=== block 1 ===
==> block_1/clock_wires.png <==
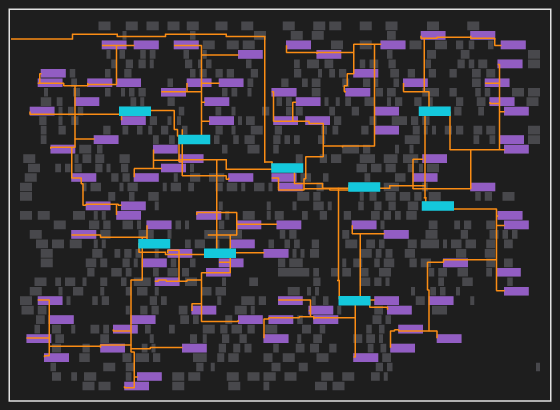

File: config.mk
export PLATFORM = sky130hd
export DESIGN_NAME = rvx_spi_boot_loader
export DESIGN_NICKNAME = d
export VERILOG_FILES = /design/src/rtl/rvx_spi_boot_loader.sv
export SDC_FILE = /design/constraint.sdc
export NUM_CORES = 1
export LEC_CHECK = 0
export CELL_PAD_IN_SITES_DETAIL_PLACEMENT = 1
export CELL_PAD_IN_SITES_GLOBAL_PLACEMENT = 2
export CORE_AREA = 2 2 153 110
export CTS_CLUSTER_SIZE = 40
export DETAILED_ROUTE_END_ITERATION = 8
export DIE_AREA = 0 0 155 112
export PLACE_DENSITY_LB_ADDON = 0.1
export SLEW_MARGIN = 10
export SYNTH_ARGS = -nofsm -noshare
export SYNTH_HDL_FRONTEND = slang
export SYNTH_SLANG_ARGS = --single-unit
File: constraint.sdc
create_clock -name clock -period 6.96 [get_ports clock]
set_clock_uncertainty 0.15 [all_clocks]
set_input_delay 0.696 -clock clock [delete_from_list [all_inputs] [get_ports clock]]
set_output_delay 0.696 -clock clock [all_outputs]
set_load 0.02 [all_outputs]
File: src/rtl/rvx_spi_boot_loader.sv
// Power-up boot sequencer: issues one SPI NOR READ (0x03) burst, packs the returned
// bytes into little-endian words, writes them to memory, then releases the rvx core.
module rvx_spi_boot_loader #(
    parameter int          SCLK_DIVIDER        = 4,
    parameter logic [23:0] FLASH_START_ADDRESS = 24'h000000,
    parameter int          IMAGE_SIZE          = 8192,
    parameter logic [31:0] BOOT_ADDRESS        = 32'h00000000
) (
    input  logic        clock,
    input  logic        reset,
    output logic        sclk,
    output logic        pico,
    input  logic        poci,
    output logic        cs,
    output logic [31:0] mem_address,
    output logic [31:0] mem_write_data,
    output logic [3:0]  mem_write_strobe,
    output logic        mem_write_request,
    input  logic        mem_write_response,
    output logic        cpu_reset,
    output logic        boot_done
);
    localparam int             WORDS     = IMAGE_SIZE / 4;
    localparam int             WCW       = (WORDS < 2) ? 1 : $clog2(WORDS + 1);
    localparam logic [7:0]     DIV_LAST  = 8'(SCLK_DIVIDER - 1);
    localparam logic [31:0]    CMD_WORD  = {8'h03, FLASH_START_ADDRESS};
    localparam logic [WCW-1:0] LAST_WORD = WCW'(WORDS - 1);
    localparam logic [WCW-1:0] WORD_ONE  = WCW'(1);

    typedef enum logic [2:0] {
        IDLE, CS_SETUP, SHIFT_CMD, SHIFT_DATA, MEM_WRITE, CS_HOLD, DONE
    } state_t;

    state_t         state_q;
    logic [7:0]     div_q;
    logic [4:0]     bit_q;
    logic [WCW-1:0] word_q;
    logic           sclk_q;
    logic           pico_q;
    logic           cs_q;
    logic           req_q;
    logic [3:0]     strobe_q;
    logic [31:0]    addr_q;
    logic [31:0]    data_q;
    logic           cpu_reset_q;
    logic           boot_done_q;

    logic           div_end_d;
    logic [4:0]     bit_d;
    logic [4:0]     data_idx_d;

    // Divider phase end, next bit number and little-endian bit position of the current data bit
    always_comb begin
        div_end_d  = (div_q == DIV_LAST);
        bit_d      = bit_q + 5'd1;
        data_idx_d = {bit_q[4:3], ~bit_q[2:0]};
    end

    // Boot sequencer with all SPI, memory and core-control outputs registered
    always_ff @(posedge clock) begin
        if (reset) begin
            state_q     <= IDLE;
            div_q       <= 8'd0;
            bit_q       <= 5'd0;
            word_q      <= '0;
            sclk_q      <= 1'b0;
            pico_q      <= 1'b0;
            cs_q        <= 1'b1;
            req_q       <= 1'b0;
            strobe_q    <= 4'h0;
            addr_q      <= BOOT_ADDRESS;
            data_q      <= 32'h0000_0000;
            cpu_reset_q <= 1'b1;
            boot_done_q <= 1'b0;
        end else begin
            case (state_q)
                IDLE: begin
                    div_q <= 8'd0;
                    if (WORDS == 0) begin
                        state_q <= DONE;
                    end else begin
                        state_q <= CS_SETUP;
                        cs_q    <= 1'b0;
                    end
                end
                CS_SETUP: begin
                    if (div_end_d) begin
                        state_q <= SHIFT_CMD;
                        div_q   <= 8'd0;
                        bit_q   <= 5'd0;
                        pico_q  <= CMD_WORD[31];
                    end else begin
                        div_q <= div_q + 8'd1;
                    end
                end
                SHIFT_CMD, SHIFT_DATA: begin
                    if (!div_end_d) begin
                        div_q <= div_q + 8'd1;
                    end else begin
                        div_q <= 8'd0;
                        if (!sclk_q) begin
                            sclk_q <= 1'b1;
                            if (state_q == SHIFT_DATA) begin
                                data_q[data_idx_d] <= poci;
                            end
                        end else begin
                            // bit_q wraps to 0 after bit 31, ready for the next 32-bit run
                            sclk_q <= 1'b0;
                            bit_q  <= bit_d;
                            if (bit_q != 5'd31) begin
                                pico_q <= (state_q == SHIFT_CMD) ? CMD_WORD[~bit_d] : 1'b0;
                            end else if (state_q == SHIFT_CMD) begin
                                state_q <= SHIFT_DATA;
                                pico_q  <= 1'b0;
                            end else begin
                                state_q  <= MEM_WRITE;
                                pico_q   <= 1'b0;
                                req_q    <= 1'b1;
                                strobe_q <= 4'hF;
                            end
                        end
                    end
                end
                MEM_WRITE: begin
                    if (mem_write_response) begin
                        req_q    <= 1'b0;
                        strobe_q <= 4'h0;
                        addr_q   <= addr_q + 32'd4;
                        word_q   <= word_q + WORD_ONE;
                        div_q    <= 8'd0;
                        bit_q    <= 5'd0;
                        if (word_q == LAST_WORD) begin
                            state_q <= CS_HOLD;
                            cs_q    <= 1'b1;
                        end else begin
                            state_q <= SHIFT_DATA;
                        end
                    end
                end
                CS_HOLD: begin
                    if (div_end_d) begin
                        state_q <= DONE;
                    end else begin
                        div_q <= div_q + 8'd1;
                    end
                end
                DONE: begin
                    boot_done_q <= 1'b1;
                    cpu_reset_q <= 1'b0;
                end
                default: begin
                    state_q <= IDLE;
                end
            endcase
        end
    end

    assign sclk              = sclk_q;
    assign pico              = pico_q;
    assign cs                = cs_q;
    assign mem_address       = addr_q;
    assign mem_write_data    = data_q;
    assign mem_write_strobe  = strobe_q;
    assign mem_write_request = req_q;
    assign cpu_reset         = cpu_reset_q;
    assign boot_done         = boot_done_q;

endmodule

=== block 2 ===
<file path="src/rtl/ram_access_arbiter.sv">
// Shares the single-port 1024x32 data RAM between instruction fetch and the
// load/store unit. Grants one requester at a time, holds address/control for
// the RAM's one-cycle read latency, registers read data and returns a
// one-cycle ack to the granted requester.
module ram_access_arbiter #(
    parameter logic [2:0]  FETCH_CTRL = 3'b000,
    parameter int unsigned PRIO_MODE  = 0,
    parameter int unsigned CNT_W      = 16
) (
    input  logic             clk,
    input  logic             rst,
    input  logic             if_req,
    input  logic [9:0]       if_addr,
    output logic             if_ack,
    input  logic             d_req,
    input  logic             d_we,
    input  logic [9:0]       d_addr,
    input  logic [2:0]       d_ctrl,
    input  logic [31:0]      d_wdata,
    output logic             d_ack,
    output logic [31:0]      rdata,
    output logic [9:0]       ram_addr,
    output logic [2:0]       ram_ctrl,
    output logic [31:0]      ram_din,
    output logic             ram_we,
    input  logic [31:0]      ram_dout,
    output logic             busy,
    output logic [CNT_W-1:0] fetch_cnt,
    output logic [CNT_W-1:0] data_cnt
);

    localparam logic [1:0] IDLE   = 2'b00;
    localparam logic [1:0] ACCESS = 2'b01;
    localparam logic [1:0] WAIT   = 2'b10;
    localparam logic [1:0] RESP   = 2'b11;

    localparam logic GRANT_FETCH = 1'b0;
    localparam logic GRANT_DATA  = 1'b1;

    logic [1:0] state;
    logic [1:0] next_state;
    logic       last_grant;
    logic       gnt_data;
    logic       gnt_we;
    logic       any_req_c;
    logic       grant_data_c;

    // Arbitration: data wins if alone, in fixed-priority mode, or on its round-robin turn
    always_comb begin
        any_req_c    = if_req | d_req;
        grant_data_c = d_req && (!if_req || (PRIO_MODE != 0) || (last_grant == GRANT_FETCH));
    end

    // State register
    always_ff @(posedge clk) begin
        if (rst) begin
            state <= IDLE;
        end else begin
            state <= next_state;
        end
    end

    // Next-state logic; stores skip WAIT since nothing is read back
    always_comb begin
        next_state = state;
        case (state)
            IDLE:    if (any_req_c) next_state = ACCESS;
            ACCESS:  next_state = gnt_we ? RESP : WAIT;
            WAIT:    next_state = RESP;
            RESP:    next_state = IDLE;
            default: next_state = IDLE;
        endcase
    end

    // Grant latch, RAM drive, read capture, acks and counters
    always_ff @(posedge clk) begin
        if (rst) begin
            last_grant <= GRANT_DATA;
            gnt_data   <= GRANT_FETCH;
            gnt_we     <= 1'b0;
            if_ack     <= 1'b0;
            d_ack      <= 1'b0;
            rdata      <= '0;
            ram_addr   <= '0;
            ram_ctrl   <= '0;
            ram_din    <= '0;
            ram_we     <= 1'b0;
            busy       <= 1'b0;
            fetch_cnt  <= '0;
            data_cnt   <= '0;
        end else begin
            ram_we <= 1'b0;
            if_ack <= 1'b0;
            d_ack  <= 1'b0;
            busy   <= (next_state != IDLE);

            // Latch the winner once; later changes on the request inputs are ignored
            if (state == IDLE && any_req_c) begin
                last_grant <= grant_data_c;
                gnt_data   <= grant_data_c;
                if (grant_data_c) begin
                    gnt_we   <= d_we;
                    ram_addr <= d_addr;
                    ram_ctrl <= d_ctrl;
                    ram_din  <= d_wdata;
                    ram_we   <= d_we;
                end else begin
                    gnt_we   <= 1'b0;
                    ram_addr <= if_addr;
                    ram_ctrl <= FETCH_CTRL;
                end
            end

            // Store completes after its single write cycle
            if (state == ACCESS && gnt_we) begin
                d_ack <= 1'b1;
            end

            // Read data is valid at the end of WAIT; capture and ack the reader
            if (state == WAIT) begin
                rdata <= ram_dout;
                if (gnt_data) begin
                    d_ack <= 1'b1;
                end else begin
                    if_ack <= 1'b1;
                end
            end

            // Saturating completion counters
            if (state == RESP) begin
                if (gnt_data) begin
                    if (data_cnt != '1) data_cnt <= data_cnt + CNT_W'(1);
                end else begin
                    if (fetch_cnt != '1) fetch_cnt <= fetch_cnt + CNT_W'(1);
                end
            end
        end
    end

endmodule

</file>
<file path="config.mk">
export PLATFORM = sky130hd
export DESIGN_NAME = ram_access_arbiter
export DESIGN_NICKNAME = d
export VERILOG_FILES = /design/src/rtl/ram_access_arbiter.sv
export SDC_FILE = /design/constraint.sdc
export NUM_CORES = 1
export LEC_CHECK = 0
export CORE_ASPECT_RATIO = 1.75
export CORE_MARGIN = 2
export CORE_UTILIZATION = 38
export DETAILED_ROUTE_END_ITERATION = 6
export PLACE_DENSITY = 0.73
export SETUP_SLACK_MARGIN = 0.1
export SYNTH_ARGS = -nofsm -noshare
export SYNTH_HDL_FRONTEND = slang
export SYNTH_SLANG_ARGS = --single-unit
</file>
<file path="constraint.sdc">
create_clock -name clk -period 1.9 [get_ports clk]
set_clock_uncertainty 0.2 [all_clocks]
set_input_delay 0.19 -clock clk [delete_from_list [all_inputs] [get_ports clk]]
set_output_delay 0.19 -clock clk [all_outputs]
set_load 0.01 [all_outputs]
</file>
==> block_1/ff_map.png <==
Other sequential cells in the stronger gray, the rest of the logic in the fainter gray.
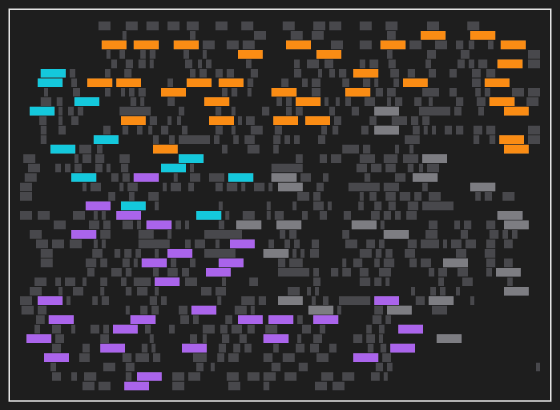
[purple] mem_address | sequential cells: 30
[cyan] word_q | sequential cells: 12
[orange] mem_write_data | sequential cells: 32 | where: a band across the top
not colored: 22

About block_1/clock_wires.png:
[cyan] clock-net drivers | count: 9
[orange] clock wires | length: 1,440 um
[purple] flip-flops | count: 96
routed clock nets: 10
flops lie: all over the die

==> results.ini, block 1 <==
[sta]
timing.final.hold_violations = 0

[route]
route.met3.wl_um = 699
detailed_route_drc_error_count = 0
routed_wire_length_per_instance_um = 18.3
final_antenna_net_count = 0

[power_and_ir_drop]
internal_cell_power_mw = 0.867
p_sw_share_pct = 22.3
largestPowerGroup = sequential cells

[grt]
grt_overflow = 0
antenna_violations_before_repair = 0
busiest_layer = met1

[clock_network]
cts-htree-levels = 3

[finish]
instances_no_fill = 841
area.share.combinational_pct = 44.7
n_clock_buffer = 12
syn_to_final_growth_pct = 23.8
layout.buffer.nonclock.area_share_pct = 13.1

[setup_path]
critPathRequiredTime_ns = 7.08
slowest_delay_ns = 0.65

[hold_path]
worst_hold_path.endpoint = pico$_SDFFE_PP0P_

[logic_synthesis]
avg_inst_size_synth_um2 = 8.25
synth-edff-count = 0
simple_gate_area_share_pct = 28.9
syn_area_um2 = 4870

[outcome]
run_status = finished clean

## block 1: how the worst max path moves through the flow
stage               slack, ns                            to  cells past startpoint                from
floorplan                4.53  mem_address[29]$_SDFFE_PP0P_                      6  mem_write_response
global placement         3.62  mem_address[29]$_SDFFE_PP0P_                      5  mem_write_response
detailed placement       3.55  mem_address[27]$_SDFFE_PP0P_                      5  mem_write_response
CTS                      3.88  mem_address[24]$_SDFFE_PP0P_                      6  mem_write_response
global route             3.68  mem_address[28]$_SDFFE_PP0P_                      6  mem_write_response
finish                   3.86  mem_address[24]$_SDFFE_PP0P_                      6  mem_write_response
## block 1: cell usage after synthesis, drive strengths merged (9+ instances only)
cell / count / area share (%)
or3: 9 / 1.2
o31ai: 33 / 5.1
clkbuf: 35 / 2.7
inv: 12 / 0.93
a21oi: 63 / 6.5
and2: 11 / 1.4
dfxtp: 96 / 39
and4: 11 / 2.0
o21ai: 32 / 3.3
xor2: 14 / 2.5
nand4: 48 / 6.2
or4: 16 / 2.5
nor2b: 13 / 1.7
buf: 17 / 2.0
nand3: 20 / 2.1
nor2: 31 / 2.4
nand2: 41 / 3.2
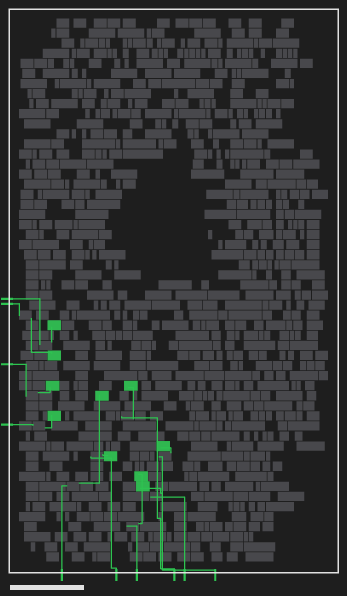
(block_2/port_trees.png)
Bar = 20 um.
[green] d_addr | bits: 10 | direction: input | edge: 6 bottom, 4 left | end cells: 10 | buffers: 10 | wire: 348 um

==> results.ini, block 2 <==
[sta]
timing.slew.headroom_pct = 71.0
max_clock_freq_mhz = 521
finalWorstSetupSlack_ns = -0.0209
final.setup.tns_ns = -0.0540
post-route-min-period_ns = 1.92
finalSetupViolCount = 3

[setup_path]
cp_data_arrival_time_ns = 2.06
worstSetupStartpoint = data_cnt[1]$_SDFFE_PP0P_
r2r_start = data_cnt[1]$_SDFFE_PP0P_

[floorplan]
well_tap_count = 168
coreArea_um2 = 12300
ios = 205

[logic_synthesis]
yosysTopAreaCellShare_pct = 49.8
primary_ff_master_synth = sky130_fd_sc_hd__dfxtp_1
ys.warnings.count = 0
yosysChipArea_um2 = 4740
count_of_mapped_cells_out_of_synthesis = 527

[placement]
placed_area_um2 = 7280

[grt]
antenna_violations_before_repair = 0

[clock_network]
worst_setup_hold_path_clk_slew_ns = 0.06
cts.sinks = 118
clk-insertion-delay-late_ns = 0.40

[outcome]
violations_in_the_final_reports = setup timing
run_status = finished with violations

[power_and_ir_drop]
total_leakage_power_nw = 3.20

[run]
cap_violations = 0

[route]
routed_wire_length_per_instance_um = 16.0

[finish]
final-seq-area_um2 = 2420

==> block 2: metal layers <==
metal	share of wire, %	wire (um)
met1	35	5400
met2	56	8590
met3	5.4	823
met4	3.0	456
met5	0	0
==> block 2: where the power goes <==
| part | internal [mW] | switching, mW | leakage [nW] |
|---|---|---|---|
| sequential | 2.89 | 0.234 | 0.977 |
| combinational | 1.51 | 1.28 | 1.96 |
| clock | 1.81 | 1.19 | 0.263 |
==> block 2: cell usage in the layout (no fill, tap or decap), drive strengths merged, types with 3 or more instances in the layout <==
cell           count
o21ai             11
or4                8
a21oi             53
clkbuf            19
nand3              7
nor3               9
and3               5
clkinvlp           4
clkinv             6
xor2               3
dfxtp            118
nand4              8
dlymetal6s2s       5
clkdlybuf4s50    187
nor4               4
mux2i             46
nor2b              5
inv                8
nor2              62
a211oi            14
mux2               4
buf               52
or3                8
o31ai              7
and2               3
a22oi              4
nand2             84
dlygate4sd2       11
ha                 7
nand2b             4
==> block 2: registers in the layout, indices dropped and copies added, names as in the netlist <==
signal,flops
busy,1
d_ack,1
data_cnt,16
fetch_cnt,16
gnt_data,1
gnt_we,1
if_ack,1
last_grant,1
ram_addr,10
ram_ctrl,3
ram_din,32
ram_we,1
rdata,32
state,2

=== block 3 ===
[config.mk]
export PLATFORM = sky130hd
export DESIGN_NAME = mem_port_arbiter_flat
export DESIGN_NICKNAME = d
export VERILOG_FILES = /design/src/rtl/mem_port_arbiter_pkg.sv /design/src/rtl/mem_port_arbiter_if.sv /design/src/rtl/mem_port_arbiter_dbg_req_buffer.sv /design/src/rtl/mem_port_arbiter.sv /design/src/flat_wrapper.sv
export SDC_FILE = /design/constraint.sdc
export NUM_CORES = 1
export LEC_CHECK = 0
export ABC_AREA = 1
export CORE_MARGIN = 5
export CORE_UTILIZATION = 47
export DETAILED_ROUTE_END_ITERATION = 7
export PLACE_DENSITY_LB_ADDON = 0.1
export SLEW_MARGIN = 40
export SYNTH_ARGS = -nofsm -noshare
export SYNTH_HDL_FRONTEND = slang
export SYNTH_SLANG_ARGS = --single-unit
[constraint.sdc]
create_clock -name cpu_clk -period 3.3 [get_ports cpu_clk]
set_clock_uncertainty 0.15 [all_clocks]
set_input_delay 0.33 -clock cpu_clk [delete_from_list [all_inputs] [get_ports cpu_clk]]
set_output_delay 0.33 -clock cpu_clk [all_outputs]
set_load 0.01 [all_outputs]
[src/rtl/mem_port_arbiter_pkg.sv]
// Shared encodings for the memory port arbiter: FSM state codes and access owner.
package mem_port_arbiter_pkg;

  localparam logic [1:0] ST_IDLE  = 2'd0;
  localparam logic [1:0] ST_ISSUE = 2'd1;
  localparam logic [1:0] ST_WAIT  = 2'd2;

  typedef enum logic {
    OWN_CPU = 1'b0,
    OWN_DBG = 1'b1
  } owner_e;

endpackage

[src/rtl/mem_port_arbiter_if.sv]
// CPU, debug and RAM signal bundle; master is the arbiter view, slave the client/RAM view.
interface mem_port_arbiter_if #(
  parameter int AW = 32,
  parameter int DW = 32
);

  logic          cpu_req;
  logic          cpu_we;
  logic [AW-1:0] cpu_addr;
  logic [DW-1:0] cpu_wdata;
  logic          cpu_ack;
  logic [DW-1:0] cpu_rdata;

  logic          dbg_ce;
  logic          dbg_we;
  logic [AW-1:0] dbg_addr;
  logic [DW-1:0] dbg_wdata;
  logic          dbg_busy;
  logic          dbg_rvalid;
  logic [DW-1:0] dbg_rdata;
  logic          dbg_err;
  logic          dbg_err_clr;

  logic          mem_ce;
  logic          mem_we;
  logic [AW-1:0] mem_addr;
  logic [DW-1:0] mem_wdata;
  logic [DW-1:0] mem_rdata;

  modport master (
    input  cpu_req, cpu_we, cpu_addr, cpu_wdata,
    input  dbg_ce, dbg_we, dbg_addr, dbg_wdata, dbg_err_clr,
    input  mem_rdata,
    output cpu_ack, cpu_rdata,
    output dbg_busy, dbg_rvalid, dbg_rdata, dbg_err,
    output mem_ce, mem_we, mem_addr, mem_wdata
  );

  modport slave (
    output cpu_req, cpu_we, cpu_addr, cpu_wdata,
    output dbg_ce, dbg_we, dbg_addr, dbg_wdata, dbg_err_clr,
    output mem_rdata,
    input  cpu_ack, cpu_rdata,
    input  dbg_busy, dbg_rvalid, dbg_rdata, dbg_err,
    input  mem_ce, mem_we, mem_addr, mem_wdata
  );

endinterface

[src/rtl/mem_port_arbiter_dbg_req_buffer.sv]
// One-entry debug request holding register; a strobe while busy is dropped and latches a sticky error.
// Load visible next cycle; entry held until the arbiter clears it at the end of its access.
module dbg_req_buffer #(
  parameter int AW = 32,
  parameter int DW = 32
) (
  input  logic          clk,
  input  logic          rstn,
  input  logic          load,
  input  logic          load_we,
  input  logic [AW-1:0] load_addr,
  input  logic [DW-1:0] load_wdata,
  input  logic          clear,
  input  logic          inflight,
  input  logic          err_clr,
  output logic          pend_v,
  output logic          pend_we,
  output logic [AW-1:0] pend_addr,
  output logic [DW-1:0] pend_wdata,
  output logic          busy,
  output logic          err
);

  logic accept;
  logic drop;

  assign busy   = pend_v | inflight;
  assign accept = load & ~busy;
  assign drop   = load & busy;

  always_ff @(posedge clk) begin
    if (!rstn) begin
      pend_v     <= 1'b0;
      pend_we    <= 1'b0;
      pend_addr  <= '0;
      pend_wdata <= '0;
      err        <= 1'b0;
    end else begin
      // accept and clear never coincide: clear only happens while busy
      if (accept) begin
        pend_v     <= 1'b1;
        pend_we    <= load_we;
        pend_addr  <= load_addr;
        pend_wdata <= load_wdata;
      end else if (clear) begin
        pend_v <= 1'b0;
      end
      if (drop) begin
        err <= 1'b1;
      end else if (err_clr) begin
        err <= 1'b0;
      end
    end
  end

endmodule

[src/rtl/mem_port_arbiter.sv]
// Single-port RAM arbiter: CPU handshake vs one-deep debug port, one access in flight (IDLE/ISSUE/WAIT).
// Grant to completion is 2 cycles, one access per 3 cycles; a pending debug request wins ties.
module mem_port_arbiter
  import mem_port_arbiter_pkg::*;
#(
  parameter int AW = 32,
  parameter int DW = 32
) (
  input logic                cpu_clk,
  input logic                sys_rstn,
  mem_port_arbiter_if.master bus
);

  logic [1:0]    state;
  owner_e        owner;
  logic          cur_we;
  logic          mem_ce_q;
  logic          mem_we_q;
  logic [AW-1:0] mem_addr_q;
  logic [DW-1:0] mem_wdata_q;
  logic          dbg_rvalid_q;
  logic [DW-1:0] dbg_rdata_q;

  logic          pend_v;
  logic          pend_we;
  logic [AW-1:0] pend_addr;
  logic [DW-1:0] pend_wdata;
  logic          buf_busy;
  logic          buf_err;

  logic grant_dbg;
  logic grant_cpu;
  logic dbg_done;
  logic dbg_inflight;

  assign grant_dbg    = (state == ST_IDLE) && pend_v;
  assign grant_cpu    = (state == ST_IDLE) && !pend_v && bus.cpu_req;
  assign dbg_done     = (state == ST_WAIT) && (owner == OWN_DBG);
  assign dbg_inflight = (owner == OWN_DBG) && ((state == ST_ISSUE) || (state == ST_WAIT));

  dbg_req_buffer #(
    .AW(AW),
    .DW(DW)
  ) u_dbg_buf (
    .clk       (cpu_clk),
    .rstn      (sys_rstn),
    .load      (bus.dbg_ce),
    .load_we   (bus.dbg_we),
    .load_addr (bus.dbg_addr),
    .load_wdata(bus.dbg_wdata),
    .clear     (dbg_done),
    .inflight  (dbg_inflight),
    .err_clr   (bus.dbg_err_clr),
    .pend_v    (pend_v),
    .pend_we   (pend_we),
    .pend_addr (pend_addr),
    .pend_wdata(pend_wdata),
    .busy      (buf_busy),
    .err       (buf_err)
  );

  always_ff @(posedge cpu_clk) begin
    if (!sys_rstn) begin
      state        <= ST_IDLE;
      owner        <= OWN_CPU;
      cur_we       <= 1'b0;
      mem_ce_q     <= 1'b0;
      mem_we_q     <= 1'b0;
      mem_addr_q   <= '0;
      mem_wdata_q  <= '0;
      dbg_rvalid_q <= 1'b0;
      dbg_rdata_q  <= '0;
    end else begin
      dbg_rvalid_q <= dbg_done;
      case (state)
        ST_IDLE: begin
          if (grant_dbg || grant_cpu) begin
            state       <= ST_ISSUE;
            owner       <= grant_dbg ? OWN_DBG : OWN_CPU;
            cur_we      <= grant_dbg ? pend_we : bus.cpu_we;
            mem_ce_q    <= 1'b1;
            mem_we_q    <= grant_dbg ? pend_we : bus.cpu_we;
            mem_addr_q  <= grant_dbg ? pend_addr : bus.cpu_addr;
            mem_wdata_q <= grant_dbg ? pend_wdata : bus.cpu_wdata;
          end
        end
        ST_ISSUE: begin
          state    <= ST_WAIT;
          mem_ce_q <= 1'b0;
          mem_we_q <= 1'b0;
        end
        default: begin
          // WAIT: RAM data is valid now; debug reads keep it until the next debug read
          state <= ST_IDLE;
          if (dbg_done && !cur_we) begin
            dbg_rdata_q <= bus.mem_rdata;
          end
        end
      endcase
    end
  end

  assign bus.cpu_ack    = (state == ST_WAIT) && (owner == OWN_CPU);
  assign bus.cpu_rdata  = bus.cpu_ack ? bus.mem_rdata : '0;
  assign bus.dbg_busy   = buf_busy;
  assign bus.dbg_err    = buf_err;
  assign bus.dbg_rvalid = dbg_rvalid_q;
  assign bus.dbg_rdata  = dbg_rdata_q;
  assign bus.mem_ce     = mem_ce_q;
  assign bus.mem_we     = mem_we_q;
  assign bus.mem_addr   = mem_addr_q;
  assign bus.mem_wdata  = mem_wdata_q;

endmodule
[src/flat_wrapper.sv]
// flat-port wrapper written by rule: the top's interface ports become plain ports
module mem_port_arbiter_flat import mem_port_arbiter_pkg::*;
#(
  parameter int AW = 32,
  parameter int DW = 32
)
  (cpu_clk, sys_rstn, bus_cpu_req, bus_cpu_we, bus_cpu_addr, bus_cpu_wdata, bus_dbg_ce, bus_dbg_we, bus_dbg_addr, bus_dbg_wdata, bus_dbg_err_clr, bus_mem_rdata, bus_cpu_ack, bus_cpu_rdata, bus_dbg_busy, bus_dbg_rvalid, bus_dbg_rdata, bus_dbg_err, bus_mem_ce, bus_mem_we, bus_mem_addr, bus_mem_wdata);
  mem_port_arbiter_if #(.AW(AW), .DW(DW)) bus_i ();
  input logic cpu_clk;
  input logic sys_rstn;
  input wire logic [$bits(bus_i.cpu_req)-1:0] bus_cpu_req;
  input wire logic [$bits(bus_i.cpu_we)-1:0] bus_cpu_we;
  input wire logic [$bits(bus_i.cpu_addr)-1:0] bus_cpu_addr;
  input wire logic [$bits(bus_i.cpu_wdata)-1:0] bus_cpu_wdata;
  input wire logic [$bits(bus_i.dbg_ce)-1:0] bus_dbg_ce;
  input wire logic [$bits(bus_i.dbg_we)-1:0] bus_dbg_we;
  input wire logic [$bits(bus_i.dbg_addr)-1:0] bus_dbg_addr;
  input wire logic [$bits(bus_i.dbg_wdata)-1:0] bus_dbg_wdata;
  input wire logic [$bits(bus_i.dbg_err_clr)-1:0] bus_dbg_err_clr;
  input wire logic [$bits(bus_i.mem_rdata)-1:0] bus_mem_rdata;
  output wire logic [$bits(bus_i.cpu_ack)-1:0] bus_cpu_ack;
  output wire logic [$bits(bus_i.cpu_rdata)-1:0] bus_cpu_rdata;
  output wire logic [$bits(bus_i.dbg_busy)-1:0] bus_dbg_busy;
  output wire logic [$bits(bus_i.dbg_rvalid)-1:0] bus_dbg_rvalid;
  output wire logic [$bits(bus_i.dbg_rdata)-1:0] bus_dbg_rdata;
  output wire logic [$bits(bus_i.dbg_err)-1:0] bus_dbg_err;
  output wire logic [$bits(bus_i.mem_ce)-1:0] bus_mem_ce;
  output wire logic [$bits(bus_i.mem_we)-1:0] bus_mem_we;
  output wire logic [$bits(bus_i.mem_addr)-1:0] bus_mem_addr;
  output wire logic [$bits(bus_i.mem_wdata)-1:0] bus_mem_wdata;
  assign bus_i.cpu_req = bus_cpu_req;
  assign bus_i.cpu_we = bus_cpu_we;
  assign bus_i.cpu_addr = bus_cpu_addr;
  assign bus_i.cpu_wdata = bus_cpu_wdata;
  assign bus_i.dbg_ce = bus_dbg_ce;
  assign bus_i.dbg_we = bus_dbg_we;
  assign bus_i.dbg_addr = bus_dbg_addr;
  assign bus_i.dbg_wdata = bus_dbg_wdata;
  assign bus_i.dbg_err_clr = bus_dbg_err_clr;
  assign bus_i.mem_rdata = bus_mem_rdata;
  assign bus_cpu_ack = bus_i.cpu_ack;
  assign bus_cpu_rdata = bus_i.cpu_rdata;
  assign bus_dbg_busy = bus_i.dbg_busy;
  assign bus_dbg_rvalid = bus_i.dbg_rvalid;
  assign bus_dbg_rdata = bus_i.dbg_rdata;
  assign bus_dbg_err = bus_i.dbg_err;
  assign bus_mem_ce = bus_i.mem_ce;
  assign bus_mem_we = bus_i.mem_we;
  assign bus_mem_addr = bus_i.mem_addr;
  assign bus_mem_wdata = bus_i.mem_wdata;
  mem_port_arbiter #(.AW(AW), .DW(DW)) u_core (.cpu_clk(cpu_clk), .sys_rstn(sys_rstn), .bus(bus_i));
endmodule
=== block 4 ===
$ cat src/rtl/btb_ctrl.sv
// Branch target buffer controller: owns tag/valid/2-bit direction state, queues
// resolved branches in a 2-entry FIFO and sequences BTB target writes and invalidation sweeps.
module btb_ctrl #(
  parameter int TAG = 27,
  parameter int PC  = 32
) (
  input  logic          clk_in,
  input  logic          rst_in,
  input  logic          flush_in,
  input  logic [PC-1:0] fetch_pc_in,
  output logic          fetch_hit_out,
  output logic          fetch_taken_out,
  input  logic          resolve_valid_in,
  output logic          resolve_ready_out,
  input  logic [PC-1:0] resolve_pc_in,
  input  logic          resolve_taken_in,
  input  logic [PC-1:0] resolve_target_in,
  output logic          btb_update_out,
  output logic [PC-TAG-1:0] btb_index_out,
  output logic [PC-1:0] btb_new_pc_out,
  output logic          busy_out
);

  localparam int IDX  = PC - TAG;
  localparam int TW   = PC - IDX - 2;
  localparam int NENT = 2 ** IDX;
  localparam logic [IDX-1:0] PtrLast = {IDX{1'b1}};
  localparam logic [IDX-1:0] PtrOne  = {{(IDX-1){1'b0}}, 1'b1};

  typedef enum logic [0:0] {
    ST_SWEEP = 1'b0,
    ST_IDLE  = 1'b1
  } state_e;

  state_e              state_q, state_d;
  logic [IDX-1:0]      ptr_q, ptr_d;
  logic [NENT-1:0]     valid_q, valid_d;
  logic [TW-1:0]       tag_q [NENT];
  logic [TW-1:0]       tag_d [NENT];
  logic [1:0]          ctr_q [NENT];
  logic [1:0]          ctr_d [NENT];

  logic [PC-1:0]       fifo_pc_q [2];
  logic [PC-1:0]       fifo_pc_d [2];
  logic [PC-1:0]       fifo_tg_q [2];
  logic [PC-1:0]       fifo_tg_d [2];
  logic [1:0]          fifo_tk_q, fifo_tk_d;
  logic                rd_q, rd_d;
  logic [1:0]          fcnt_q, fcnt_d;

  logic                upd_q, upd_d;
  logic [IDX-1:0]      idx_q, idx_d;
  logic [PC-1:0]       npc_q, npc_d;

  logic                push_s, pop_s, wr_s, head_hit_s;
  logic [PC-1:0]       head_pc_s;
  logic [IDX-1:0]      head_idx_s, fetch_idx_s;
  logic [TW-1:0]       head_tag_s, fetch_tag_s;

  assign resolve_ready_out = (fcnt_q != 2'd2);
  assign busy_out          = (state_q == ST_SWEEP);
  assign btb_update_out    = upd_q;
  assign btb_index_out     = idx_q;
  assign btb_new_pc_out    = npc_q;

  assign fetch_idx_s = fetch_pc_in[IDX+1:2];
  assign fetch_tag_s = fetch_pc_in[PC-1:IDX+2];
  assign head_pc_s   = fifo_pc_q[rd_q];
  assign head_idx_s  = head_pc_s[IDX+1:2];
  assign head_tag_s  = head_pc_s[PC-1:IDX+2];
  assign head_hit_s  = valid_q[head_idx_s] && (tag_q[head_idx_s] == head_tag_s);
  assign wr_s        = rd_q ^ fcnt_q[0];

  // Fetch lookup sees pre-update state and is blanked while the sweep runs.
  always_comb begin
    fetch_hit_out   = 1'b0;
    fetch_taken_out = 1'b0;
    if (state_q == ST_IDLE) begin
      fetch_hit_out   = valid_q[fetch_idx_s] && (tag_q[fetch_idx_s] == fetch_tag_s);
      fetch_taken_out = fetch_hit_out && ctr_q[fetch_idx_s][1];
    end else begin
      fetch_hit_out   = 1'b0;
      fetch_taken_out = 1'b0;
    end
  end

  // Next-state: sweep/drain FSM, entry state, FIFO and registered BTB write port.
  always_comb begin
    state_d   = state_q;
    ptr_d     = ptr_q;
    valid_d   = valid_q;
    tag_d     = tag_q;
    ctr_d     = ctr_q;
    fifo_pc_d = fifo_pc_q;
    fifo_tg_d = fifo_tg_q;
    fifo_tk_d = fifo_tk_q;
    rd_d      = rd_q;
    fcnt_d    = fcnt_q;
    upd_d     = 1'b0;
    idx_d     = idx_q;
    npc_d     = npc_q;
    push_s    = resolve_valid_in && resolve_ready_out && !flush_in;
    pop_s     = (state_q == ST_IDLE) && (fcnt_q != 2'd0) && !flush_in;

    if (flush_in) begin
      state_d = ST_SWEEP;
      ptr_d   = {IDX{1'b0}};
      fcnt_d  = 2'd0;
      rd_d    = 1'b0;
    end else begin
      case (state_q)
        ST_SWEEP: begin
          upd_d          = 1'b1;
          idx_d          = ptr_q;
          npc_d          = {PC{1'b0}};
          valid_d[ptr_q] = 1'b0;
          ctr_d[ptr_q]   = 2'b01;
          ptr_d          = ptr_q + PtrOne;
          if (ptr_q == PtrLast) begin
            state_d = ST_IDLE;
          end else begin
            state_d = ST_SWEEP;
          end
        end
        ST_IDLE: begin
          if (pop_s) begin
            if (head_hit_s) begin
              if (fifo_tk_q[rd_q]) begin
                if (ctr_q[head_idx_s] != 2'b11) begin
                  ctr_d[head_idx_s] = ctr_q[head_idx_s] + 2'b01;
                end else begin
                  ctr_d[head_idx_s] = 2'b11;
                end
                upd_d = 1'b1;
                idx_d = head_idx_s;
                npc_d = fifo_tg_q[rd_q];
              end else begin
                if (ctr_q[head_idx_s] != 2'b00) begin
                  ctr_d[head_idx_s] = ctr_q[head_idx_s] - 2'b01;
                end else begin
                  ctr_d[head_idx_s] = 2'b00;
                end
              end
            end else if (fifo_tk_q[rd_q]) begin
              valid_d[head_idx_s] = 1'b1;
              tag_d[head_idx_s]   = head_tag_s;
              ctr_d[head_idx_s]   = 2'b10;
              upd_d               = 1'b1;
              idx_d               = head_idx_s;
              npc_d               = fifo_tg_q[rd_q];
            end else begin
              upd_d = 1'b0;
            end
          end else begin
            upd_d = 1'b0;
          end
        end
        default: begin
          state_d = ST_SWEEP;
          ptr_d   = {IDX{1'b0}};
        end
      endcase

      if (push_s) begin
        fifo_pc_d[wr_s] = resolve_pc_in;
        fifo_tg_d[wr_s] = resolve_target_in;
        fifo_tk_d[wr_s] = resolve_taken_in;
      end else begin
        fifo_tk_d = fifo_tk_q;
      end
      if (pop_s) begin
        rd_d = ~rd_q;
      end else begin
        rd_d = rd_q;
      end
      fcnt_d = fcnt_q + {1'b0, push_s} - {1'b0, pop_s};
    end
  end

  // State registers with synchronous reset into a fresh invalidation sweep.
  always_ff @(posedge clk_in) begin
    if (rst_in) begin
      state_q   <= ST_SWEEP;
      ptr_q     <= {IDX{1'b0}};
      valid_q   <= {NENT{1'b0}};
      for (int i = 0; i < NENT; i++) begin
        tag_q[i] <= {TW{1'b0}};
        ctr_q[i] <= 2'b01;
      end
      for (int j = 0; j < 2; j++) begin
        fifo_pc_q[j] <= {PC{1'b0}};
        fifo_tg_q[j] <= {PC{1'b0}};
      end
      fifo_tk_q <= 2'b00;
      rd_q      <= 1'b0;
      fcnt_q    <= 2'd0;
      upd_q     <= 1'b0;
      idx_q     <= {IDX{1'b0}};
      npc_q     <= {PC{1'b0}};
    end else begin
      state_q   <= state_d;
      ptr_q     <= ptr_d;
      valid_q   <= valid_d;
      tag_q     <= tag_d;
      ctr_q     <= ctr_d;
      fifo_pc_q <= fifo_pc_d;
      fifo_tg_q <= fifo_tg_d;
      fifo_tk_q <= fifo_tk_d;
      rd_q      <= rd_d;
      fcnt_q    <= fcnt_d;
      upd_q     <= upd_d;
      idx_q     <= idx_d;
      npc_q     <= npc_d;
    end
  end

endmodule

$ cat config.mk
export PLATFORM = sky130hd
export DESIGN_NAME = btb_ctrl
export DESIGN_NICKNAME = d
export VERILOG_FILES = /design/src/rtl/btb_ctrl.sv
export SDC_FILE = /design/constraint.sdc
export NUM_CORES = 2
export LEC_CHECK = 0
export CORE_MARGIN = 2
export CORE_UTILIZATION = 45
export DETAILED_ROUTE_END_ITERATION = 6
export PLACE_DENSITY_LB_ADDON = 0.3
export SKIP_CTS_REPAIR_TIMING = 1
export SLEW_MARGIN = 25
export SYNTH_ARGS = -nofsm -noshare
export SYNTH_HDL_FRONTEND = slang
export SYNTH_SLANG_ARGS = --single-unit
$ cat constraint.sdc
create_clock -name clk_in -period 9.8 [get_ports clk_in]
set_input_delay 0.98 -clock clk_in [delete_from_list [all_inputs] [get_ports clk_in]]
set_output_delay 0.98 -clock clk_in [all_outputs]
set_load 0.05 [all_outputs]
=== block 5 ===
### src/rtl/coastal_risk_fsm.sv
// coastal_risk_fsm
// Four-state coastal hazard controller (NORMAL / WASPADA / KRISIS / PEMULIHAN).
// Counts the active hazard flags, applies dwell-time hysteresis on the way up
// to WASPADA and on the way down, keeps a sticky crisis alarm with operator
// acknowledge, and counts crisis entries up to a saturation limit of 255.
//
// Optional feature macro: COASTAL_SENSOR_MASK_EN
//   defined   -> sensor_mask port exists; masked sensors are not counted
//   undefined -> no sensor_mask port; every sensor is counted
//
// Every output comes from a flop. There is no combinational path from risk
// or ack to any output.

module coastal_risk_fsm #(
   parameter int N_SENSORS   = 6,
   parameter int CRIT_MIN    = N_SENSORS,
   parameter int ALERT_DWELL = 4,
   parameter int CLEAR_DWELL = 8,
   parameter int DWELL_W     = 8
) (
   input  logic                               clk,
   input  logic                               reset_n,
   input  logic [N_SENSORS-1:0]               risk,
`ifdef COASTAL_SENSOR_MASK_EN
   input  logic [N_SENSORS-1:0]               sensor_mask,
`endif
   input  logic                               ack,
   output logic [1:0]                         state,
   output logic                               O_Kritis,
   output logic                               O_Investigasi,
   output logic [$clog2(N_SENSORS+1)-1:0]     active_count,
   output logic                               alarm_latched,
   output logic [7:0]                         crisis_events
);

   // Width of the active-sensor count
   localparam int CW = $clog2(N_SENSORS + 1);

   // State encoding; these values also appear on the state port
   localparam logic [1:0] ST_NORMAL    = 2'd0;
   localparam logic [1:0] ST_WASPADA   = 2'd1;
   localparam logic [1:0] ST_KRISIS    = 2'd2;
   localparam logic [1:0] ST_PEMULIHAN = 2'd3;

   // Thresholds converted to the widths of the signals they are compared with.
   // A dwell expires on the edge where the counter would reach the dwell
   // length, so each comparison uses the last count value before that.
   localparam logic [CW-1:0]      CRIT_MIN_C   = CW'(CRIT_MIN);
   localparam logic [DWELL_W-1:0] ALERT_LAST_C = DWELL_W'(ALERT_DWELL - 1);
   localparam logic [DWELL_W-1:0] CLEAR_LAST_C = DWELL_W'(CLEAR_DWELL - 1);
   localparam logic [DWELL_W-1:0] DWELL_ZERO_C = {DWELL_W{1'b0}};
   localparam logic [7:0]         EVENTS_MAX_C = 8'd255;

   // Count the set bits of the counted hazard vector
   function automatic logic [CW-1:0] popcount(input logic [N_SENSORS-1:0] v);
      logic [CW-1:0] acc;
      acc = {CW{1'b0}};
      for (int i = 0; i < N_SENSORS; i++) begin
         acc = acc + CW'(v[i]);
      end
      return acc;
   endfunction

   // Increment the dwell counter but hold it at all-ones instead of wrapping
   function automatic logic [DWELL_W-1:0] dwell_inc(input logic [DWELL_W-1:0] v);
      logic [DWELL_W-1:0] r;
      if (v == {DWELL_W{1'b1}}) begin
         r = v;
      end else begin
         r = v + DWELL_W'(1);
      end
      return r;
   endfunction

   // Per-cycle hazard terms
   logic [N_SENSORS-1:0] mask_s;
   logic [N_SENSORS-1:0] counted_s;
   logic [CW-1:0]        cnt_s;
   logic                 any_s;
   logic                 crit_s;
   logic                 krisis_entry_s;

   // Registered state and its next-state values
   logic [1:0]         state_q,         state_d;
   logic [DWELL_W-1:0] dwell_q,         dwell_d;
   logic               kritis_q,        kritis_d;
   logic               investigasi_q,   investigasi_d;
   logic [CW-1:0]      active_count_q,  active_count_d;
   logic               alarm_q,         alarm_d;
   logic [7:0]         events_q,        events_d;

`ifdef COASTAL_SENSOR_MASK_EN
   assign mask_s = sensor_mask;
`else
   assign mask_s = {N_SENSORS{1'b1}};
`endif

   // Reduce the sensor flags to the count, any and crit terms
   always_comb begin
      counted_s = risk & mask_s;
      cnt_s     = popcount(counted_s);
      any_s     = (cnt_s != {CW{1'b0}});
      crit_s    = (cnt_s >= CRIT_MIN_C);
   end

   // Next-state and dwell-counter logic (priority: crit, dwell expiry, hold)
   always_comb begin
      state_d = state_q;
      dwell_d = dwell_q;
      case (state_q)
         ST_NORMAL: begin
            if (crit_s) begin
               state_d = ST_KRISIS;
               dwell_d = DWELL_ZERO_C;
            end else if (any_s) begin
               if (dwell_q >= ALERT_LAST_C) begin
                  state_d = ST_WASPADA;
                  dwell_d = DWELL_ZERO_C;
               end else begin
                  state_d = ST_NORMAL;
                  dwell_d = dwell_inc(dwell_q);
               end
            end else begin
               // A quiet cycle breaks the run of risky cycles
               state_d = ST_NORMAL;
               dwell_d = DWELL_ZERO_C;
            end
         end
         ST_WASPADA: begin
            if (crit_s) begin
               state_d = ST_KRISIS;
               dwell_d = DWELL_ZERO_C;
            end else if (!any_s) begin
               if (dwell_q >= CLEAR_LAST_C) begin
                  state_d = ST_NORMAL;
                  dwell_d = DWELL_ZERO_C;
               end else begin
                  state_d = ST_WASPADA;
                  dwell_d = dwell_inc(dwell_q);
               end
            end else begin
               // Any active sensor restarts the clear-down interval
               state_d = ST_WASPADA;
               dwell_d = DWELL_ZERO_C;
            end
         end
         ST_KRISIS: begin
            if (crit_s) begin
               state_d = ST_KRISIS;
               dwell_d = DWELL_ZERO_C;
            end else begin
               state_d = ST_PEMULIHAN;
               dwell_d = DWELL_ZERO_C;
            end
         end
         ST_PEMULIHAN: begin
            if (crit_s) begin
               state_d = ST_KRISIS;
               dwell_d = DWELL_ZERO_C;
            end else if (dwell_q >= CLEAR_LAST_C) begin
               // Recovery over: residual risk lands in WASPADA, none in NORMAL
               if (any_s) begin
                  state_d = ST_WASPADA;
               end else begin
                  state_d = ST_NORMAL;
               end
               dwell_d = DWELL_ZERO_C;
            end else begin
               // Recovery time runs regardless of sub-critical risk
               state_d = ST_PEMULIHAN;
               dwell_d = dwell_inc(dwell_q);
            end
         end
         default: begin
            // Unreachable with a 2-bit state; recover to the safe state
            state_d = ST_NORMAL;
            dwell_d = DWELL_ZERO_C;
         end
      endcase
   end

   // Output decode of the next state so the output flops track state_q exactly
   always_comb begin
      krisis_entry_s = (state_d == ST_KRISIS) && (state_q != ST_KRISIS);
      kritis_d       = (state_d == ST_KRISIS);
      investigasi_d  = (state_d == ST_WASPADA) || (state_d == ST_PEMULIHAN);
      active_count_d = cnt_s;
   end

   // Sticky alarm: set on KRISIS entry, cleared by ack outside KRISIS, set wins
   always_comb begin
      if (krisis_entry_s) begin
         alarm_d = 1'b1;
      end else if (ack && (state_q != ST_KRISIS)) begin
         alarm_d = 1'b0;
      end else begin
         alarm_d = alarm_q;
      end
   end

   // Crisis-entry counter that stops at 255
   always_comb begin
      if (krisis_entry_s && (events_q != EVENTS_MAX_C)) begin
         events_d = events_q + 8'd1;
      end else begin
         events_d = events_q;
      end
   end

   // State, dwell counter and registered outputs
   always_ff @(posedge clk or negedge reset_n) begin
      if (!reset_n) begin
         state_q        <= ST_NORMAL;
         dwell_q        <= DWELL_ZERO_C;
         kritis_q       <= 1'b0;
         investigasi_q  <= 1'b0;
         active_count_q <= {CW{1'b0}};
         alarm_q        <= 1'b0;
         events_q       <= 8'd0;
      end else begin
         state_q        <= state_d;
         dwell_q        <= dwell_d;
         kritis_q       <= kritis_d;
         investigasi_q  <= investigasi_d;
         active_count_q <= active_count_d;
         alarm_q        <= alarm_d;
         events_q       <= events_d;
      end
   end

   assign state         = state_q;
   assign O_Kritis      = kritis_q;
   assign O_Investigasi = investigasi_q;
   assign active_count  = active_count_q;
   assign alarm_latched = alarm_q;
   assign crisis_events = events_q;

endmodule

### config.mk
export PLATFORM = sky130hd
export DESIGN_NAME = coastal_risk_fsm
export DESIGN_NICKNAME = d
export VERILOG_FILES = /design/src/rtl/coastal_risk_fsm.sv
export SDC_FILE = /design/constraint.sdc
export NUM_CORES = 1
export LEC_CHECK = 0
export CORE_AREA = 2 2 57 59
export DETAILED_ROUTE_END_ITERATION = 6
export DIE_AREA = 0 0 59 61
export GPL_ROUTABILITY_DRIVEN = 0
export PLACE_DENSITY = 0.68
export SLEW_MARGIN = 0
export SYNTH_ARGS = -nofsm -noshare
export SYNTH_HDL_FRONTEND = slang
export SYNTH_SLANG_ARGS = --single-unit
### constraint.sdc
create_clock -name clk -period 1.85 [get_ports clk]
set_clock_uncertainty 0.05 [all_clocks]
set_input_delay 0.185 -clock clk [delete_from_list [all_inputs] [get_ports clk]]
set_output_delay 0.185 -clock clk [all_outputs]
set_load 0.03 [all_outputs]

==> notes/layouts.md <==
Pictures saved along the way, in no particular order.

Met1 routing.
Plate I
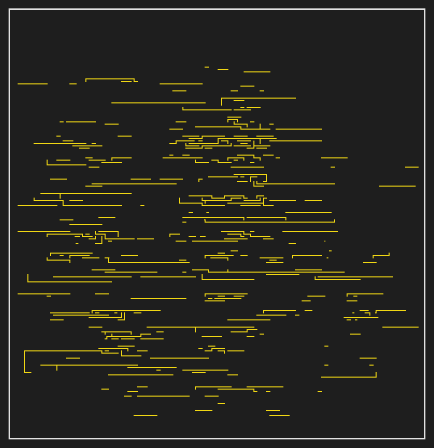
Plate II
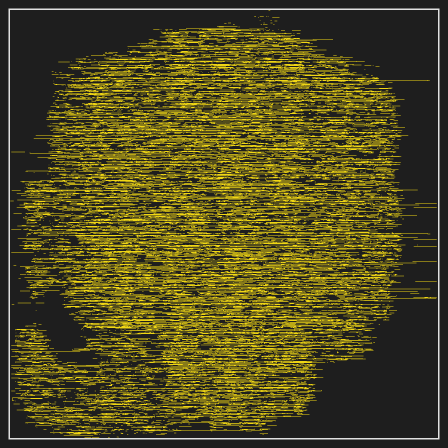
Plate III
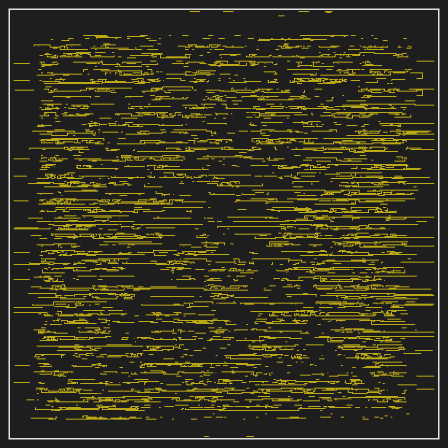
Plate III: block 3
Plate II: block 4
Plate I: block 5

==> block_5/clock_wires.png <==
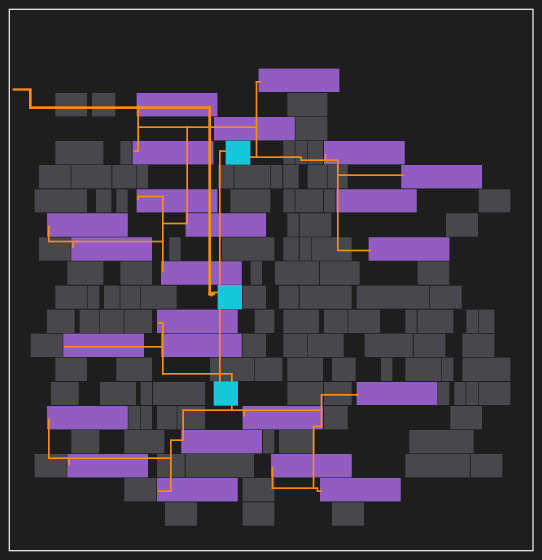
[orange] clock wires | length: 278 um
[cyan] clock-net drivers | count: 3
[purple] flip-flops | count: 24
routed clock nets: 4
part of the power in the clock network: 12.8%
clock latency at the later pin of the worst-skew pair: 0.31 ns

==> results.ini, block 5 <==
[setup_path]
worst_r2r_endpoint = crisis_events[2]$_DFFE_PN0P_
slowest_delay_ns = 0.56
worst-path-stages = 12
path_delay_family = adder cells
critPathRequiredTime_ns = 2.00

[route]
routed_wl_mm = 2.23
route.met3.wl_um = 112

[sta]
fin_hold_ws_ns = 0.166
finalWorstSetupSlack_ns = -0.742
finalSetupViolCount = 18

[clock_network]
cts-htree-levels = 1

[grt]
groute.layer.met3.usage_pct = 2.35

[placement]
placed_cells_incl_taps = 161

[power_and_ir_drop]
largestPowerGroup = combinational cells
sequential_group_power_mw = 0.769

[outcome]
run_status = finished with violations
violations_in_the_final_reports = setup timing

[floorplan]
initial_utilization_pct = 37.9

[logic_synthesis]
yosysSeqAreaShare_pct = 53.7
simple_gate_area_share_pct = 16.8

## block 5: cell type report
cell class / instances / share of cell area (%)
clock buffers: 4 / 2.18
repair buffers: 37 / 21.8
inverters: 10 / 2.71
well taps: 33 / 2.48
flip-flops and latches: 24 / 36.1
multi-input cells: 64 / 34.7
## block 5: cell usage after synthesis (all sizes together)
cell	instances	area share, %
o211a	1	0.89
xor2	6	4.7
nor3	6	3.1
conb	1	0.34
or2	1	0.56
o211ai	1	1.1
inv	10	3.4
nand2b	2	1.1
ha	3	3.4
nand2	6	2.0
nor4	2	2.2
mux2i	1	0.89
a21o	1	0.67
mux2	1	1.0
o41ai	1	1.5
xnor2	1	0.78
buf	1	0.67
fa	3	5.4
dfrtp	24	54
a21boi	1	0.67
nand4	1	0.56
o31ai	3	2.0
nand3	3	1.3
a31oi	1	0.56
a21oi	1	0.45
a22o	1	0.78
o21ai	1	0.45
nor2	8	2.7
or4	2	2.0
and2	2	1.1
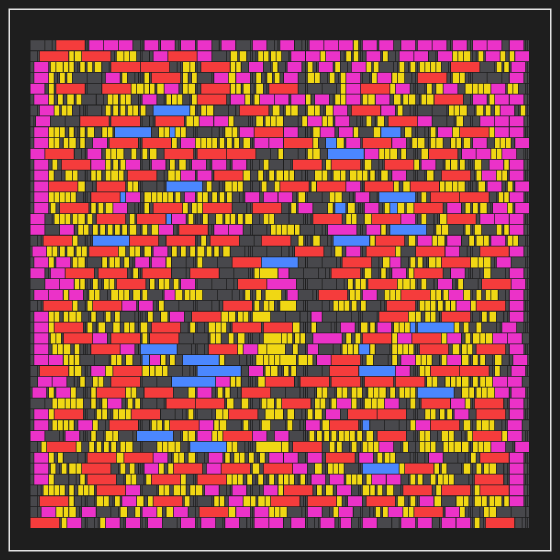
(block_3/class_map.png)
Fill, decap, tap and diode cells in gray.
[red] registers | cells: 170 | share of their area: 32%
[blue] clock drivers and dummy loads | cells: 30 | share of their area: 5.1%
[yellow] remaining logic cells | cells: 886 | share of their area: 34%
[magenta] remaining buffers and delay cells | cells: 311 | share of their area: 29%

==> results.ini, block 3 <==
[sta]
rsz0062_at_grt = false
fin_hold_ws_ns = 0.287
timing.slew.headroom_pct = 53.3
max_clock_freq_mhz = 377

[power_and_ir_drop]
largestPowerGroup = sequential cells
comb_power_share_pct = 26.7

[logic_synthesis]
yosysSeqAreaShare_pct = 46.1
synthTopLogicFamily = simple AND/OR/NAND/NOR gates
area_fraction_in_compound_gates_after_synthesis_pct = 11.5

[run]
cap_violations = 0

[hold_path]
worst_hold_path.endpoint = u_core.u_dbg_buf.pend_wdata[16]$_SDFFE_PN0P_

[floorplan]
coreArea_um2 = 15300

[setup_path]
cp_data_arrival_time_ns = 2.17
critical_path.most_common_cell = sky130_fd_sc_hd__inv_1

[outcome]
run_status = finished clean

[finish]
layout.nets = 1557
post_route_utilization_pct = 71.9

block 3: registers in the layout, summed over array words and instances (netlist names):
signal and cells:
u_core.bus.mem_addr 32, u_core.u_dbg_buf.pend_we 1, u_core.state 2, u_core.bus.mem_we 1
u_core.bus.mem_ce 1, u_core.u_dbg_buf.pend_v 1, u_core.bus.dbg_rvalid 1, u_core.cur_we 1
u_core.owner 1, u_core.u_dbg_buf.err 1, u_core.bus.mem_wdata 32, u_core.u_dbg_buf.pend_addr 32
u_core.u_dbg_buf.pend_wdata 32, u_core.bus.dbg_rdata 32
block 3: through the flow:
step	total power [mW]	area [um^2]	setup slack [ns]	cells
6_report	5.85	11000	0.651	1609
5_1_grt	6.19	11000	0.422	1608
4_1_cts	5.91	11000	0.619	1608
3_5_place_dp	3.99	10500	1.05	1578
3_3_place_gp	3.96	10500	1.11	1578
2_1_floorplan	3.26	7380	1.54	1130
block 3: layout make-up:
class                           instances  area, um^2  area share [%]
Clock buffer                           22         454            4.13
Sequential cell                       170        3400            30.9
Tap cell                              211         264            2.40
Inverter                              106         398            3.61
Multi-Input combinational cell        780        3270            29.7
Antenna cell                            1        2.50          0.0227
Timing Repair Buffer                  311        3120            28.4
Clock inverter                          8        97.6           0.887
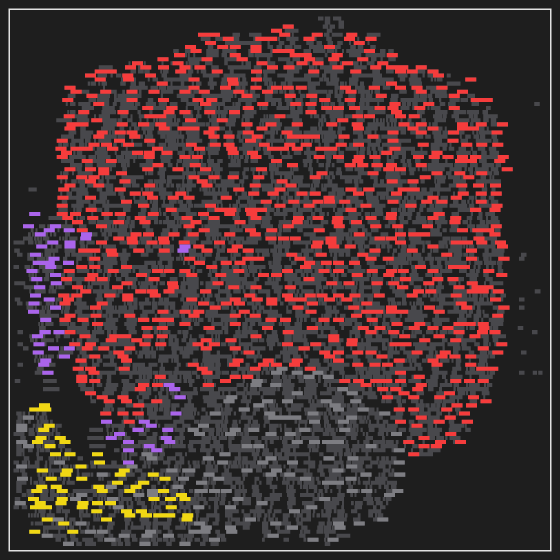
(block_4/ff_map.png)
Other sequential cells in the stronger gray, the rest of the logic in the fainter gray.
[red] tag_q | sequential cells: 800
[purple] fifo_pc_q | sequential cells: 60
[yellow] fifo_tg_q | sequential cells: 64 | where: bottom left
not colored: 145
total area of sequential cells: 21,400 um^2
sequential group power: 4.38 mW

==> results.ini, block 4 <==
[outcome]
run_status = finished with violations
violations_in_the_final_reports = DRC

[placement]
io_buffers = 138
finalWeightedCongestion = 0.919

[power_and_ir_drop]
p_per_area_nw_per_um2 = 158
largestPowerGroup = clock
power_clock_mw = 4.84
p_seq_share_pct = 43.5
part_of_the_power_in_the_clock_network_pct = 48.2

[run]
cap_violations = 0

[logic_synthesis]
post_synth_fa_ha_maj_area_fraction_pct = 0.197
post_synth_num_cell_types = 91
ys_ff = 1069
avg_inst_size_synth_um2 = 9.69
syn_nets = 6019
xor_share_pct = 0.536

[finish]
multi_input_comb_cells = 4206
biggestCellCategory = logic gates

[clock_network]
cts_buffers = 115

[setup_path]
crit_path_end = tag_q[161]$_SDFFE_PP0P_
r2r_start = rd_q$_SDFFE_PP0P_
setup.worst_path.class = register to register

[sta]
timing.final.hold_violations = 0

[route]
routed_wire_length_per_instance_um = 29.0
detailed_route_drc_error_count = 20

[grt]
global_route.usage.met2_pct = 48.7
busiest_layer = met2
grt_start_max_net_pins = 195
grt.total_usage_pct = 32.1

[hold_path]
worst_hold_path.endpoint = fifo_pc_q[42]$_SDFFE_PP0P_

==> block 4: cells in the mapped netlist, types with 69 or more instances <==
library cell | number | share of area, %
sky130_fd_sc_hd__buf_2 | 69 | 0.60
sky130_fd_sc_hd__nand3_1 | 80 | 0.70
sky130_fd_sc_hd__nand2_1 | 512 | 3.4
sky130_fd_sc_hd__nor2_1 | 958 | 6.3
sky130_fd_sc_hd__a21oi_1 | 346 | 3.0
sky130_fd_sc_hd__buf_4 | 81 | 1.1
sky130_fd_sc_hd__clkbuf_1 | 346 | 2.3
sky130_fd_sc_hd__o21ai_0 | 113 | 0.99
sky130_fd_sc_hd__mux4_2 | 315 | 12
sky130_fd_sc_hd__a21o_1 | 226 | 3.0
sky130_fd_sc_hd__mux2i_1 | 953 | 17
sky130_fd_sc_hd__dfxtp_1 | 1069 | 37
==> block 4: registers in the layout, summed over array words and instances (netlist names), 5 cells and up <==
signal          count
ctr_q              64
fifo_tg_q          64
btb_new_pc_out     32
tag_q             800
ptr_q               5
btb_index_out       5
fifo_pc_q          60
valid_q            32

=== block 6 ===
==> block_6/m1.png <==
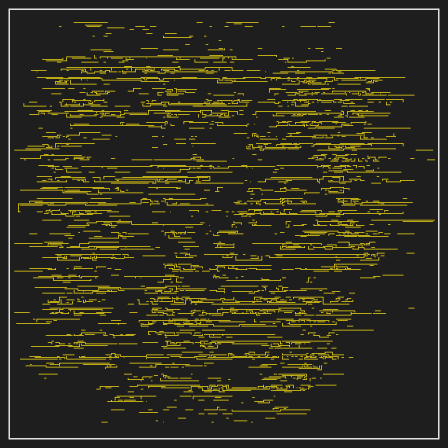

**config.mk**
```make
export PLATFORM = sky130hd
export DESIGN_NAME = hdmi_scan_controller
export DESIGN_NICKNAME = d
export VERILOG_FILES = /design/src/rtl/hdmi_scan_controller.sv
export SDC_FILE = /design/constraint.sdc
export NUM_CORES = 1
export LEC_CHECK = 0
export ABC_AREA = 1
export CORE_MARGIN = 2
export CORE_UTILIZATION = 45
export CTS_CLUSTER_DIAMETER = 60
export DETAILED_ROUTE_END_ITERATION = 10
export GPL_ROUTABILITY_DRIVEN = 0
export PLACE_DENSITY = 0.69
export SLEW_MARGIN = 20
export SYNTH_ARGS = -nofsm -noshare
export SYNTH_HDL_FRONTEND = slang
export SYNTH_SLANG_ARGS = --single-unit
```
**constraint.sdc**
```tcl
create_clock -name system_clk -period 3.9 [get_ports system_clk]
set_clock_uncertainty 0.2 [all_clocks]
set_input_delay 0.975 -clock system_clk [delete_from_list [all_inputs] [get_ports system_clk]]
set_output_delay 0.975 -clock system_clk [all_outputs]
set_load 0.05 [all_outputs]
```
**src/rtl/hdmi_scan_controller.sv**
```systemverilog
// hdmi_scan_controller
//   Raster timing generator and one-entry prefetching pixel fetcher that sits between
//   the frame-buffer memory interface and the TMDS encode/serialize path.
//
// Ports
//   system_clk      in   system clock, all logic on the rising edge
//   rst             in   synchronous active-high reset
//   data_ready      in   memory has valid data_line for the current request
//   data_line       in   24-bit {R,G,B} pixel from memory
//   read_request    out  fetch request to memory
//   address_line    out  linear pixel index being fetched
//   pixel_en        out  one-cycle strobe, once per CLK_DIV cycles
//   pixel_out       out  pixel to encoders, valid with pixel_en
//   de/hsync/vsync  out  raster timing, active high
//   frame_done      out  pulse with the pixel_en of the last raster position
//   underflow       out  pulse: active slot found no buffered pixel
//
// Optional feature
//   SCAN_UNDERFLOW_CNT_EN: adds underflow_count[15:0], a saturating count of underflow
//   pulses, cleared only by rst.

module hdmi_scan_controller #(
    parameter int unsigned H_ACTIVE = 640,
    parameter int unsigned H_FP     = 16,
    parameter int unsigned H_SYNC   = 96,
    parameter int unsigned H_BP     = 48,
    parameter int unsigned V_ACTIVE = 480,
    parameter int unsigned V_FP     = 10,
    parameter int unsigned V_SYNC   = 2,
    parameter int unsigned V_BP     = 33,
    parameter int unsigned CLK_DIV  = 8,
    parameter int unsigned ADDR_W   = 20
) (
    input  logic              system_clk,
    input  logic              rst,
    input  logic              data_ready,
    input  logic [23:0]       data_line,
    output logic              read_request,
    output logic [ADDR_W-1:0] address_line,
    output logic              pixel_en,
    output logic [23:0]       pixel_out,
    output logic              de,
    output logic              hsync,
    output logic              vsync,
    output logic              frame_done,
    output logic              underflow
`ifdef SCAN_UNDERFLOW_CNT_EN
    ,
    output logic [15:0]       underflow_count
`endif
);

    localparam int unsigned H_TOTAL   = H_ACTIVE + H_FP + H_SYNC + H_BP;
    localparam int unsigned V_TOTAL   = V_ACTIVE + V_FP + V_SYNC + V_BP;
    localparam int unsigned PIX_TOTAL = H_ACTIVE * V_ACTIVE;
    localparam int unsigned DIV_W     = $clog2(CLK_DIV);
    localparam int unsigned HW        = $clog2(H_TOTAL);
    localparam int unsigned VW        = $clog2(V_TOTAL);

    typedef enum logic [1:0] {StIdle, StReq, StFull} fetch_state_t;

    logic [DIV_W-1:0] div_cnt;
    logic [HW-1:0]    h_cnt;
    logic [VW-1:0]    v_cnt;
    fetch_state_t     state;
    logic [23:0]      pix_buf;

    logic        tick, active, hs_pos, vs_pos, last_pos;
    logic        consume, bypass, take_buf, uflow_set, addr_adv;
    logic [31:0] h_ext, v_ext;

    always_comb begin
        h_ext    = 32'(h_cnt);
        v_ext    = 32'(v_cnt);
        tick     = (div_cnt == DIV_W'(CLK_DIV - 1));
        active   = (h_ext < H_ACTIVE) && (v_ext < V_ACTIVE);
        hs_pos   = (h_ext >= H_ACTIVE + H_FP) && (h_ext < H_ACTIVE + H_FP + H_SYNC);
        vs_pos   = (v_ext >= V_ACTIVE + V_FP) && (v_ext < V_ACTIVE + V_FP + V_SYNC);
        last_pos = (h_ext == H_TOTAL - 1) && (v_ext == V_TOTAL - 1);
        consume  = tick && active;
        // Empty buffer but the outstanding request completes this very cycle: forward it.
        bypass    = consume && (state == StReq) && data_ready;
        take_buf  = consume && (state == StFull);
        uflow_set = consume && !bypass && !take_buf;
        addr_adv  = bypass || take_buf;
    end

    assign read_request = (state == StReq);

    always_ff @(posedge system_clk) begin
        if (rst) begin
            div_cnt      <= '0;
            h_cnt        <= '0;
            v_cnt        <= '0;
            state        <= StIdle;
            pix_buf      <= '0;
            address_line <= '0;
            pixel_en     <= 1'b0;
            pixel_out    <= '0;
            de           <= 1'b0;
            hsync        <= 1'b0;
            vsync        <= 1'b0;
            frame_done   <= 1'b0;
            underflow    <= 1'b0;
        end else begin
            pixel_en   <= tick;
            frame_done <= 1'b0;
            underflow  <= 1'b0;
            div_cnt    <= tick ? '0 : div_cnt + DIV_W'(1);

            if (tick) begin
                de         <= active;
                hsync      <= hs_pos;
                vsync      <= vs_pos;
                frame_done <= last_pos;
                underflow  <= uflow_set;
                if (take_buf) begin
                    pixel_out <= pix_buf;
                end else if (bypass) begin
                    pixel_out <= data_line;
                end else begin
                    pixel_out <= '0;
                end
                if (h_ext == H_TOTAL - 1) begin
                    h_cnt <= '0;
                    v_cnt <= (v_ext == V_TOTAL - 1) ? '0 : v_cnt + VW'(1);
                end else begin
                    h_cnt <= h_cnt + HW'(1);
                end
            end

            if (addr_adv) begin
                address_line <= (32'(address_line) == PIX_TOTAL - 1) ? '0
                                                                      : address_line + ADDR_W'(1);
            end

            unique case (state)
                StIdle: state <= StReq;
                StReq: begin
                    // A bypassed response is consumed immediately; keep requesting the next one.
                    if (data_ready && !consume) begin
                        pix_buf <= data_line;
                        state   <= StFull;
                    end
                end
                StFull: begin
                    if (consume) state <= StReq;
                end
                default: state <= StIdle;
            endcase
        end
    end

`ifdef SCAN_UNDERFLOW_CNT_EN
    always_ff @(posedge system_clk) begin
        if (rst) begin
            underflow_count <= '0;
        end else if (uflow_set && (underflow_count != 16'hFFFF)) begin
            underflow_count <= underflow_count + 16'd1;
        end
    end
`endif

endmodule

```
=== block 7 ===
===== src/rtl/tone_pkg.sv =====
// rtl/tone_pkg.sv - shared tone constants, detector defaults and FSM state type
package tone_pkg;

    localparam int NOTE_COUNT = 8;
    localparam int HALF_W     = 16;

    // Same half-period constants the oscillator bank uses, in clk cycles.
    localparam logic [HALF_W-1:0] NOTE_HALF [0:NOTE_COUNT-1] = '{
        16'd15289, 16'd13621, 16'd12135, 16'd11454,
        16'd10204, 16'd9091,  16'd8099,  16'd7645
    };

    localparam int DEFAULT_TOL     = 8;
    localparam int DEFAULT_TIMEOUT = 65535;

    typedef enum logic [1:0] {
        ST_IDLE,
        ST_MEASURE,
        ST_CANDIDATE,
        ST_LOCK
    } det_state_t;

endpackage


===== src/rtl/pitch_detector_if.sv =====
// rtl/pitch_detector_if.sv - measurement/lock result bundle of the pitch detector
interface pitch_detector_if #(
    parameter int NOTES = 8,
    parameter int CNT_W = 17
);
    logic [CNT_W-1:0]         period;
    logic                     period_strobe;
    logic [$clog2(NOTES)-1:0] note_idx;
    logic                     note_valid;
    logic                     timeout;

    modport master (
        output period, period_strobe, note_idx, note_valid, timeout
    );

    modport slave (
        input period, period_strobe, note_idx, note_valid, timeout
    );
endinterface


===== src/rtl/note_matcher.sv =====
// rtl/note_matcher.sv - combinational period to note-table matcher, lowest index wins
module note_matcher
    import tone_pkg::*;
#(
    parameter int NOTES = NOTE_COUNT,
    parameter int CNT_W = 17,
    parameter int TOL   = DEFAULT_TOL,
    parameter logic [HALF_W-1:0] HALF [0:NOTES-1] = NOTE_HALF
) (
    input  logic [CNT_W+1:0]         period,
    output logic                     match,
    output logic [$clog2(NOTES)-1:0] idx
);

    localparam int CW    = CNT_W + 2;
    localparam int IDX_W = $clog2(NOTES);

    logic [CW-1:0] twice;
    logic [CW-1:0] diff;

    // Descending scan so the lowest matching index is the one left standing.
    always_comb begin
        match = 1'b0;
        idx   = '0;
        twice = '0;
        diff  = '0;
        for (int i = NOTES - 1; i >= 0; i--) begin
            twice = CW'({HALF[i], 1'b0});
            diff  = (period >= twice) ? (period - twice) : (twice - period);
            if (diff <= CW'(TOL)) begin
                match = 1'b1;
                idx   = i[IDX_W-1:0];
            end
        end
    end

endmodule


===== src/rtl/pitch_detector.sv =====
// rtl/pitch_detector.sv - measures tone input period and locks onto a table note
module pitch_detector
    import tone_pkg::*;
#(
    parameter int NOTES   = NOTE_COUNT,
    parameter int CNT_W   = 17,
    parameter int TOL     = DEFAULT_TOL,
    parameter int TIMEOUT = DEFAULT_TIMEOUT,
    parameter logic [HALF_W-1:0] HALF [0:NOTES-1] = NOTE_HALF
) (
    input  logic             clk,
    input  logic             rst_n,
    input  logic             sig_in,
    pitch_detector_if.master det
);

    localparam int IDX_W = $clog2(NOTES);
    localparam logic [CNT_W-1:0] CNT_MAX = CNT_W'(TIMEOUT);
    localparam logic [CNT_W-1:0] CNT_EXP = CNT_W'(TIMEOUT - 1);

    logic s0, s1, s2;
    logic rise;
    logic [CNT_W-1:0] cnt;
    logic [CNT_W+1:0] meas;
    logic             match;
    logic [IDX_W-1:0] m_idx;
    logic             expire;

    det_state_t       state, state_n;
    logic [IDX_W-1:0] cand_q, cand_n;
    logic [CNT_W-1:0] period_q, period_n;
    logic             strobe_q, strobe_n;
    logic [IDX_W-1:0] idx_q, idx_n;
    logic             valid_q, valid_n;
    logic             to_q, to_n;

    always_ff @(posedge clk or negedge rst_n) begin
        if (!rst_n) begin
            s0 <= 1'b0;
            s1 <= 1'b0;
            s2 <= 1'b0;
        end else begin
            s0 <= sig_in;
            s1 <= s0;
            s2 <= s1;
        end
    end

    assign rise = s1 & ~s2;

    always_ff @(posedge clk or negedge rst_n) begin
        if (!rst_n) begin
            cnt <= '0;
        end else if (rise) begin
            cnt <= '0;
        end else if (cnt != CNT_MAX) begin
            cnt <= cnt + 1'b1;
        end
    end

    assign meas = (CNT_W+2)'(cnt) + 1'b1;

    note_matcher #(
        .NOTES (NOTES),
        .CNT_W (CNT_W),
        .TOL   (TOL),
        .HALF  (HALF)
    ) u_matcher (
        .period (meas),
        .match  (match),
        .idx    (m_idx)
    );

    // The elapsed period reaches TIMEOUT on this edge; a coincident rise takes priority.
    assign expire = !rise && (cnt == CNT_EXP) && (state != ST_IDLE);

    always_comb begin
        state_n  = state;
        cand_n   = cand_q;
        period_n = period_q;
        strobe_n = 1'b0;
        idx_n    = idx_q;
        valid_n  = valid_q;
        to_n     = 1'b0;
        if (rise && state != ST_IDLE) begin
            period_n = meas[CNT_W-1:0];
            strobe_n = 1'b1;
        end
        case (state)
            ST_IDLE: begin
                if (rise) state_n = ST_MEASURE;
            end
            ST_MEASURE: begin
                if (rise && match) begin
                    cand_n  = m_idx;
                    state_n = ST_CANDIDATE;
                end
            end
            ST_CANDIDATE: begin
                if (rise) begin
                    if (match && m_idx == cand_q) begin
                        valid_n = 1'b1;
                        idx_n   = m_idx;
                        state_n = ST_LOCK;
                    end else if (match) begin
                        cand_n = m_idx;
                    end else begin
                        state_n = ST_MEASURE;
                    end
                end
            end
            ST_LOCK: begin
                if (rise && !(match && m_idx == idx_q)) begin
                    valid_n = 1'b0;
                    if (match) begin
                        cand_n  = m_idx;
                        state_n = ST_CANDIDATE;
                    end else begin
                        state_n = ST_MEASURE;
                    end
                end
            end
            default: state_n = ST_IDLE;
        endcase
        if (expire) begin
            state_n = ST_IDLE;
            valid_n = 1'b0;
            to_n    = 1'b1;
        end
    end

    always_ff @(posedge clk or negedge rst_n) begin
        if (!rst_n) begin
            state    <= ST_IDLE;
            cand_q   <= '0;
            period_q <= '0;
            strobe_q <= 1'b0;
            idx_q    <= '0;
            valid_q  <= 1'b0;
            to_q     <= 1'b0;
        end else begin
            state    <= state_n;
            cand_q   <= cand_n;
            period_q <= period_n;
            strobe_q <= strobe_n;
            idx_q    <= idx_n;
            valid_q  <= valid_n;
            to_q     <= to_n;
        end
    end

    assign det.period        = period_q;
    assign det.period_strobe = strobe_q;
    assign det.note_idx      = idx_q;
    assign det.note_valid    = valid_q;
    assign det.timeout       = to_q;

endmodule


===== src/flat_wrapper.sv =====
// flat-port wrapper written by rule: the top's interface ports become plain ports
module pitch_detector_flat import tone_pkg::*;
#(
    parameter int NOTES   = NOTE_COUNT,
    parameter int CNT_W   = 17,
    parameter int TOL     = DEFAULT_TOL,
    parameter int TIMEOUT = DEFAULT_TIMEOUT,
    parameter logic [HALF_W-1:0] HALF [0:NOTES-1] = NOTE_HALF
)
  (clk, rst_n, sig_in, det_period, det_period_strobe, det_note_idx, det_note_valid, det_timeout);
  pitch_detector_if #(.NOTES(NOTES), .CNT_W(CNT_W)) det_i ();
  input  logic clk;
  input  logic rst_n;
  input  logic sig_in;
  output wire logic [$bits(det_i.period)-1:0] det_period;
  output wire logic [$bits(det_i.period_strobe)-1:0] det_period_strobe;
  output wire logic [$bits(det_i.note_idx)-1:0] det_note_idx;
  output wire logic [$bits(det_i.note_valid)-1:0] det_note_valid;
  output wire logic [$bits(det_i.timeout)-1:0] det_timeout;
  assign det_period = det_i.period;
  assign det_period_strobe = det_i.period_strobe;
  assign det_note_idx = det_i.note_idx;
  assign det_note_valid = det_i.note_valid;
  assign det_timeout = det_i.timeout;
  pitch_detector #(.NOTES(NOTES), .CNT_W(CNT_W), .TOL(TOL), .TIMEOUT(TIMEOUT), .HALF(HALF)) u_core (.clk(clk), .rst_n(rst_n), .sig_in(sig_in), .det(det_i));
endmodule

===== config.mk =====
export PLATFORM = sky130hd
export DESIGN_NAME = pitch_detector_flat
export DESIGN_NICKNAME = d
export VERILOG_FILES = /design/src/rtl/tone_pkg.sv /design/src/rtl/pitch_detector_if.sv /design/src/rtl/note_matcher.sv /design/src/rtl/pitch_detector.sv /design/src/flat_wrapper.sv
export SDC_FILE = /design/constraint.sdc
export NUM_CORES = 1
export LEC_CHECK = 0
export CORE_MARGIN = 1
export CORE_UTILIZATION = 45
export CTS_BUF_LIST = sky130_fd_sc_hd__clkbuf_2 sky130_fd_sc_hd__clkbuf_4 sky130_fd_sc_hd__clkbuf_8
export DETAILED_ROUTE_END_ITERATION = 6
export HOLD_SLACK_MARGIN = 0.03
export PLACE_DENSITY = 0.72
export SLEW_MARGIN = 30
export SYNTH_ARGS = -nofsm -noshare
export SYNTH_HDL_FRONTEND = slang
export SYNTH_SLANG_ARGS = --single-unit

===== constraint.sdc =====
create_clock -name clk -period 16.8 [get_ports clk]
set_input_delay 1.68 -clock clk [delete_from_list [all_inputs] [get_ports clk]]
set_output_delay 1.68 -clock clk [all_outputs]
set_load 0.1 [all_outputs]

=== block 8 ===
**config.mk**
```make
export PLATFORM = sky130hd
export DESIGN_NAME = rr_bus_arbiter
export DESIGN_NICKNAME = d
export VERILOG_FILES = /design/src/rtl/msi_pkg.sv /design/src/rtl/rr_pick.sv /design/src/rtl/rr_bus_arbiter.sv
export SDC_FILE = /design/constraint.sdc
export NUM_CORES = 1
export LEC_CHECK = 0
export CAP_MARGIN = 10
export CORE_UTILIZATION = 41
export CTS_CLUSTER_SIZE = 25
export DETAILED_ROUTE_END_ITERATION = 10
export GPL_ROUTABILITY_DRIVEN = 0
export PLACE_DENSITY_LB_ADDON = 0.1
export SLEW_MARGIN = 10
export SYNTH_ARGS = -nofsm -noshare
export SYNTH_HDL_FRONTEND = slang
export SYNTH_SLANG_ARGS = --single-unit
```
**constraint.sdc**
```tcl
create_clock -name clk -period 4 [get_ports clk]
set_clock_uncertainty 0.05 [all_clocks]
set_input_delay 0.8 -clock clk [delete_from_list [all_inputs] [get_ports clk]]
set_output_delay 0.8 -clock clk [all_outputs]
set_load 0.02 [all_outputs]
```
**src/rtl/msi_pkg.sv**
```systemverilog
// rtl/msi_pkg.sv - shared constants and state encoding for the round-robin bus arbiter
//   N_REQ   : number of requesters sharing the channel
//   IDW     : width of a binary requester index
//   state_t : arbiter FSM state (IDLE / GRANT)
package msi_pkg;

   localparam int N_REQ = 4;
   localparam int IDW   = 2;

   typedef enum logic {
      IDLE  = 1'b0,
      GRANT = 1'b1
   } state_t;

endpackage

```
**src/rtl/rr_pick.sv**
```systemverilog
// rtl/rr_pick.sv - combinational round-robin winner selection
//   req  in  : per-requester request bits
//   last in  : index of the most recently granted requester
//   w    out : one-hot winner (zero when no request)
//   wid  out : binary winner index (zero when no request)
//   any  out : at least one request is set
module rr_pick
   import msi_pkg::*;
(
   input  logic [N_REQ-1:0] req,
   input  logic [IDW-1:0]   last,
   output logic [N_REQ-1:0] w,
   output logic [IDW-1:0]   wid,
   output logic             any
);

   logic             found;
   logic [IDW-1:0]   idx;

   // Walk the requesters starting just after the last winner; wrapping on
   // the 2-bit index is the rotate / encode / rotate-back in one pass.
   always_comb begin
      found = 1'b0;
      wid   = '0;
      idx   = '0;
      for (int k = 0; k < N_REQ; k++) begin
         idx = last + IDW'(k + 1);
         if (!found && req[idx]) begin
            found = 1'b1;
            wid   = idx;
         end
      end
      any = found;
      w   = found ? (N_REQ'(1) << wid) : '0;
   end

endmodule

```
**src/rtl/rr_bus_arbiter.sv**
```systemverilog
// rtl/rr_bus_arbiter.sv - 4-way round-robin arbiter with bounded grant tenure and data mux
//   clk        in  : rising-edge clock
//   rst_n      in  : asynchronous active-low reset
//   req        in  : per-requester level request
//   din        in  : requester data, requester i on din[i*DW +: DW]
//   gnt        out : registered one-hot grant
//   gnt_id     out : registered binary index of the grant holder
//   gnt_valid  out : registered, a grant is active
//   dout       out : holder's data, zero when no grant
//   dout_valid out : grant active and holder still requesting
module rr_bus_arbiter
   import msi_pkg::*;
#(
   parameter int DW       = 8,
   parameter int MAX_HOLD = 8
)(
   input  logic                clk,
   input  logic                rst_n,
   input  logic [N_REQ-1:0]    req,
   input  logic [N_REQ*DW-1:0] din,
   output logic [N_REQ-1:0]    gnt,
   output logic [IDW-1:0]      gnt_id,
   output logic                gnt_valid,
   output logic [DW-1:0]       dout,
   output logic                dout_valid
);

   localparam int CW = $clog2(MAX_HOLD + 1);

   state_t           state, state_nxt;
   logic [CW-1:0]    cnt, cnt_nxt;
   logic [IDW-1:0]   last, last_nxt;
   logic [N_REQ-1:0] gnt_nxt;
   logic [IDW-1:0]   gnt_id_nxt;
   logic             gnt_valid_nxt;

   logic [N_REQ-1:0] pick_w;
   logic [IDW-1:0]   pick_wid;
   logic             pick_any;
   logic             tenure_end;

   // While a grant is held, last equals gnt_id, so the same pointer serves
   // both the idle pick and the end-of-tenure re-pick.
   rr_pick u_pick (
      .req  (req),
      .last (last),
      .w    (pick_w),
      .wid  (pick_wid),
      .any  (pick_any)
   );

   assign tenure_end = !req[gnt_id] || (cnt == CW'(MAX_HOLD));

   always_ff @(posedge clk or negedge rst_n) begin
      if (!rst_n) begin
         state     <= IDLE;
         cnt       <= '0;
         last      <= IDW'(N_REQ - 1);
         gnt       <= '0;
         gnt_id    <= '0;
         gnt_valid <= 1'b0;
      end else begin
         state     <= state_nxt;
         cnt       <= cnt_nxt;
         last      <= last_nxt;
         gnt       <= gnt_nxt;
         gnt_id    <= gnt_id_nxt;
         gnt_valid <= gnt_valid_nxt;
      end
   end

   always_comb begin
      state_nxt     = state;
      cnt_nxt       = cnt;
      last_nxt      = last;
      gnt_nxt       = gnt;
      gnt_id_nxt    = gnt_id;
      gnt_valid_nxt = gnt_valid;
      case (state)
         IDLE: begin
            if (pick_any) begin
               state_nxt     = GRANT;
               cnt_nxt       = CW'(1);
               last_nxt      = pick_wid;
               gnt_nxt       = pick_w;
               gnt_id_nxt    = pick_wid;
               gnt_valid_nxt = 1'b1;
            end
         end
         GRANT: begin
            if (!tenure_end) begin
               cnt_nxt = cnt + CW'(1);
            end else if (pick_any) begin
               // Hand over (or re-grant the sole requester) with no bubble.
               cnt_nxt       = CW'(1);
               last_nxt      = pick_wid;
               gnt_nxt       = pick_w;
               gnt_id_nxt    = pick_wid;
               gnt_valid_nxt = 1'b1;
            end else begin
               state_nxt     = IDLE;
               cnt_nxt       = '0;
               gnt_nxt       = '0;
               gnt_valid_nxt = 1'b0;
            end
         end
         default: state_nxt = IDLE;
      endcase
   end

   always_comb begin
      dout       = '0;
      dout_valid = 1'b0;
      if (gnt_valid) begin
         dout       = din[int'(gnt_id) * DW +: DW];
         dout_valid = req[gnt_id];
      end
   end

endmodule

```
=== block 9 ===
## config.mk

```make
export PLATFORM = sky130hd
export DESIGN_NAME = combolock_input_cond
export DESIGN_NICKNAME = d
export VERILOG_FILES = /design/src/rtl/combolock_input_cond.sv
export SDC_FILE = /design/constraint.sdc
export NUM_CORES = 1
export LEC_CHECK = 0
export ABC_CLOCK_PERIOD_IN_PS = 2200
export CAP_MARGIN = 20
export CORE_UTILIZATION = 55
export DETAILED_ROUTE_END_ITERATION = 8
export GPL_ROUTABILITY_DRIVEN = 0
export PLACE_DENSITY_LB_ADDON = 0.1
export SLEW_MARGIN = 0
export SYNTH_ARGS = -nofsm -noshare
export SYNTH_HDL_FRONTEND = slang
export SYNTH_SLANG_ARGS = --single-unit
```

## constraint.sdc

```tcl
create_clock -name clk -period 2.2 [get_ports clk]
set_input_delay 0.22 -clock clk [delete_from_list [all_inputs] [get_ports clk]]
set_output_delay 0.22 -clock clk [all_outputs]
set_load 0.02 [all_outputs]
```

## src/rtl/combolock_input_cond.sv

```systemverilog
`default_nettype none
// ============================================================================
// Module   : combolock_input_cond
// Purpose  : Input conditioner in front of the combination-lock core.
//            Synchronises and debounces the raw enable, submit and code
//            switches. Each accepted submit press becomes a single-cycle
//            strobe, and the code present at that moment is captured and
//            held for the core to compare.
// Ports    : clk              - system clock
//            rst_n            - asynchronous active-low reset
//            sw_en_raw        - raw lock-enable switch (asynchronous)
//            sw_submit_raw    - raw submit switch/button (asynchronous)
//            sw_code_raw      - raw passcode switches (asynchronous)
//            en               - debounced enable level
//            submit_pulse     - one-cycle strobe per accepted submit press
//            passcode_attempt - code captured with the strobe, held until
//                               the next strobe
//            code_live        - debounced code switches, continuous
//            glitch_cnt       - (COMBOLOCK_GLITCH_CNT_EN only) saturating
//                               count of cycles in which at least one
//                               debouncer discarded a pending change
// Options  : define COMBOLOCK_GLITCH_CNT_EN to add glitch_cnt and its logic.
// Revision : 1.0 - initial release
// ============================================================================
module combolock_input_cond #(
    parameter int DEBOUNCE_CYCLES = 500000,
    parameter int SYNC_STAGES     = 2,
    parameter int CODE_W          = 8
) (
    input  logic              clk,
    input  logic              rst_n,
    input  logic              sw_en_raw,
    input  logic              sw_submit_raw,
    input  logic [CODE_W-1:0] sw_code_raw,
    output logic              en,
    output logic              submit_pulse,
    output logic [CODE_W-1:0] passcode_attempt,
    output logic [CODE_W-1:0] code_live
`ifdef COMBOLOCK_GLITCH_CNT_EN
    ,
    output logic [7:0]        glitch_cnt
`endif
);

    // Bit map of the conditioned bus: [0]=enable, [1]=submit, [CODE_W+1:2]=code
    localparam int c_nbits = CODE_W + 2;
    localparam int c_cnt_w = (DEBOUNCE_CYCLES > 1) ? $clog2(DEBOUNCE_CYCLES) : 1;
    localparam logic [c_cnt_w-1:0] c_cnt_last = c_cnt_w'(DEBOUNCE_CYCLES - 1);

    logic [c_nbits-1:0] w_raw;
    logic [c_nbits-1:0] w_sync;
    logic [c_nbits-1:0] w_stable;
    logic               w_sub_d;
    logic               w_primed;

    assign w_raw = {sw_code_raw, sw_submit_raw, sw_en_raw};

    // ------------------------------------------------------------------
    // Synchronisers: one SYNC_STAGES-deep chain per bit.
    // A token chain of the same depth marks when the chain output first
    // reflects the real switch level rather than its reset value.
    // ------------------------------------------------------------------
    logic [SYNC_STAGES-1:0][c_nbits-1:0] r_sync;
    logic [SYNC_STAGES-1:0]              r_prime;

    always_ff @(posedge clk or negedge rst_n) begin
        if (!rst_n) begin
            r_sync  <= '0;
            r_prime <= '0;
        end else begin
            r_sync  <= {r_sync[SYNC_STAGES-2:0], w_raw};
            r_prime <= {r_prime[SYNC_STAGES-2:0], 1'b1};
        end
    end

    assign w_sync   = r_sync[SYNC_STAGES-1];
    assign w_primed = r_prime[SYNC_STAGES-1];

    // ------------------------------------------------------------------
    // Per-bit debouncers. A change is accepted only after the synchronised
    // level has differed from the stable level for DEBOUNCE_CYCLES
    // consecutive cycles; any return to the stable level restarts the count.
    // ------------------------------------------------------------------
`ifdef COMBOLOCK_GLITCH_CNT_EN
    logic [c_nbits-1:0] w_reject;
`endif

    generate
        for (genvar gi = 0; gi < c_nbits; gi++) begin : g_debounce
            logic [c_cnt_w-1:0] r_cnt;
            logic               r_stb;

            always_ff @(posedge clk or negedge rst_n) begin
                if (!rst_n) begin
                    r_cnt <= '0;
                    r_stb <= 1'b0;
                end else if (w_sync[gi] != r_stb) begin
                    if (r_cnt == c_cnt_last) begin
                        r_stb <= w_sync[gi];
                        r_cnt <= '0;
                    end else begin
                        r_cnt <= r_cnt + 1'b1;
                    end
                end else begin
                    r_cnt <= '0;
                end
            end

            assign w_stable[gi] = r_stb;

`ifdef COMBOLOCK_GLITCH_CNT_EN
            // Pending change abandoned: counter was running and input fell back
            assign w_reject[gi] = (w_sync[gi] == r_stb) && (r_cnt != '0);
`endif
        end
    endgenerate

    assign en        = w_stable[0];
    assign w_sub_d   = w_stable[1];
    assign code_live = w_stable[c_nbits-1:2];

    // ------------------------------------------------------------------
    // Submit strobe FSM. The strobe and the captured code are registered
    // on the same edge, so passcode_attempt is valid with submit_pulse.
    // WAIT_RELEASE only re-arms once the synchroniser is primed and both
    // the debounced and synchronised submit levels are low; a switch held
    // through reset therefore needs a genuine release before it can fire.
    // ------------------------------------------------------------------
    typedef enum logic [1:0] {
        ST_WAIT_RELEASE = 2'd0,
        ST_IDLE         = 2'd1,
        ST_FIRE         = 2'd2
    } state_t;

    state_t r_state;

    always_ff @(posedge clk or negedge rst_n) begin
        if (!rst_n) begin
            r_state          <= ST_WAIT_RELEASE;
            submit_pulse     <= 1'b0;
            passcode_attempt <= '0;
        end else begin
            submit_pulse <= 1'b0;
            case (r_state)
                ST_WAIT_RELEASE: begin
                    if (w_primed && !w_sub_d && !w_sync[1]) begin
                        r_state <= ST_IDLE;
                    end
                end
                ST_IDLE: begin
                    if (w_sub_d) begin
                        if (en) begin
                            r_state          <= ST_FIRE;
                            submit_pulse     <= 1'b1;
                            passcode_attempt <= code_live;
                        end else begin
                            // Press while disabled is swallowed
                            r_state <= ST_WAIT_RELEASE;
                        end
                    end
                end
                ST_FIRE: begin
                    r_state <= ST_WAIT_RELEASE;
                end
                default: begin
                    r_state <= ST_WAIT_RELEASE;
                end
            endcase
        end
    end

`ifdef COMBOLOCK_GLITCH_CNT_EN
    // ------------------------------------------------------------------
    // Glitch counter: one count per cycle with any rejection, saturating.
    // ------------------------------------------------------------------
    logic [7:0] r_glitch_cnt;

    always_ff @(posedge clk or negedge rst_n) begin
        if (!rst_n) begin
            r_glitch_cnt <= 8'h00;
        end else if ((|w_reject) && (r_glitch_cnt != 8'hFF)) begin
            r_glitch_cnt <= r_glitch_cnt + 8'd1;
        end
    end

    assign glitch_cnt = r_glitch_cnt;
`endif

endmodule
`default_nettype wire

```

==> block_6/ff_map.png <==
Other sequential cells in the stronger gray, the rest of the logic in the fainter gray.
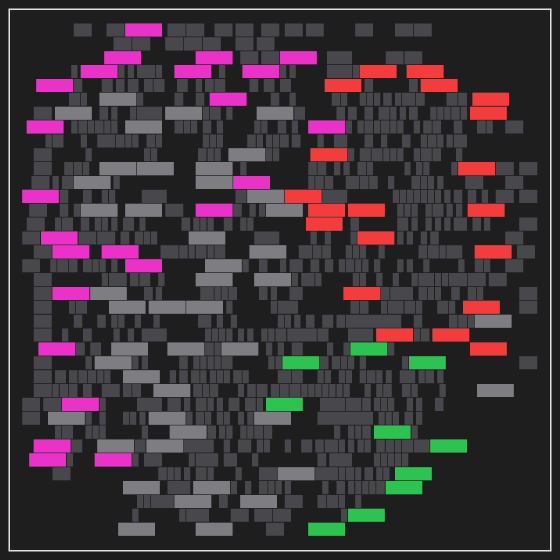
[magenta] pixel_out | sequential cells: 24
[red] address_line | sequential cells: 20
[green] v_cnt | sequential cells: 10
sequential group power: 1.05 mW
Post-Route Utilization: 55.7%

## Picture notes: block_6/m1.png
main direction: horizontal
wire length on this layer: 5,070 um
longest straight run: 33.6 um
share of all routed wire: 44%
nets with wire on the layer: 706
global-route track usage on met1: 26.0%
Vias: 4,559
total detailed-routing wirelength: 11.4 mm

==> results.ini, block 6 <==
[outcome]
run_status = finished clean

[floorplan]
dieArea_um2 = 11200
well_tap_count = 136
ios = 78

[logic_synthesis]
syn_area_um2 = 4670
yosysChipArea_um2 = 4670
yosysSeqAreaShare_pct = 42.4

[route]
detailed_route_drc_error_count = 0

[power_and_ir_drop]
post-layout-total-power_mw = 1.89
total_leakage_power_nw = 2.04

[setup_path]
path_delay_family = simple AND/OR/NAND/NOR gates
timing.critical_path.from_type = register
path_cells = ha_1 -> ha_1 -> inv_2 -> nor2_2 -> nand3_1 -> nor2_2 -> buf_4 -> nand2_2 -> nand2_2 -> nand2_1 -> nand2_1 -> a21oi_1
r2r_start = div_cnt[0]$_SDFF_PP0_

[finish]
clock_network_area_share_pct = 3.68
antennaDiodeCount = 0
layout_top_cells_excl_fill_tap = 161 x sky130_fd_sc_hd__nand2_1, 106 x sky130_fd_sc_hd__nor2_1, 99 x sky130_fd_sc_hd__dfxtp_1, 76 x sky130_fd_sc_hd__clkdlybuf4s50_1, 65 x sky130_fd_sc_hd__nand3_1
area.share.sequential_pct = 34.9

[grt]
grt_start_max_net_pins = 49
grt_overflow = 0

[clock_network]
cts.root.buffer_cell = sky130_fd_sc_hd__clkbuf_8

[sta]
timing.slew.headroom_pct = 61.4

==> block 6: state kept, by name, indices dropped and copies added (netlist names), 2 cells and up <==
register / count
v_cnt: 10
address_line: 20
state: 2
div_cnt: 3
pixel_out: 24
pix_buf: 24
h_cnt: 10
==> block 6: power by group <==
| group | leakage, nW | switching, mW | internal, mW |
|---|---|---|---|
| clock network | 0.104 | 0.335 | 0.377 |
| registers | 0.802 | 0.0126 | 1.04 |
| logic | 1.14 | 0.0759 | 0.0503 |
==> block 6: cell families (layout without fill, tap and decap cells) <==
| group | Yosys count | after routing | share of synthesized area, % |
|---|---|---|---|
| AOI/OAI and AO/OA | 97 | 97 | 11.9 |
| xor gates and xnor gates | 4 | 4 | 0.750 |
| adders and majority gates | 7 | 7 | 1.87 |
| buffers and inverters | 88 | 158 | 8.78 |
| DFF | 99 | 99 | 42.4 |
| and+or+nand+nor | 376 | 376 | 34.3 |
==> block 6: metal layers <==
| layer | routed length (um) | track usage (%) |
|---|---|---|
| met5 | 0 | 0 |
| met4 | 115 | 7.99 |
| met3 | 714 | 4.23 |
| met2 | 5550 | 37.2 |
| met1 | 5070 | 26.0 |
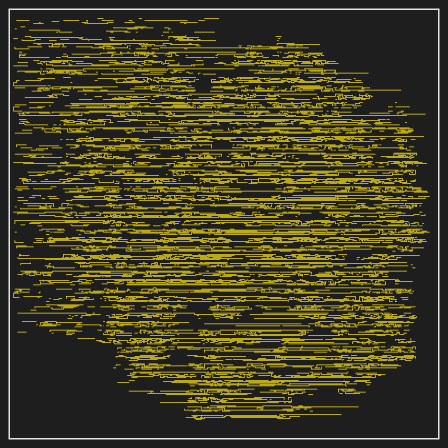
(block_7/m1.png)
share of all routed wire: 38%
wire length on this layer: 14,100 um
main direction: horizontal

==> results.ini, block 7 <==
[outcome]
violations_in_the_final_reports = DRC
run_status = finished with violations

[logic_synthesis]
topCellsByArea = sky130_fd_sc_hd__dfrtp_1 14%, sky130_fd_sc_hd__xnor2_1 7.8%, sky130_fd_sc_hd__o21ai_0 6.6%, sky130_fd_sc_hd__nand2_1 5.5%, sky130_fd_sc_hd__a21oi_1 5.2%

[placement]
pre_cts_ws_ns = 9.60

[setup_path]
setup.reg_to_reg.worst_slack_ns = 9.34
path_delay_family = simple AND/OR/NAND/NOR gates

[power_and_ir_drop]
p_seq_share_pct = 24.6
largestPowerGroup = combinational cells

[grt]
grt_overflow = 0
global_route.usage.met2_pct = 56.6
groute.layer.met3.usage_pct = 8.76
antenna_violations_before_repair = 1

[hold_path]
worst_hold_path.endpoint = u_core.s1$_DFF_PN0_

[finish]
post_route_cells_drive_above_1_share_pct = 9.38
fillCellCount = 1776

[floorplan]
placement_rows = 49

[clock_network]
cts_buffers = 5
worst_setup_hold_path_clk_slew_ns = 0.09

[route]
detailed_route_drc_error_count = 11
routed_wire_length_per_instance_um = 26.8

[block 7: cell type report]
class,count,area [um^2],area share [%]
multi-input cells,1012,6700,75.0
flip-flops and latches,48,1200,13.4
repair buffers,63,531,5.94
well taps,229,287,3.21
inverters,21,78.8,0.882
clock buffers,5,68.8,0.770
clock inverters,3,68.8,0.770
[block 7: kinds of logic after synthesis]
kind of cell	after synthesis
buffers and inverters	122
DFF	48
xor gates and xnor gates	87
and+or+nand+nor	442
adders and majority gates	20
muxes	26
AOI/OAI and AO/OA	437
[block 7: placed cells by master, fill, tap and decap left out, drive strengths merged, types with 12 or more instances in the layout]
master and count:
or3 19, ha 20, a21oi 88, a311oi 12
a211oi 19, inv 20, nand2 123, nor2 98
xor2 13, o31ai 13, nand4 31, mux2i 14
nor4 25, clkdlybuf4s50 24, xnor2 74, mux2 12
or4 15, nor3 40, nand3 36, buf 38
a31oi 29, dfrtp 48, o21ai 121, o22ai 14
[block 7: per-layer routing]
| layer | share of wire, % | vias to the layer above |
|---|---|---|
| li1 | - | 4471 |
| met1 | 38 | 4767 |
| met2 | 41 | 858 |
| met3 | 14 | 214 |
| met4 | 7.2 | 2 |
| met5 | 0.024 | - |
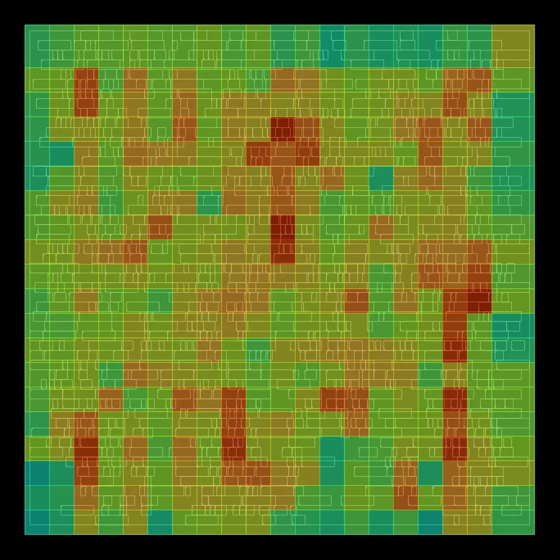
(block_9/congestion_map.png)
wire per inst: 14.1 um
Post-Route Utilization: 64.6%
met2 track demand over resource in global routing: 34.6%

==> results.ini, block 9 <==
[setup_path]
timing.critical_path.from_type = register
crit_buf_inv = 0
crit_path_end = g_debounce[9].r_stb$_DFFE_PN0P_
slowest_delay_ns = 0.60

[route]
routed_wl_mm = 20.1
detailed_route_drc_error_count = 0
first_pass_iters = 4

[sta]
clock_skew_ns = 0.00642
finalWorstSetupSlack_ns = 0.0950

[floorplan]
dieArea_um2 = 20500
initial_utilization_pct = 56.2

[clock_network]
cts.root.buffer_cell = sky130_fd_sc_hd__clkbuf_16
setup_bufs_post_cts = 0
post_cts.resized_instances = 0

[grt]
use_met1_pct = 28.9
grt_start_max_net_pins = 75

[logic_synthesis]
count_of_mapped_cells_out_of_synthesis = 1074
yosysSeqAreaShare_pct = 53.3
most_frequently_used_cell_type_in_the_post_synthesis_netlist = sky130_fd_sc_hd__dfrtp_1

[power_and_ir_drop]
total_leakage_power_nw = 5.21

[hold_path]
min_path_type = primary input to register

[outcome]
run_status = finished clean

[block 9: flip-flops by register name, summed over array words and instances (netlist names)]
signal / cells
g_debounce.r_stb: 9
r_prime: 2
g_debounce.r_cnt: 190
en: 1
r_state: 2
r_sync: 10
passcode_attempt: 8
submit_pulse: 1
w_sync: 10
[block 9: through the flow]
stage	hold WS, ns	power, mW	util [%]	std cells
6_report	0.145	8.80	64.6	1419
5_1_grt	0.136	9.15	64.6	1419
4_1_cts	0.124	8.92	64.6	1419
3_5_place_dp	0.229	4.80	60.4	1374
3_3_place_gp	0.228	4.80	60.4	1374
2_1_floorplan	-0.0756	4.61	-	1074
[block 9: area by class of cell]
| cell class | count | area, um^2 |
|---|---|---|
| clock buffers | 38 | 754 |
| repair buffers | 68 | 666 |
| flip-flops and latches | 233 | 5830 |
| inverters | 37 | 139 |
| well taps | 265 | 332 |
| clock inverters | 6 | 57.6 |
| multi-input cells | 772 | 4800 |
| fillers | 1611 | 6890 |
[block 9: where the power goes]
part           internal, mW  switching (mW)
Combinational         0.113           0.195
Sequential             4.35          0.0565
Clock                  2.46            1.62
Total                  6.93            1.87
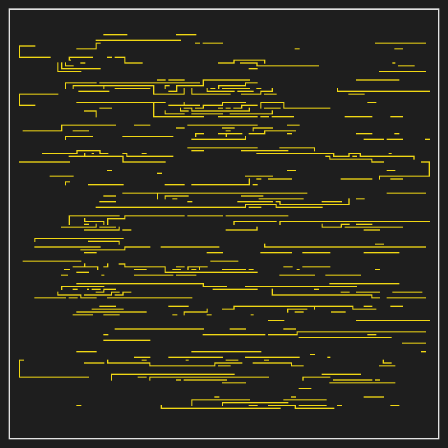
(block_8/m1.png)
nets with wire on the layer: 148
main direction: horizontal
wire length on this layer: 1,180 um
share of all routed wire: 45%
longest straight run: 22.1 um

==> results.ini, block 8 <==
[route]
routed_wl_mm = 2.63
drt_first_iter_violations = 22
route.met3.wl_um = 195

[finish]
antennaDiodeCount = 0
multi_input_comb_area_um2 = 606
clock_network_area_share_pct = 2.30
layout.buffer.nonclock.area_share_pct = 33.6

[run]
stage_log_warnings = 27
cap_violations = 0

[floorplan]
ios = 54
placement_rows = 17

[sta]
timing.slew.headroom_pct = 60.0

[hold_path]
min_path_type = register to register

[setup_path]
setup.worst_path.class = primary input to output pin
r2r_start = gnt_id[0]$_DFFE_PN0P_

[grt]
first_global_vias = 876

[outcome]
run_status = finished clean

[clock_network]
setup_bufs_post_cts = 0

[block 8: cell families (layout without fill, tap and decap cells)]
kind of cell / Yosys count / count (layout) / synth area share [%]
and+or+nand+nor: 26 / 26 / 15.3
AOI/OAI and AO/OA: 22 / 22 / 16.3
DFF: 14 / 14 / 35.3
muxes: 12 / 12 / 26.5
buffers and inverters: 8 / 62 / 4.25
adders and majority gates: 2 / 2 / 2.50
[block 8: cells in the mapped netlist (all sizes together), types with 4 or more instances]
cell   instances
mux4           9
nand2          4
inv            5
a32o           4
o21ai          4
dfrtp         12
nor2           4
and2           9
a21oi          5
[block 8: placed cells by master (no fill, tap or decap), drive strengths merged]
cell / n
nand2b: 2
nand3b: 1
o21ai: 4
a21o: 1
dfrtp: 12
clkdlybuf4s50: 53
a211o: 2
a21oi: 5
a31oi: 2
nor2: 4
a32o: 4
or2: 2
clkbuf: 4
and3: 1
inv: 5
ha: 2
mux2: 2
a211oi: 2
a22o: 2
or2b: 1
mux4: 9
nand3: 1
nor4: 1
nand2: 4
and2: 9
mux2i: 1
dfstp: 2

## Gallery

Clock network drawn from the DEF.
panel A
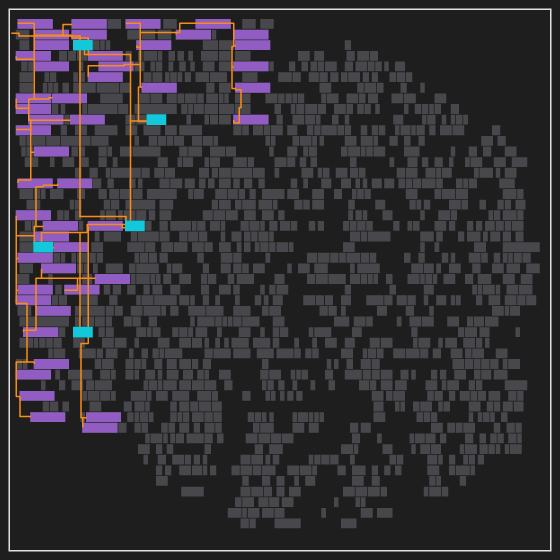
panel B
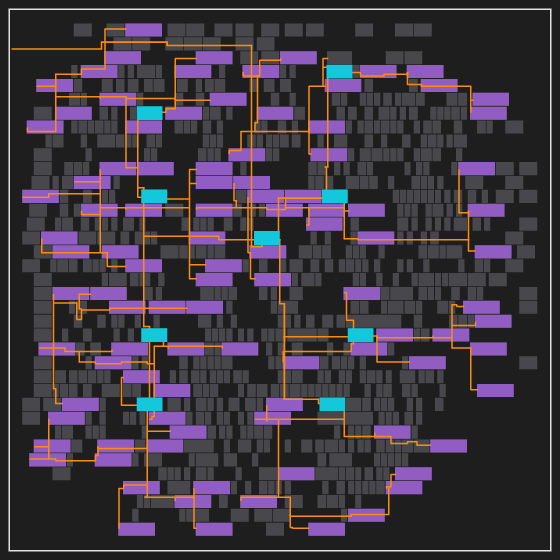
panel C
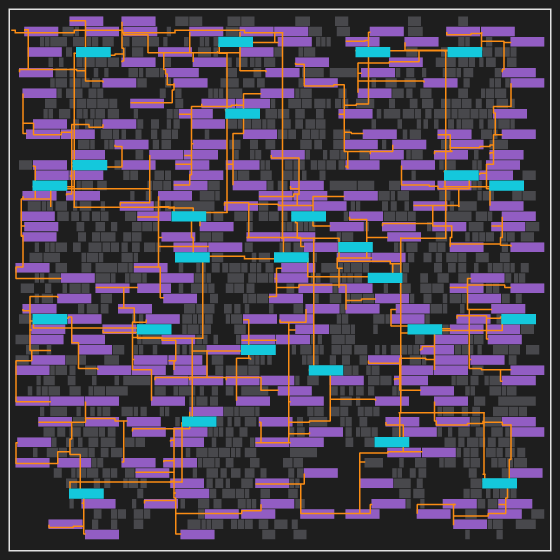
panel D
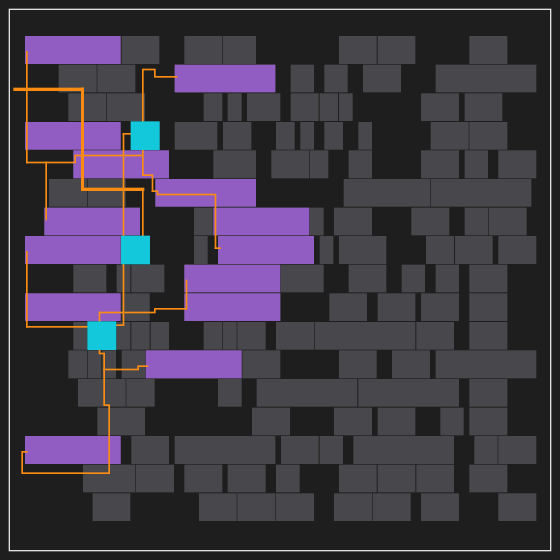
panel D: block 8
panel A: block 7
panel C: block 9
panel B: block 6
- fewest sequential cells: panel D



==> gallery <==
Register map, names as in the netlist.
Other sequential cells in the stronger gray, the rest of the logic in the fainter gray.
shot_01.png
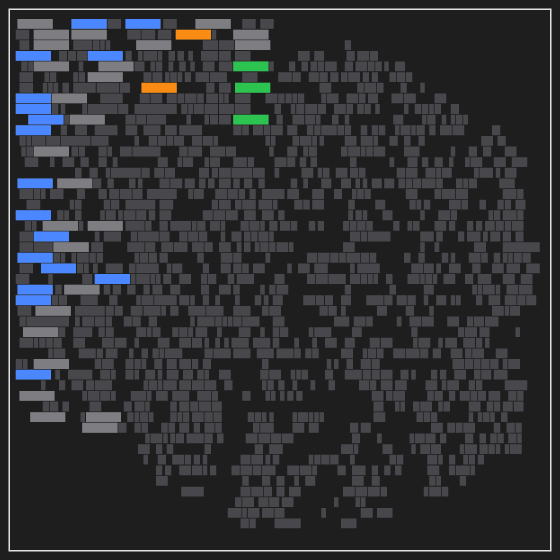
shot_02.png
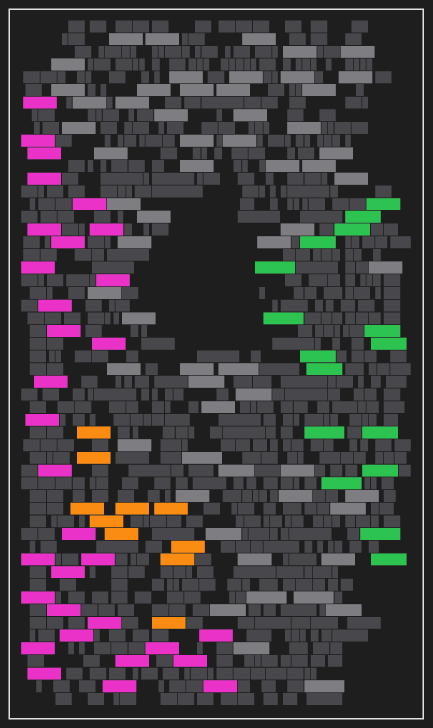
shot_03.png
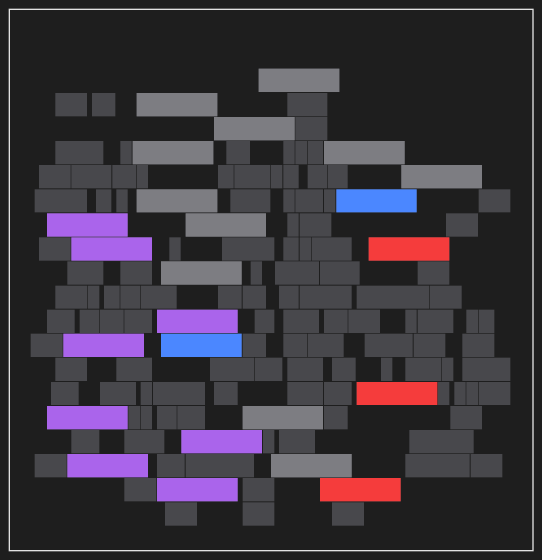
shot_04.png
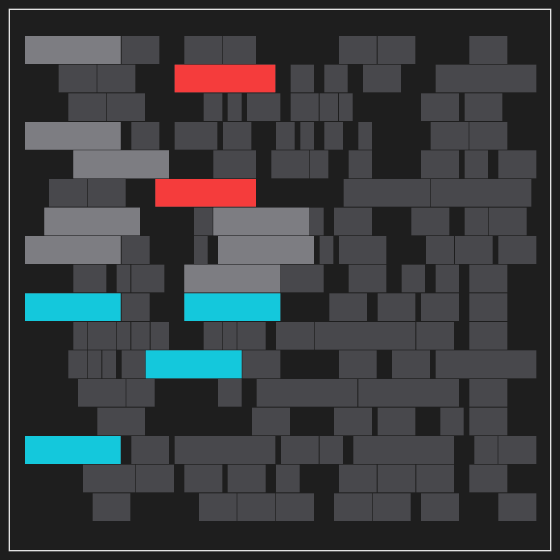
shot_05.png
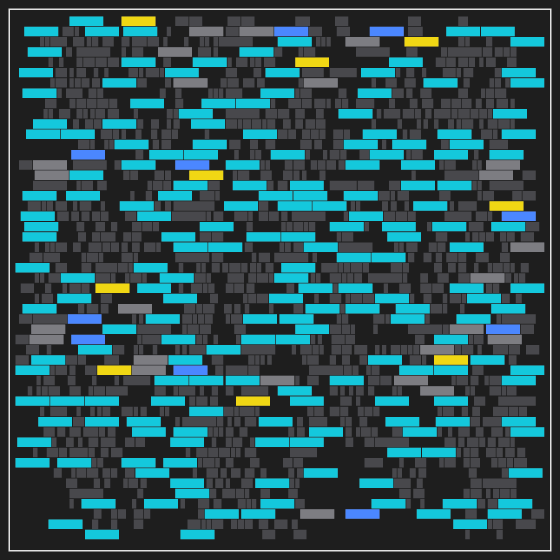
shot_04.png -> block 8
shot_01.png -> block 7
shot_03.png -> block 5
shot_05.png -> block 9
shot_02.png -> block 2
Of these, most sequential cells: shot_05.png
Of these, fewest sequential cells: shot_04.png


==> gallery <==
Met1 routing.
(a)
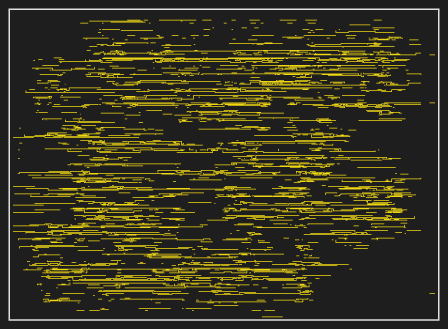
(b)
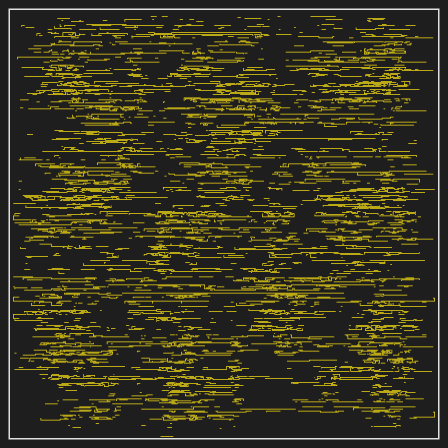
(c)
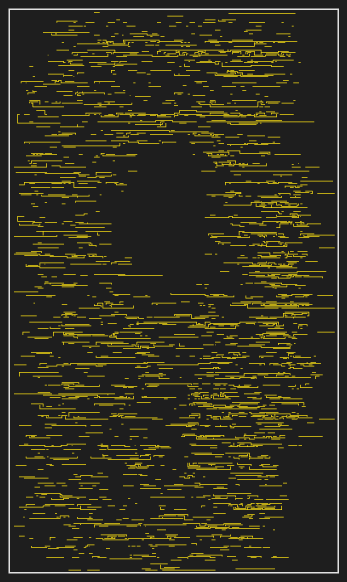
(c) -> block 2
(b) -> block 9
(a) -> block 1

Power and IR drop assume default switching activity.
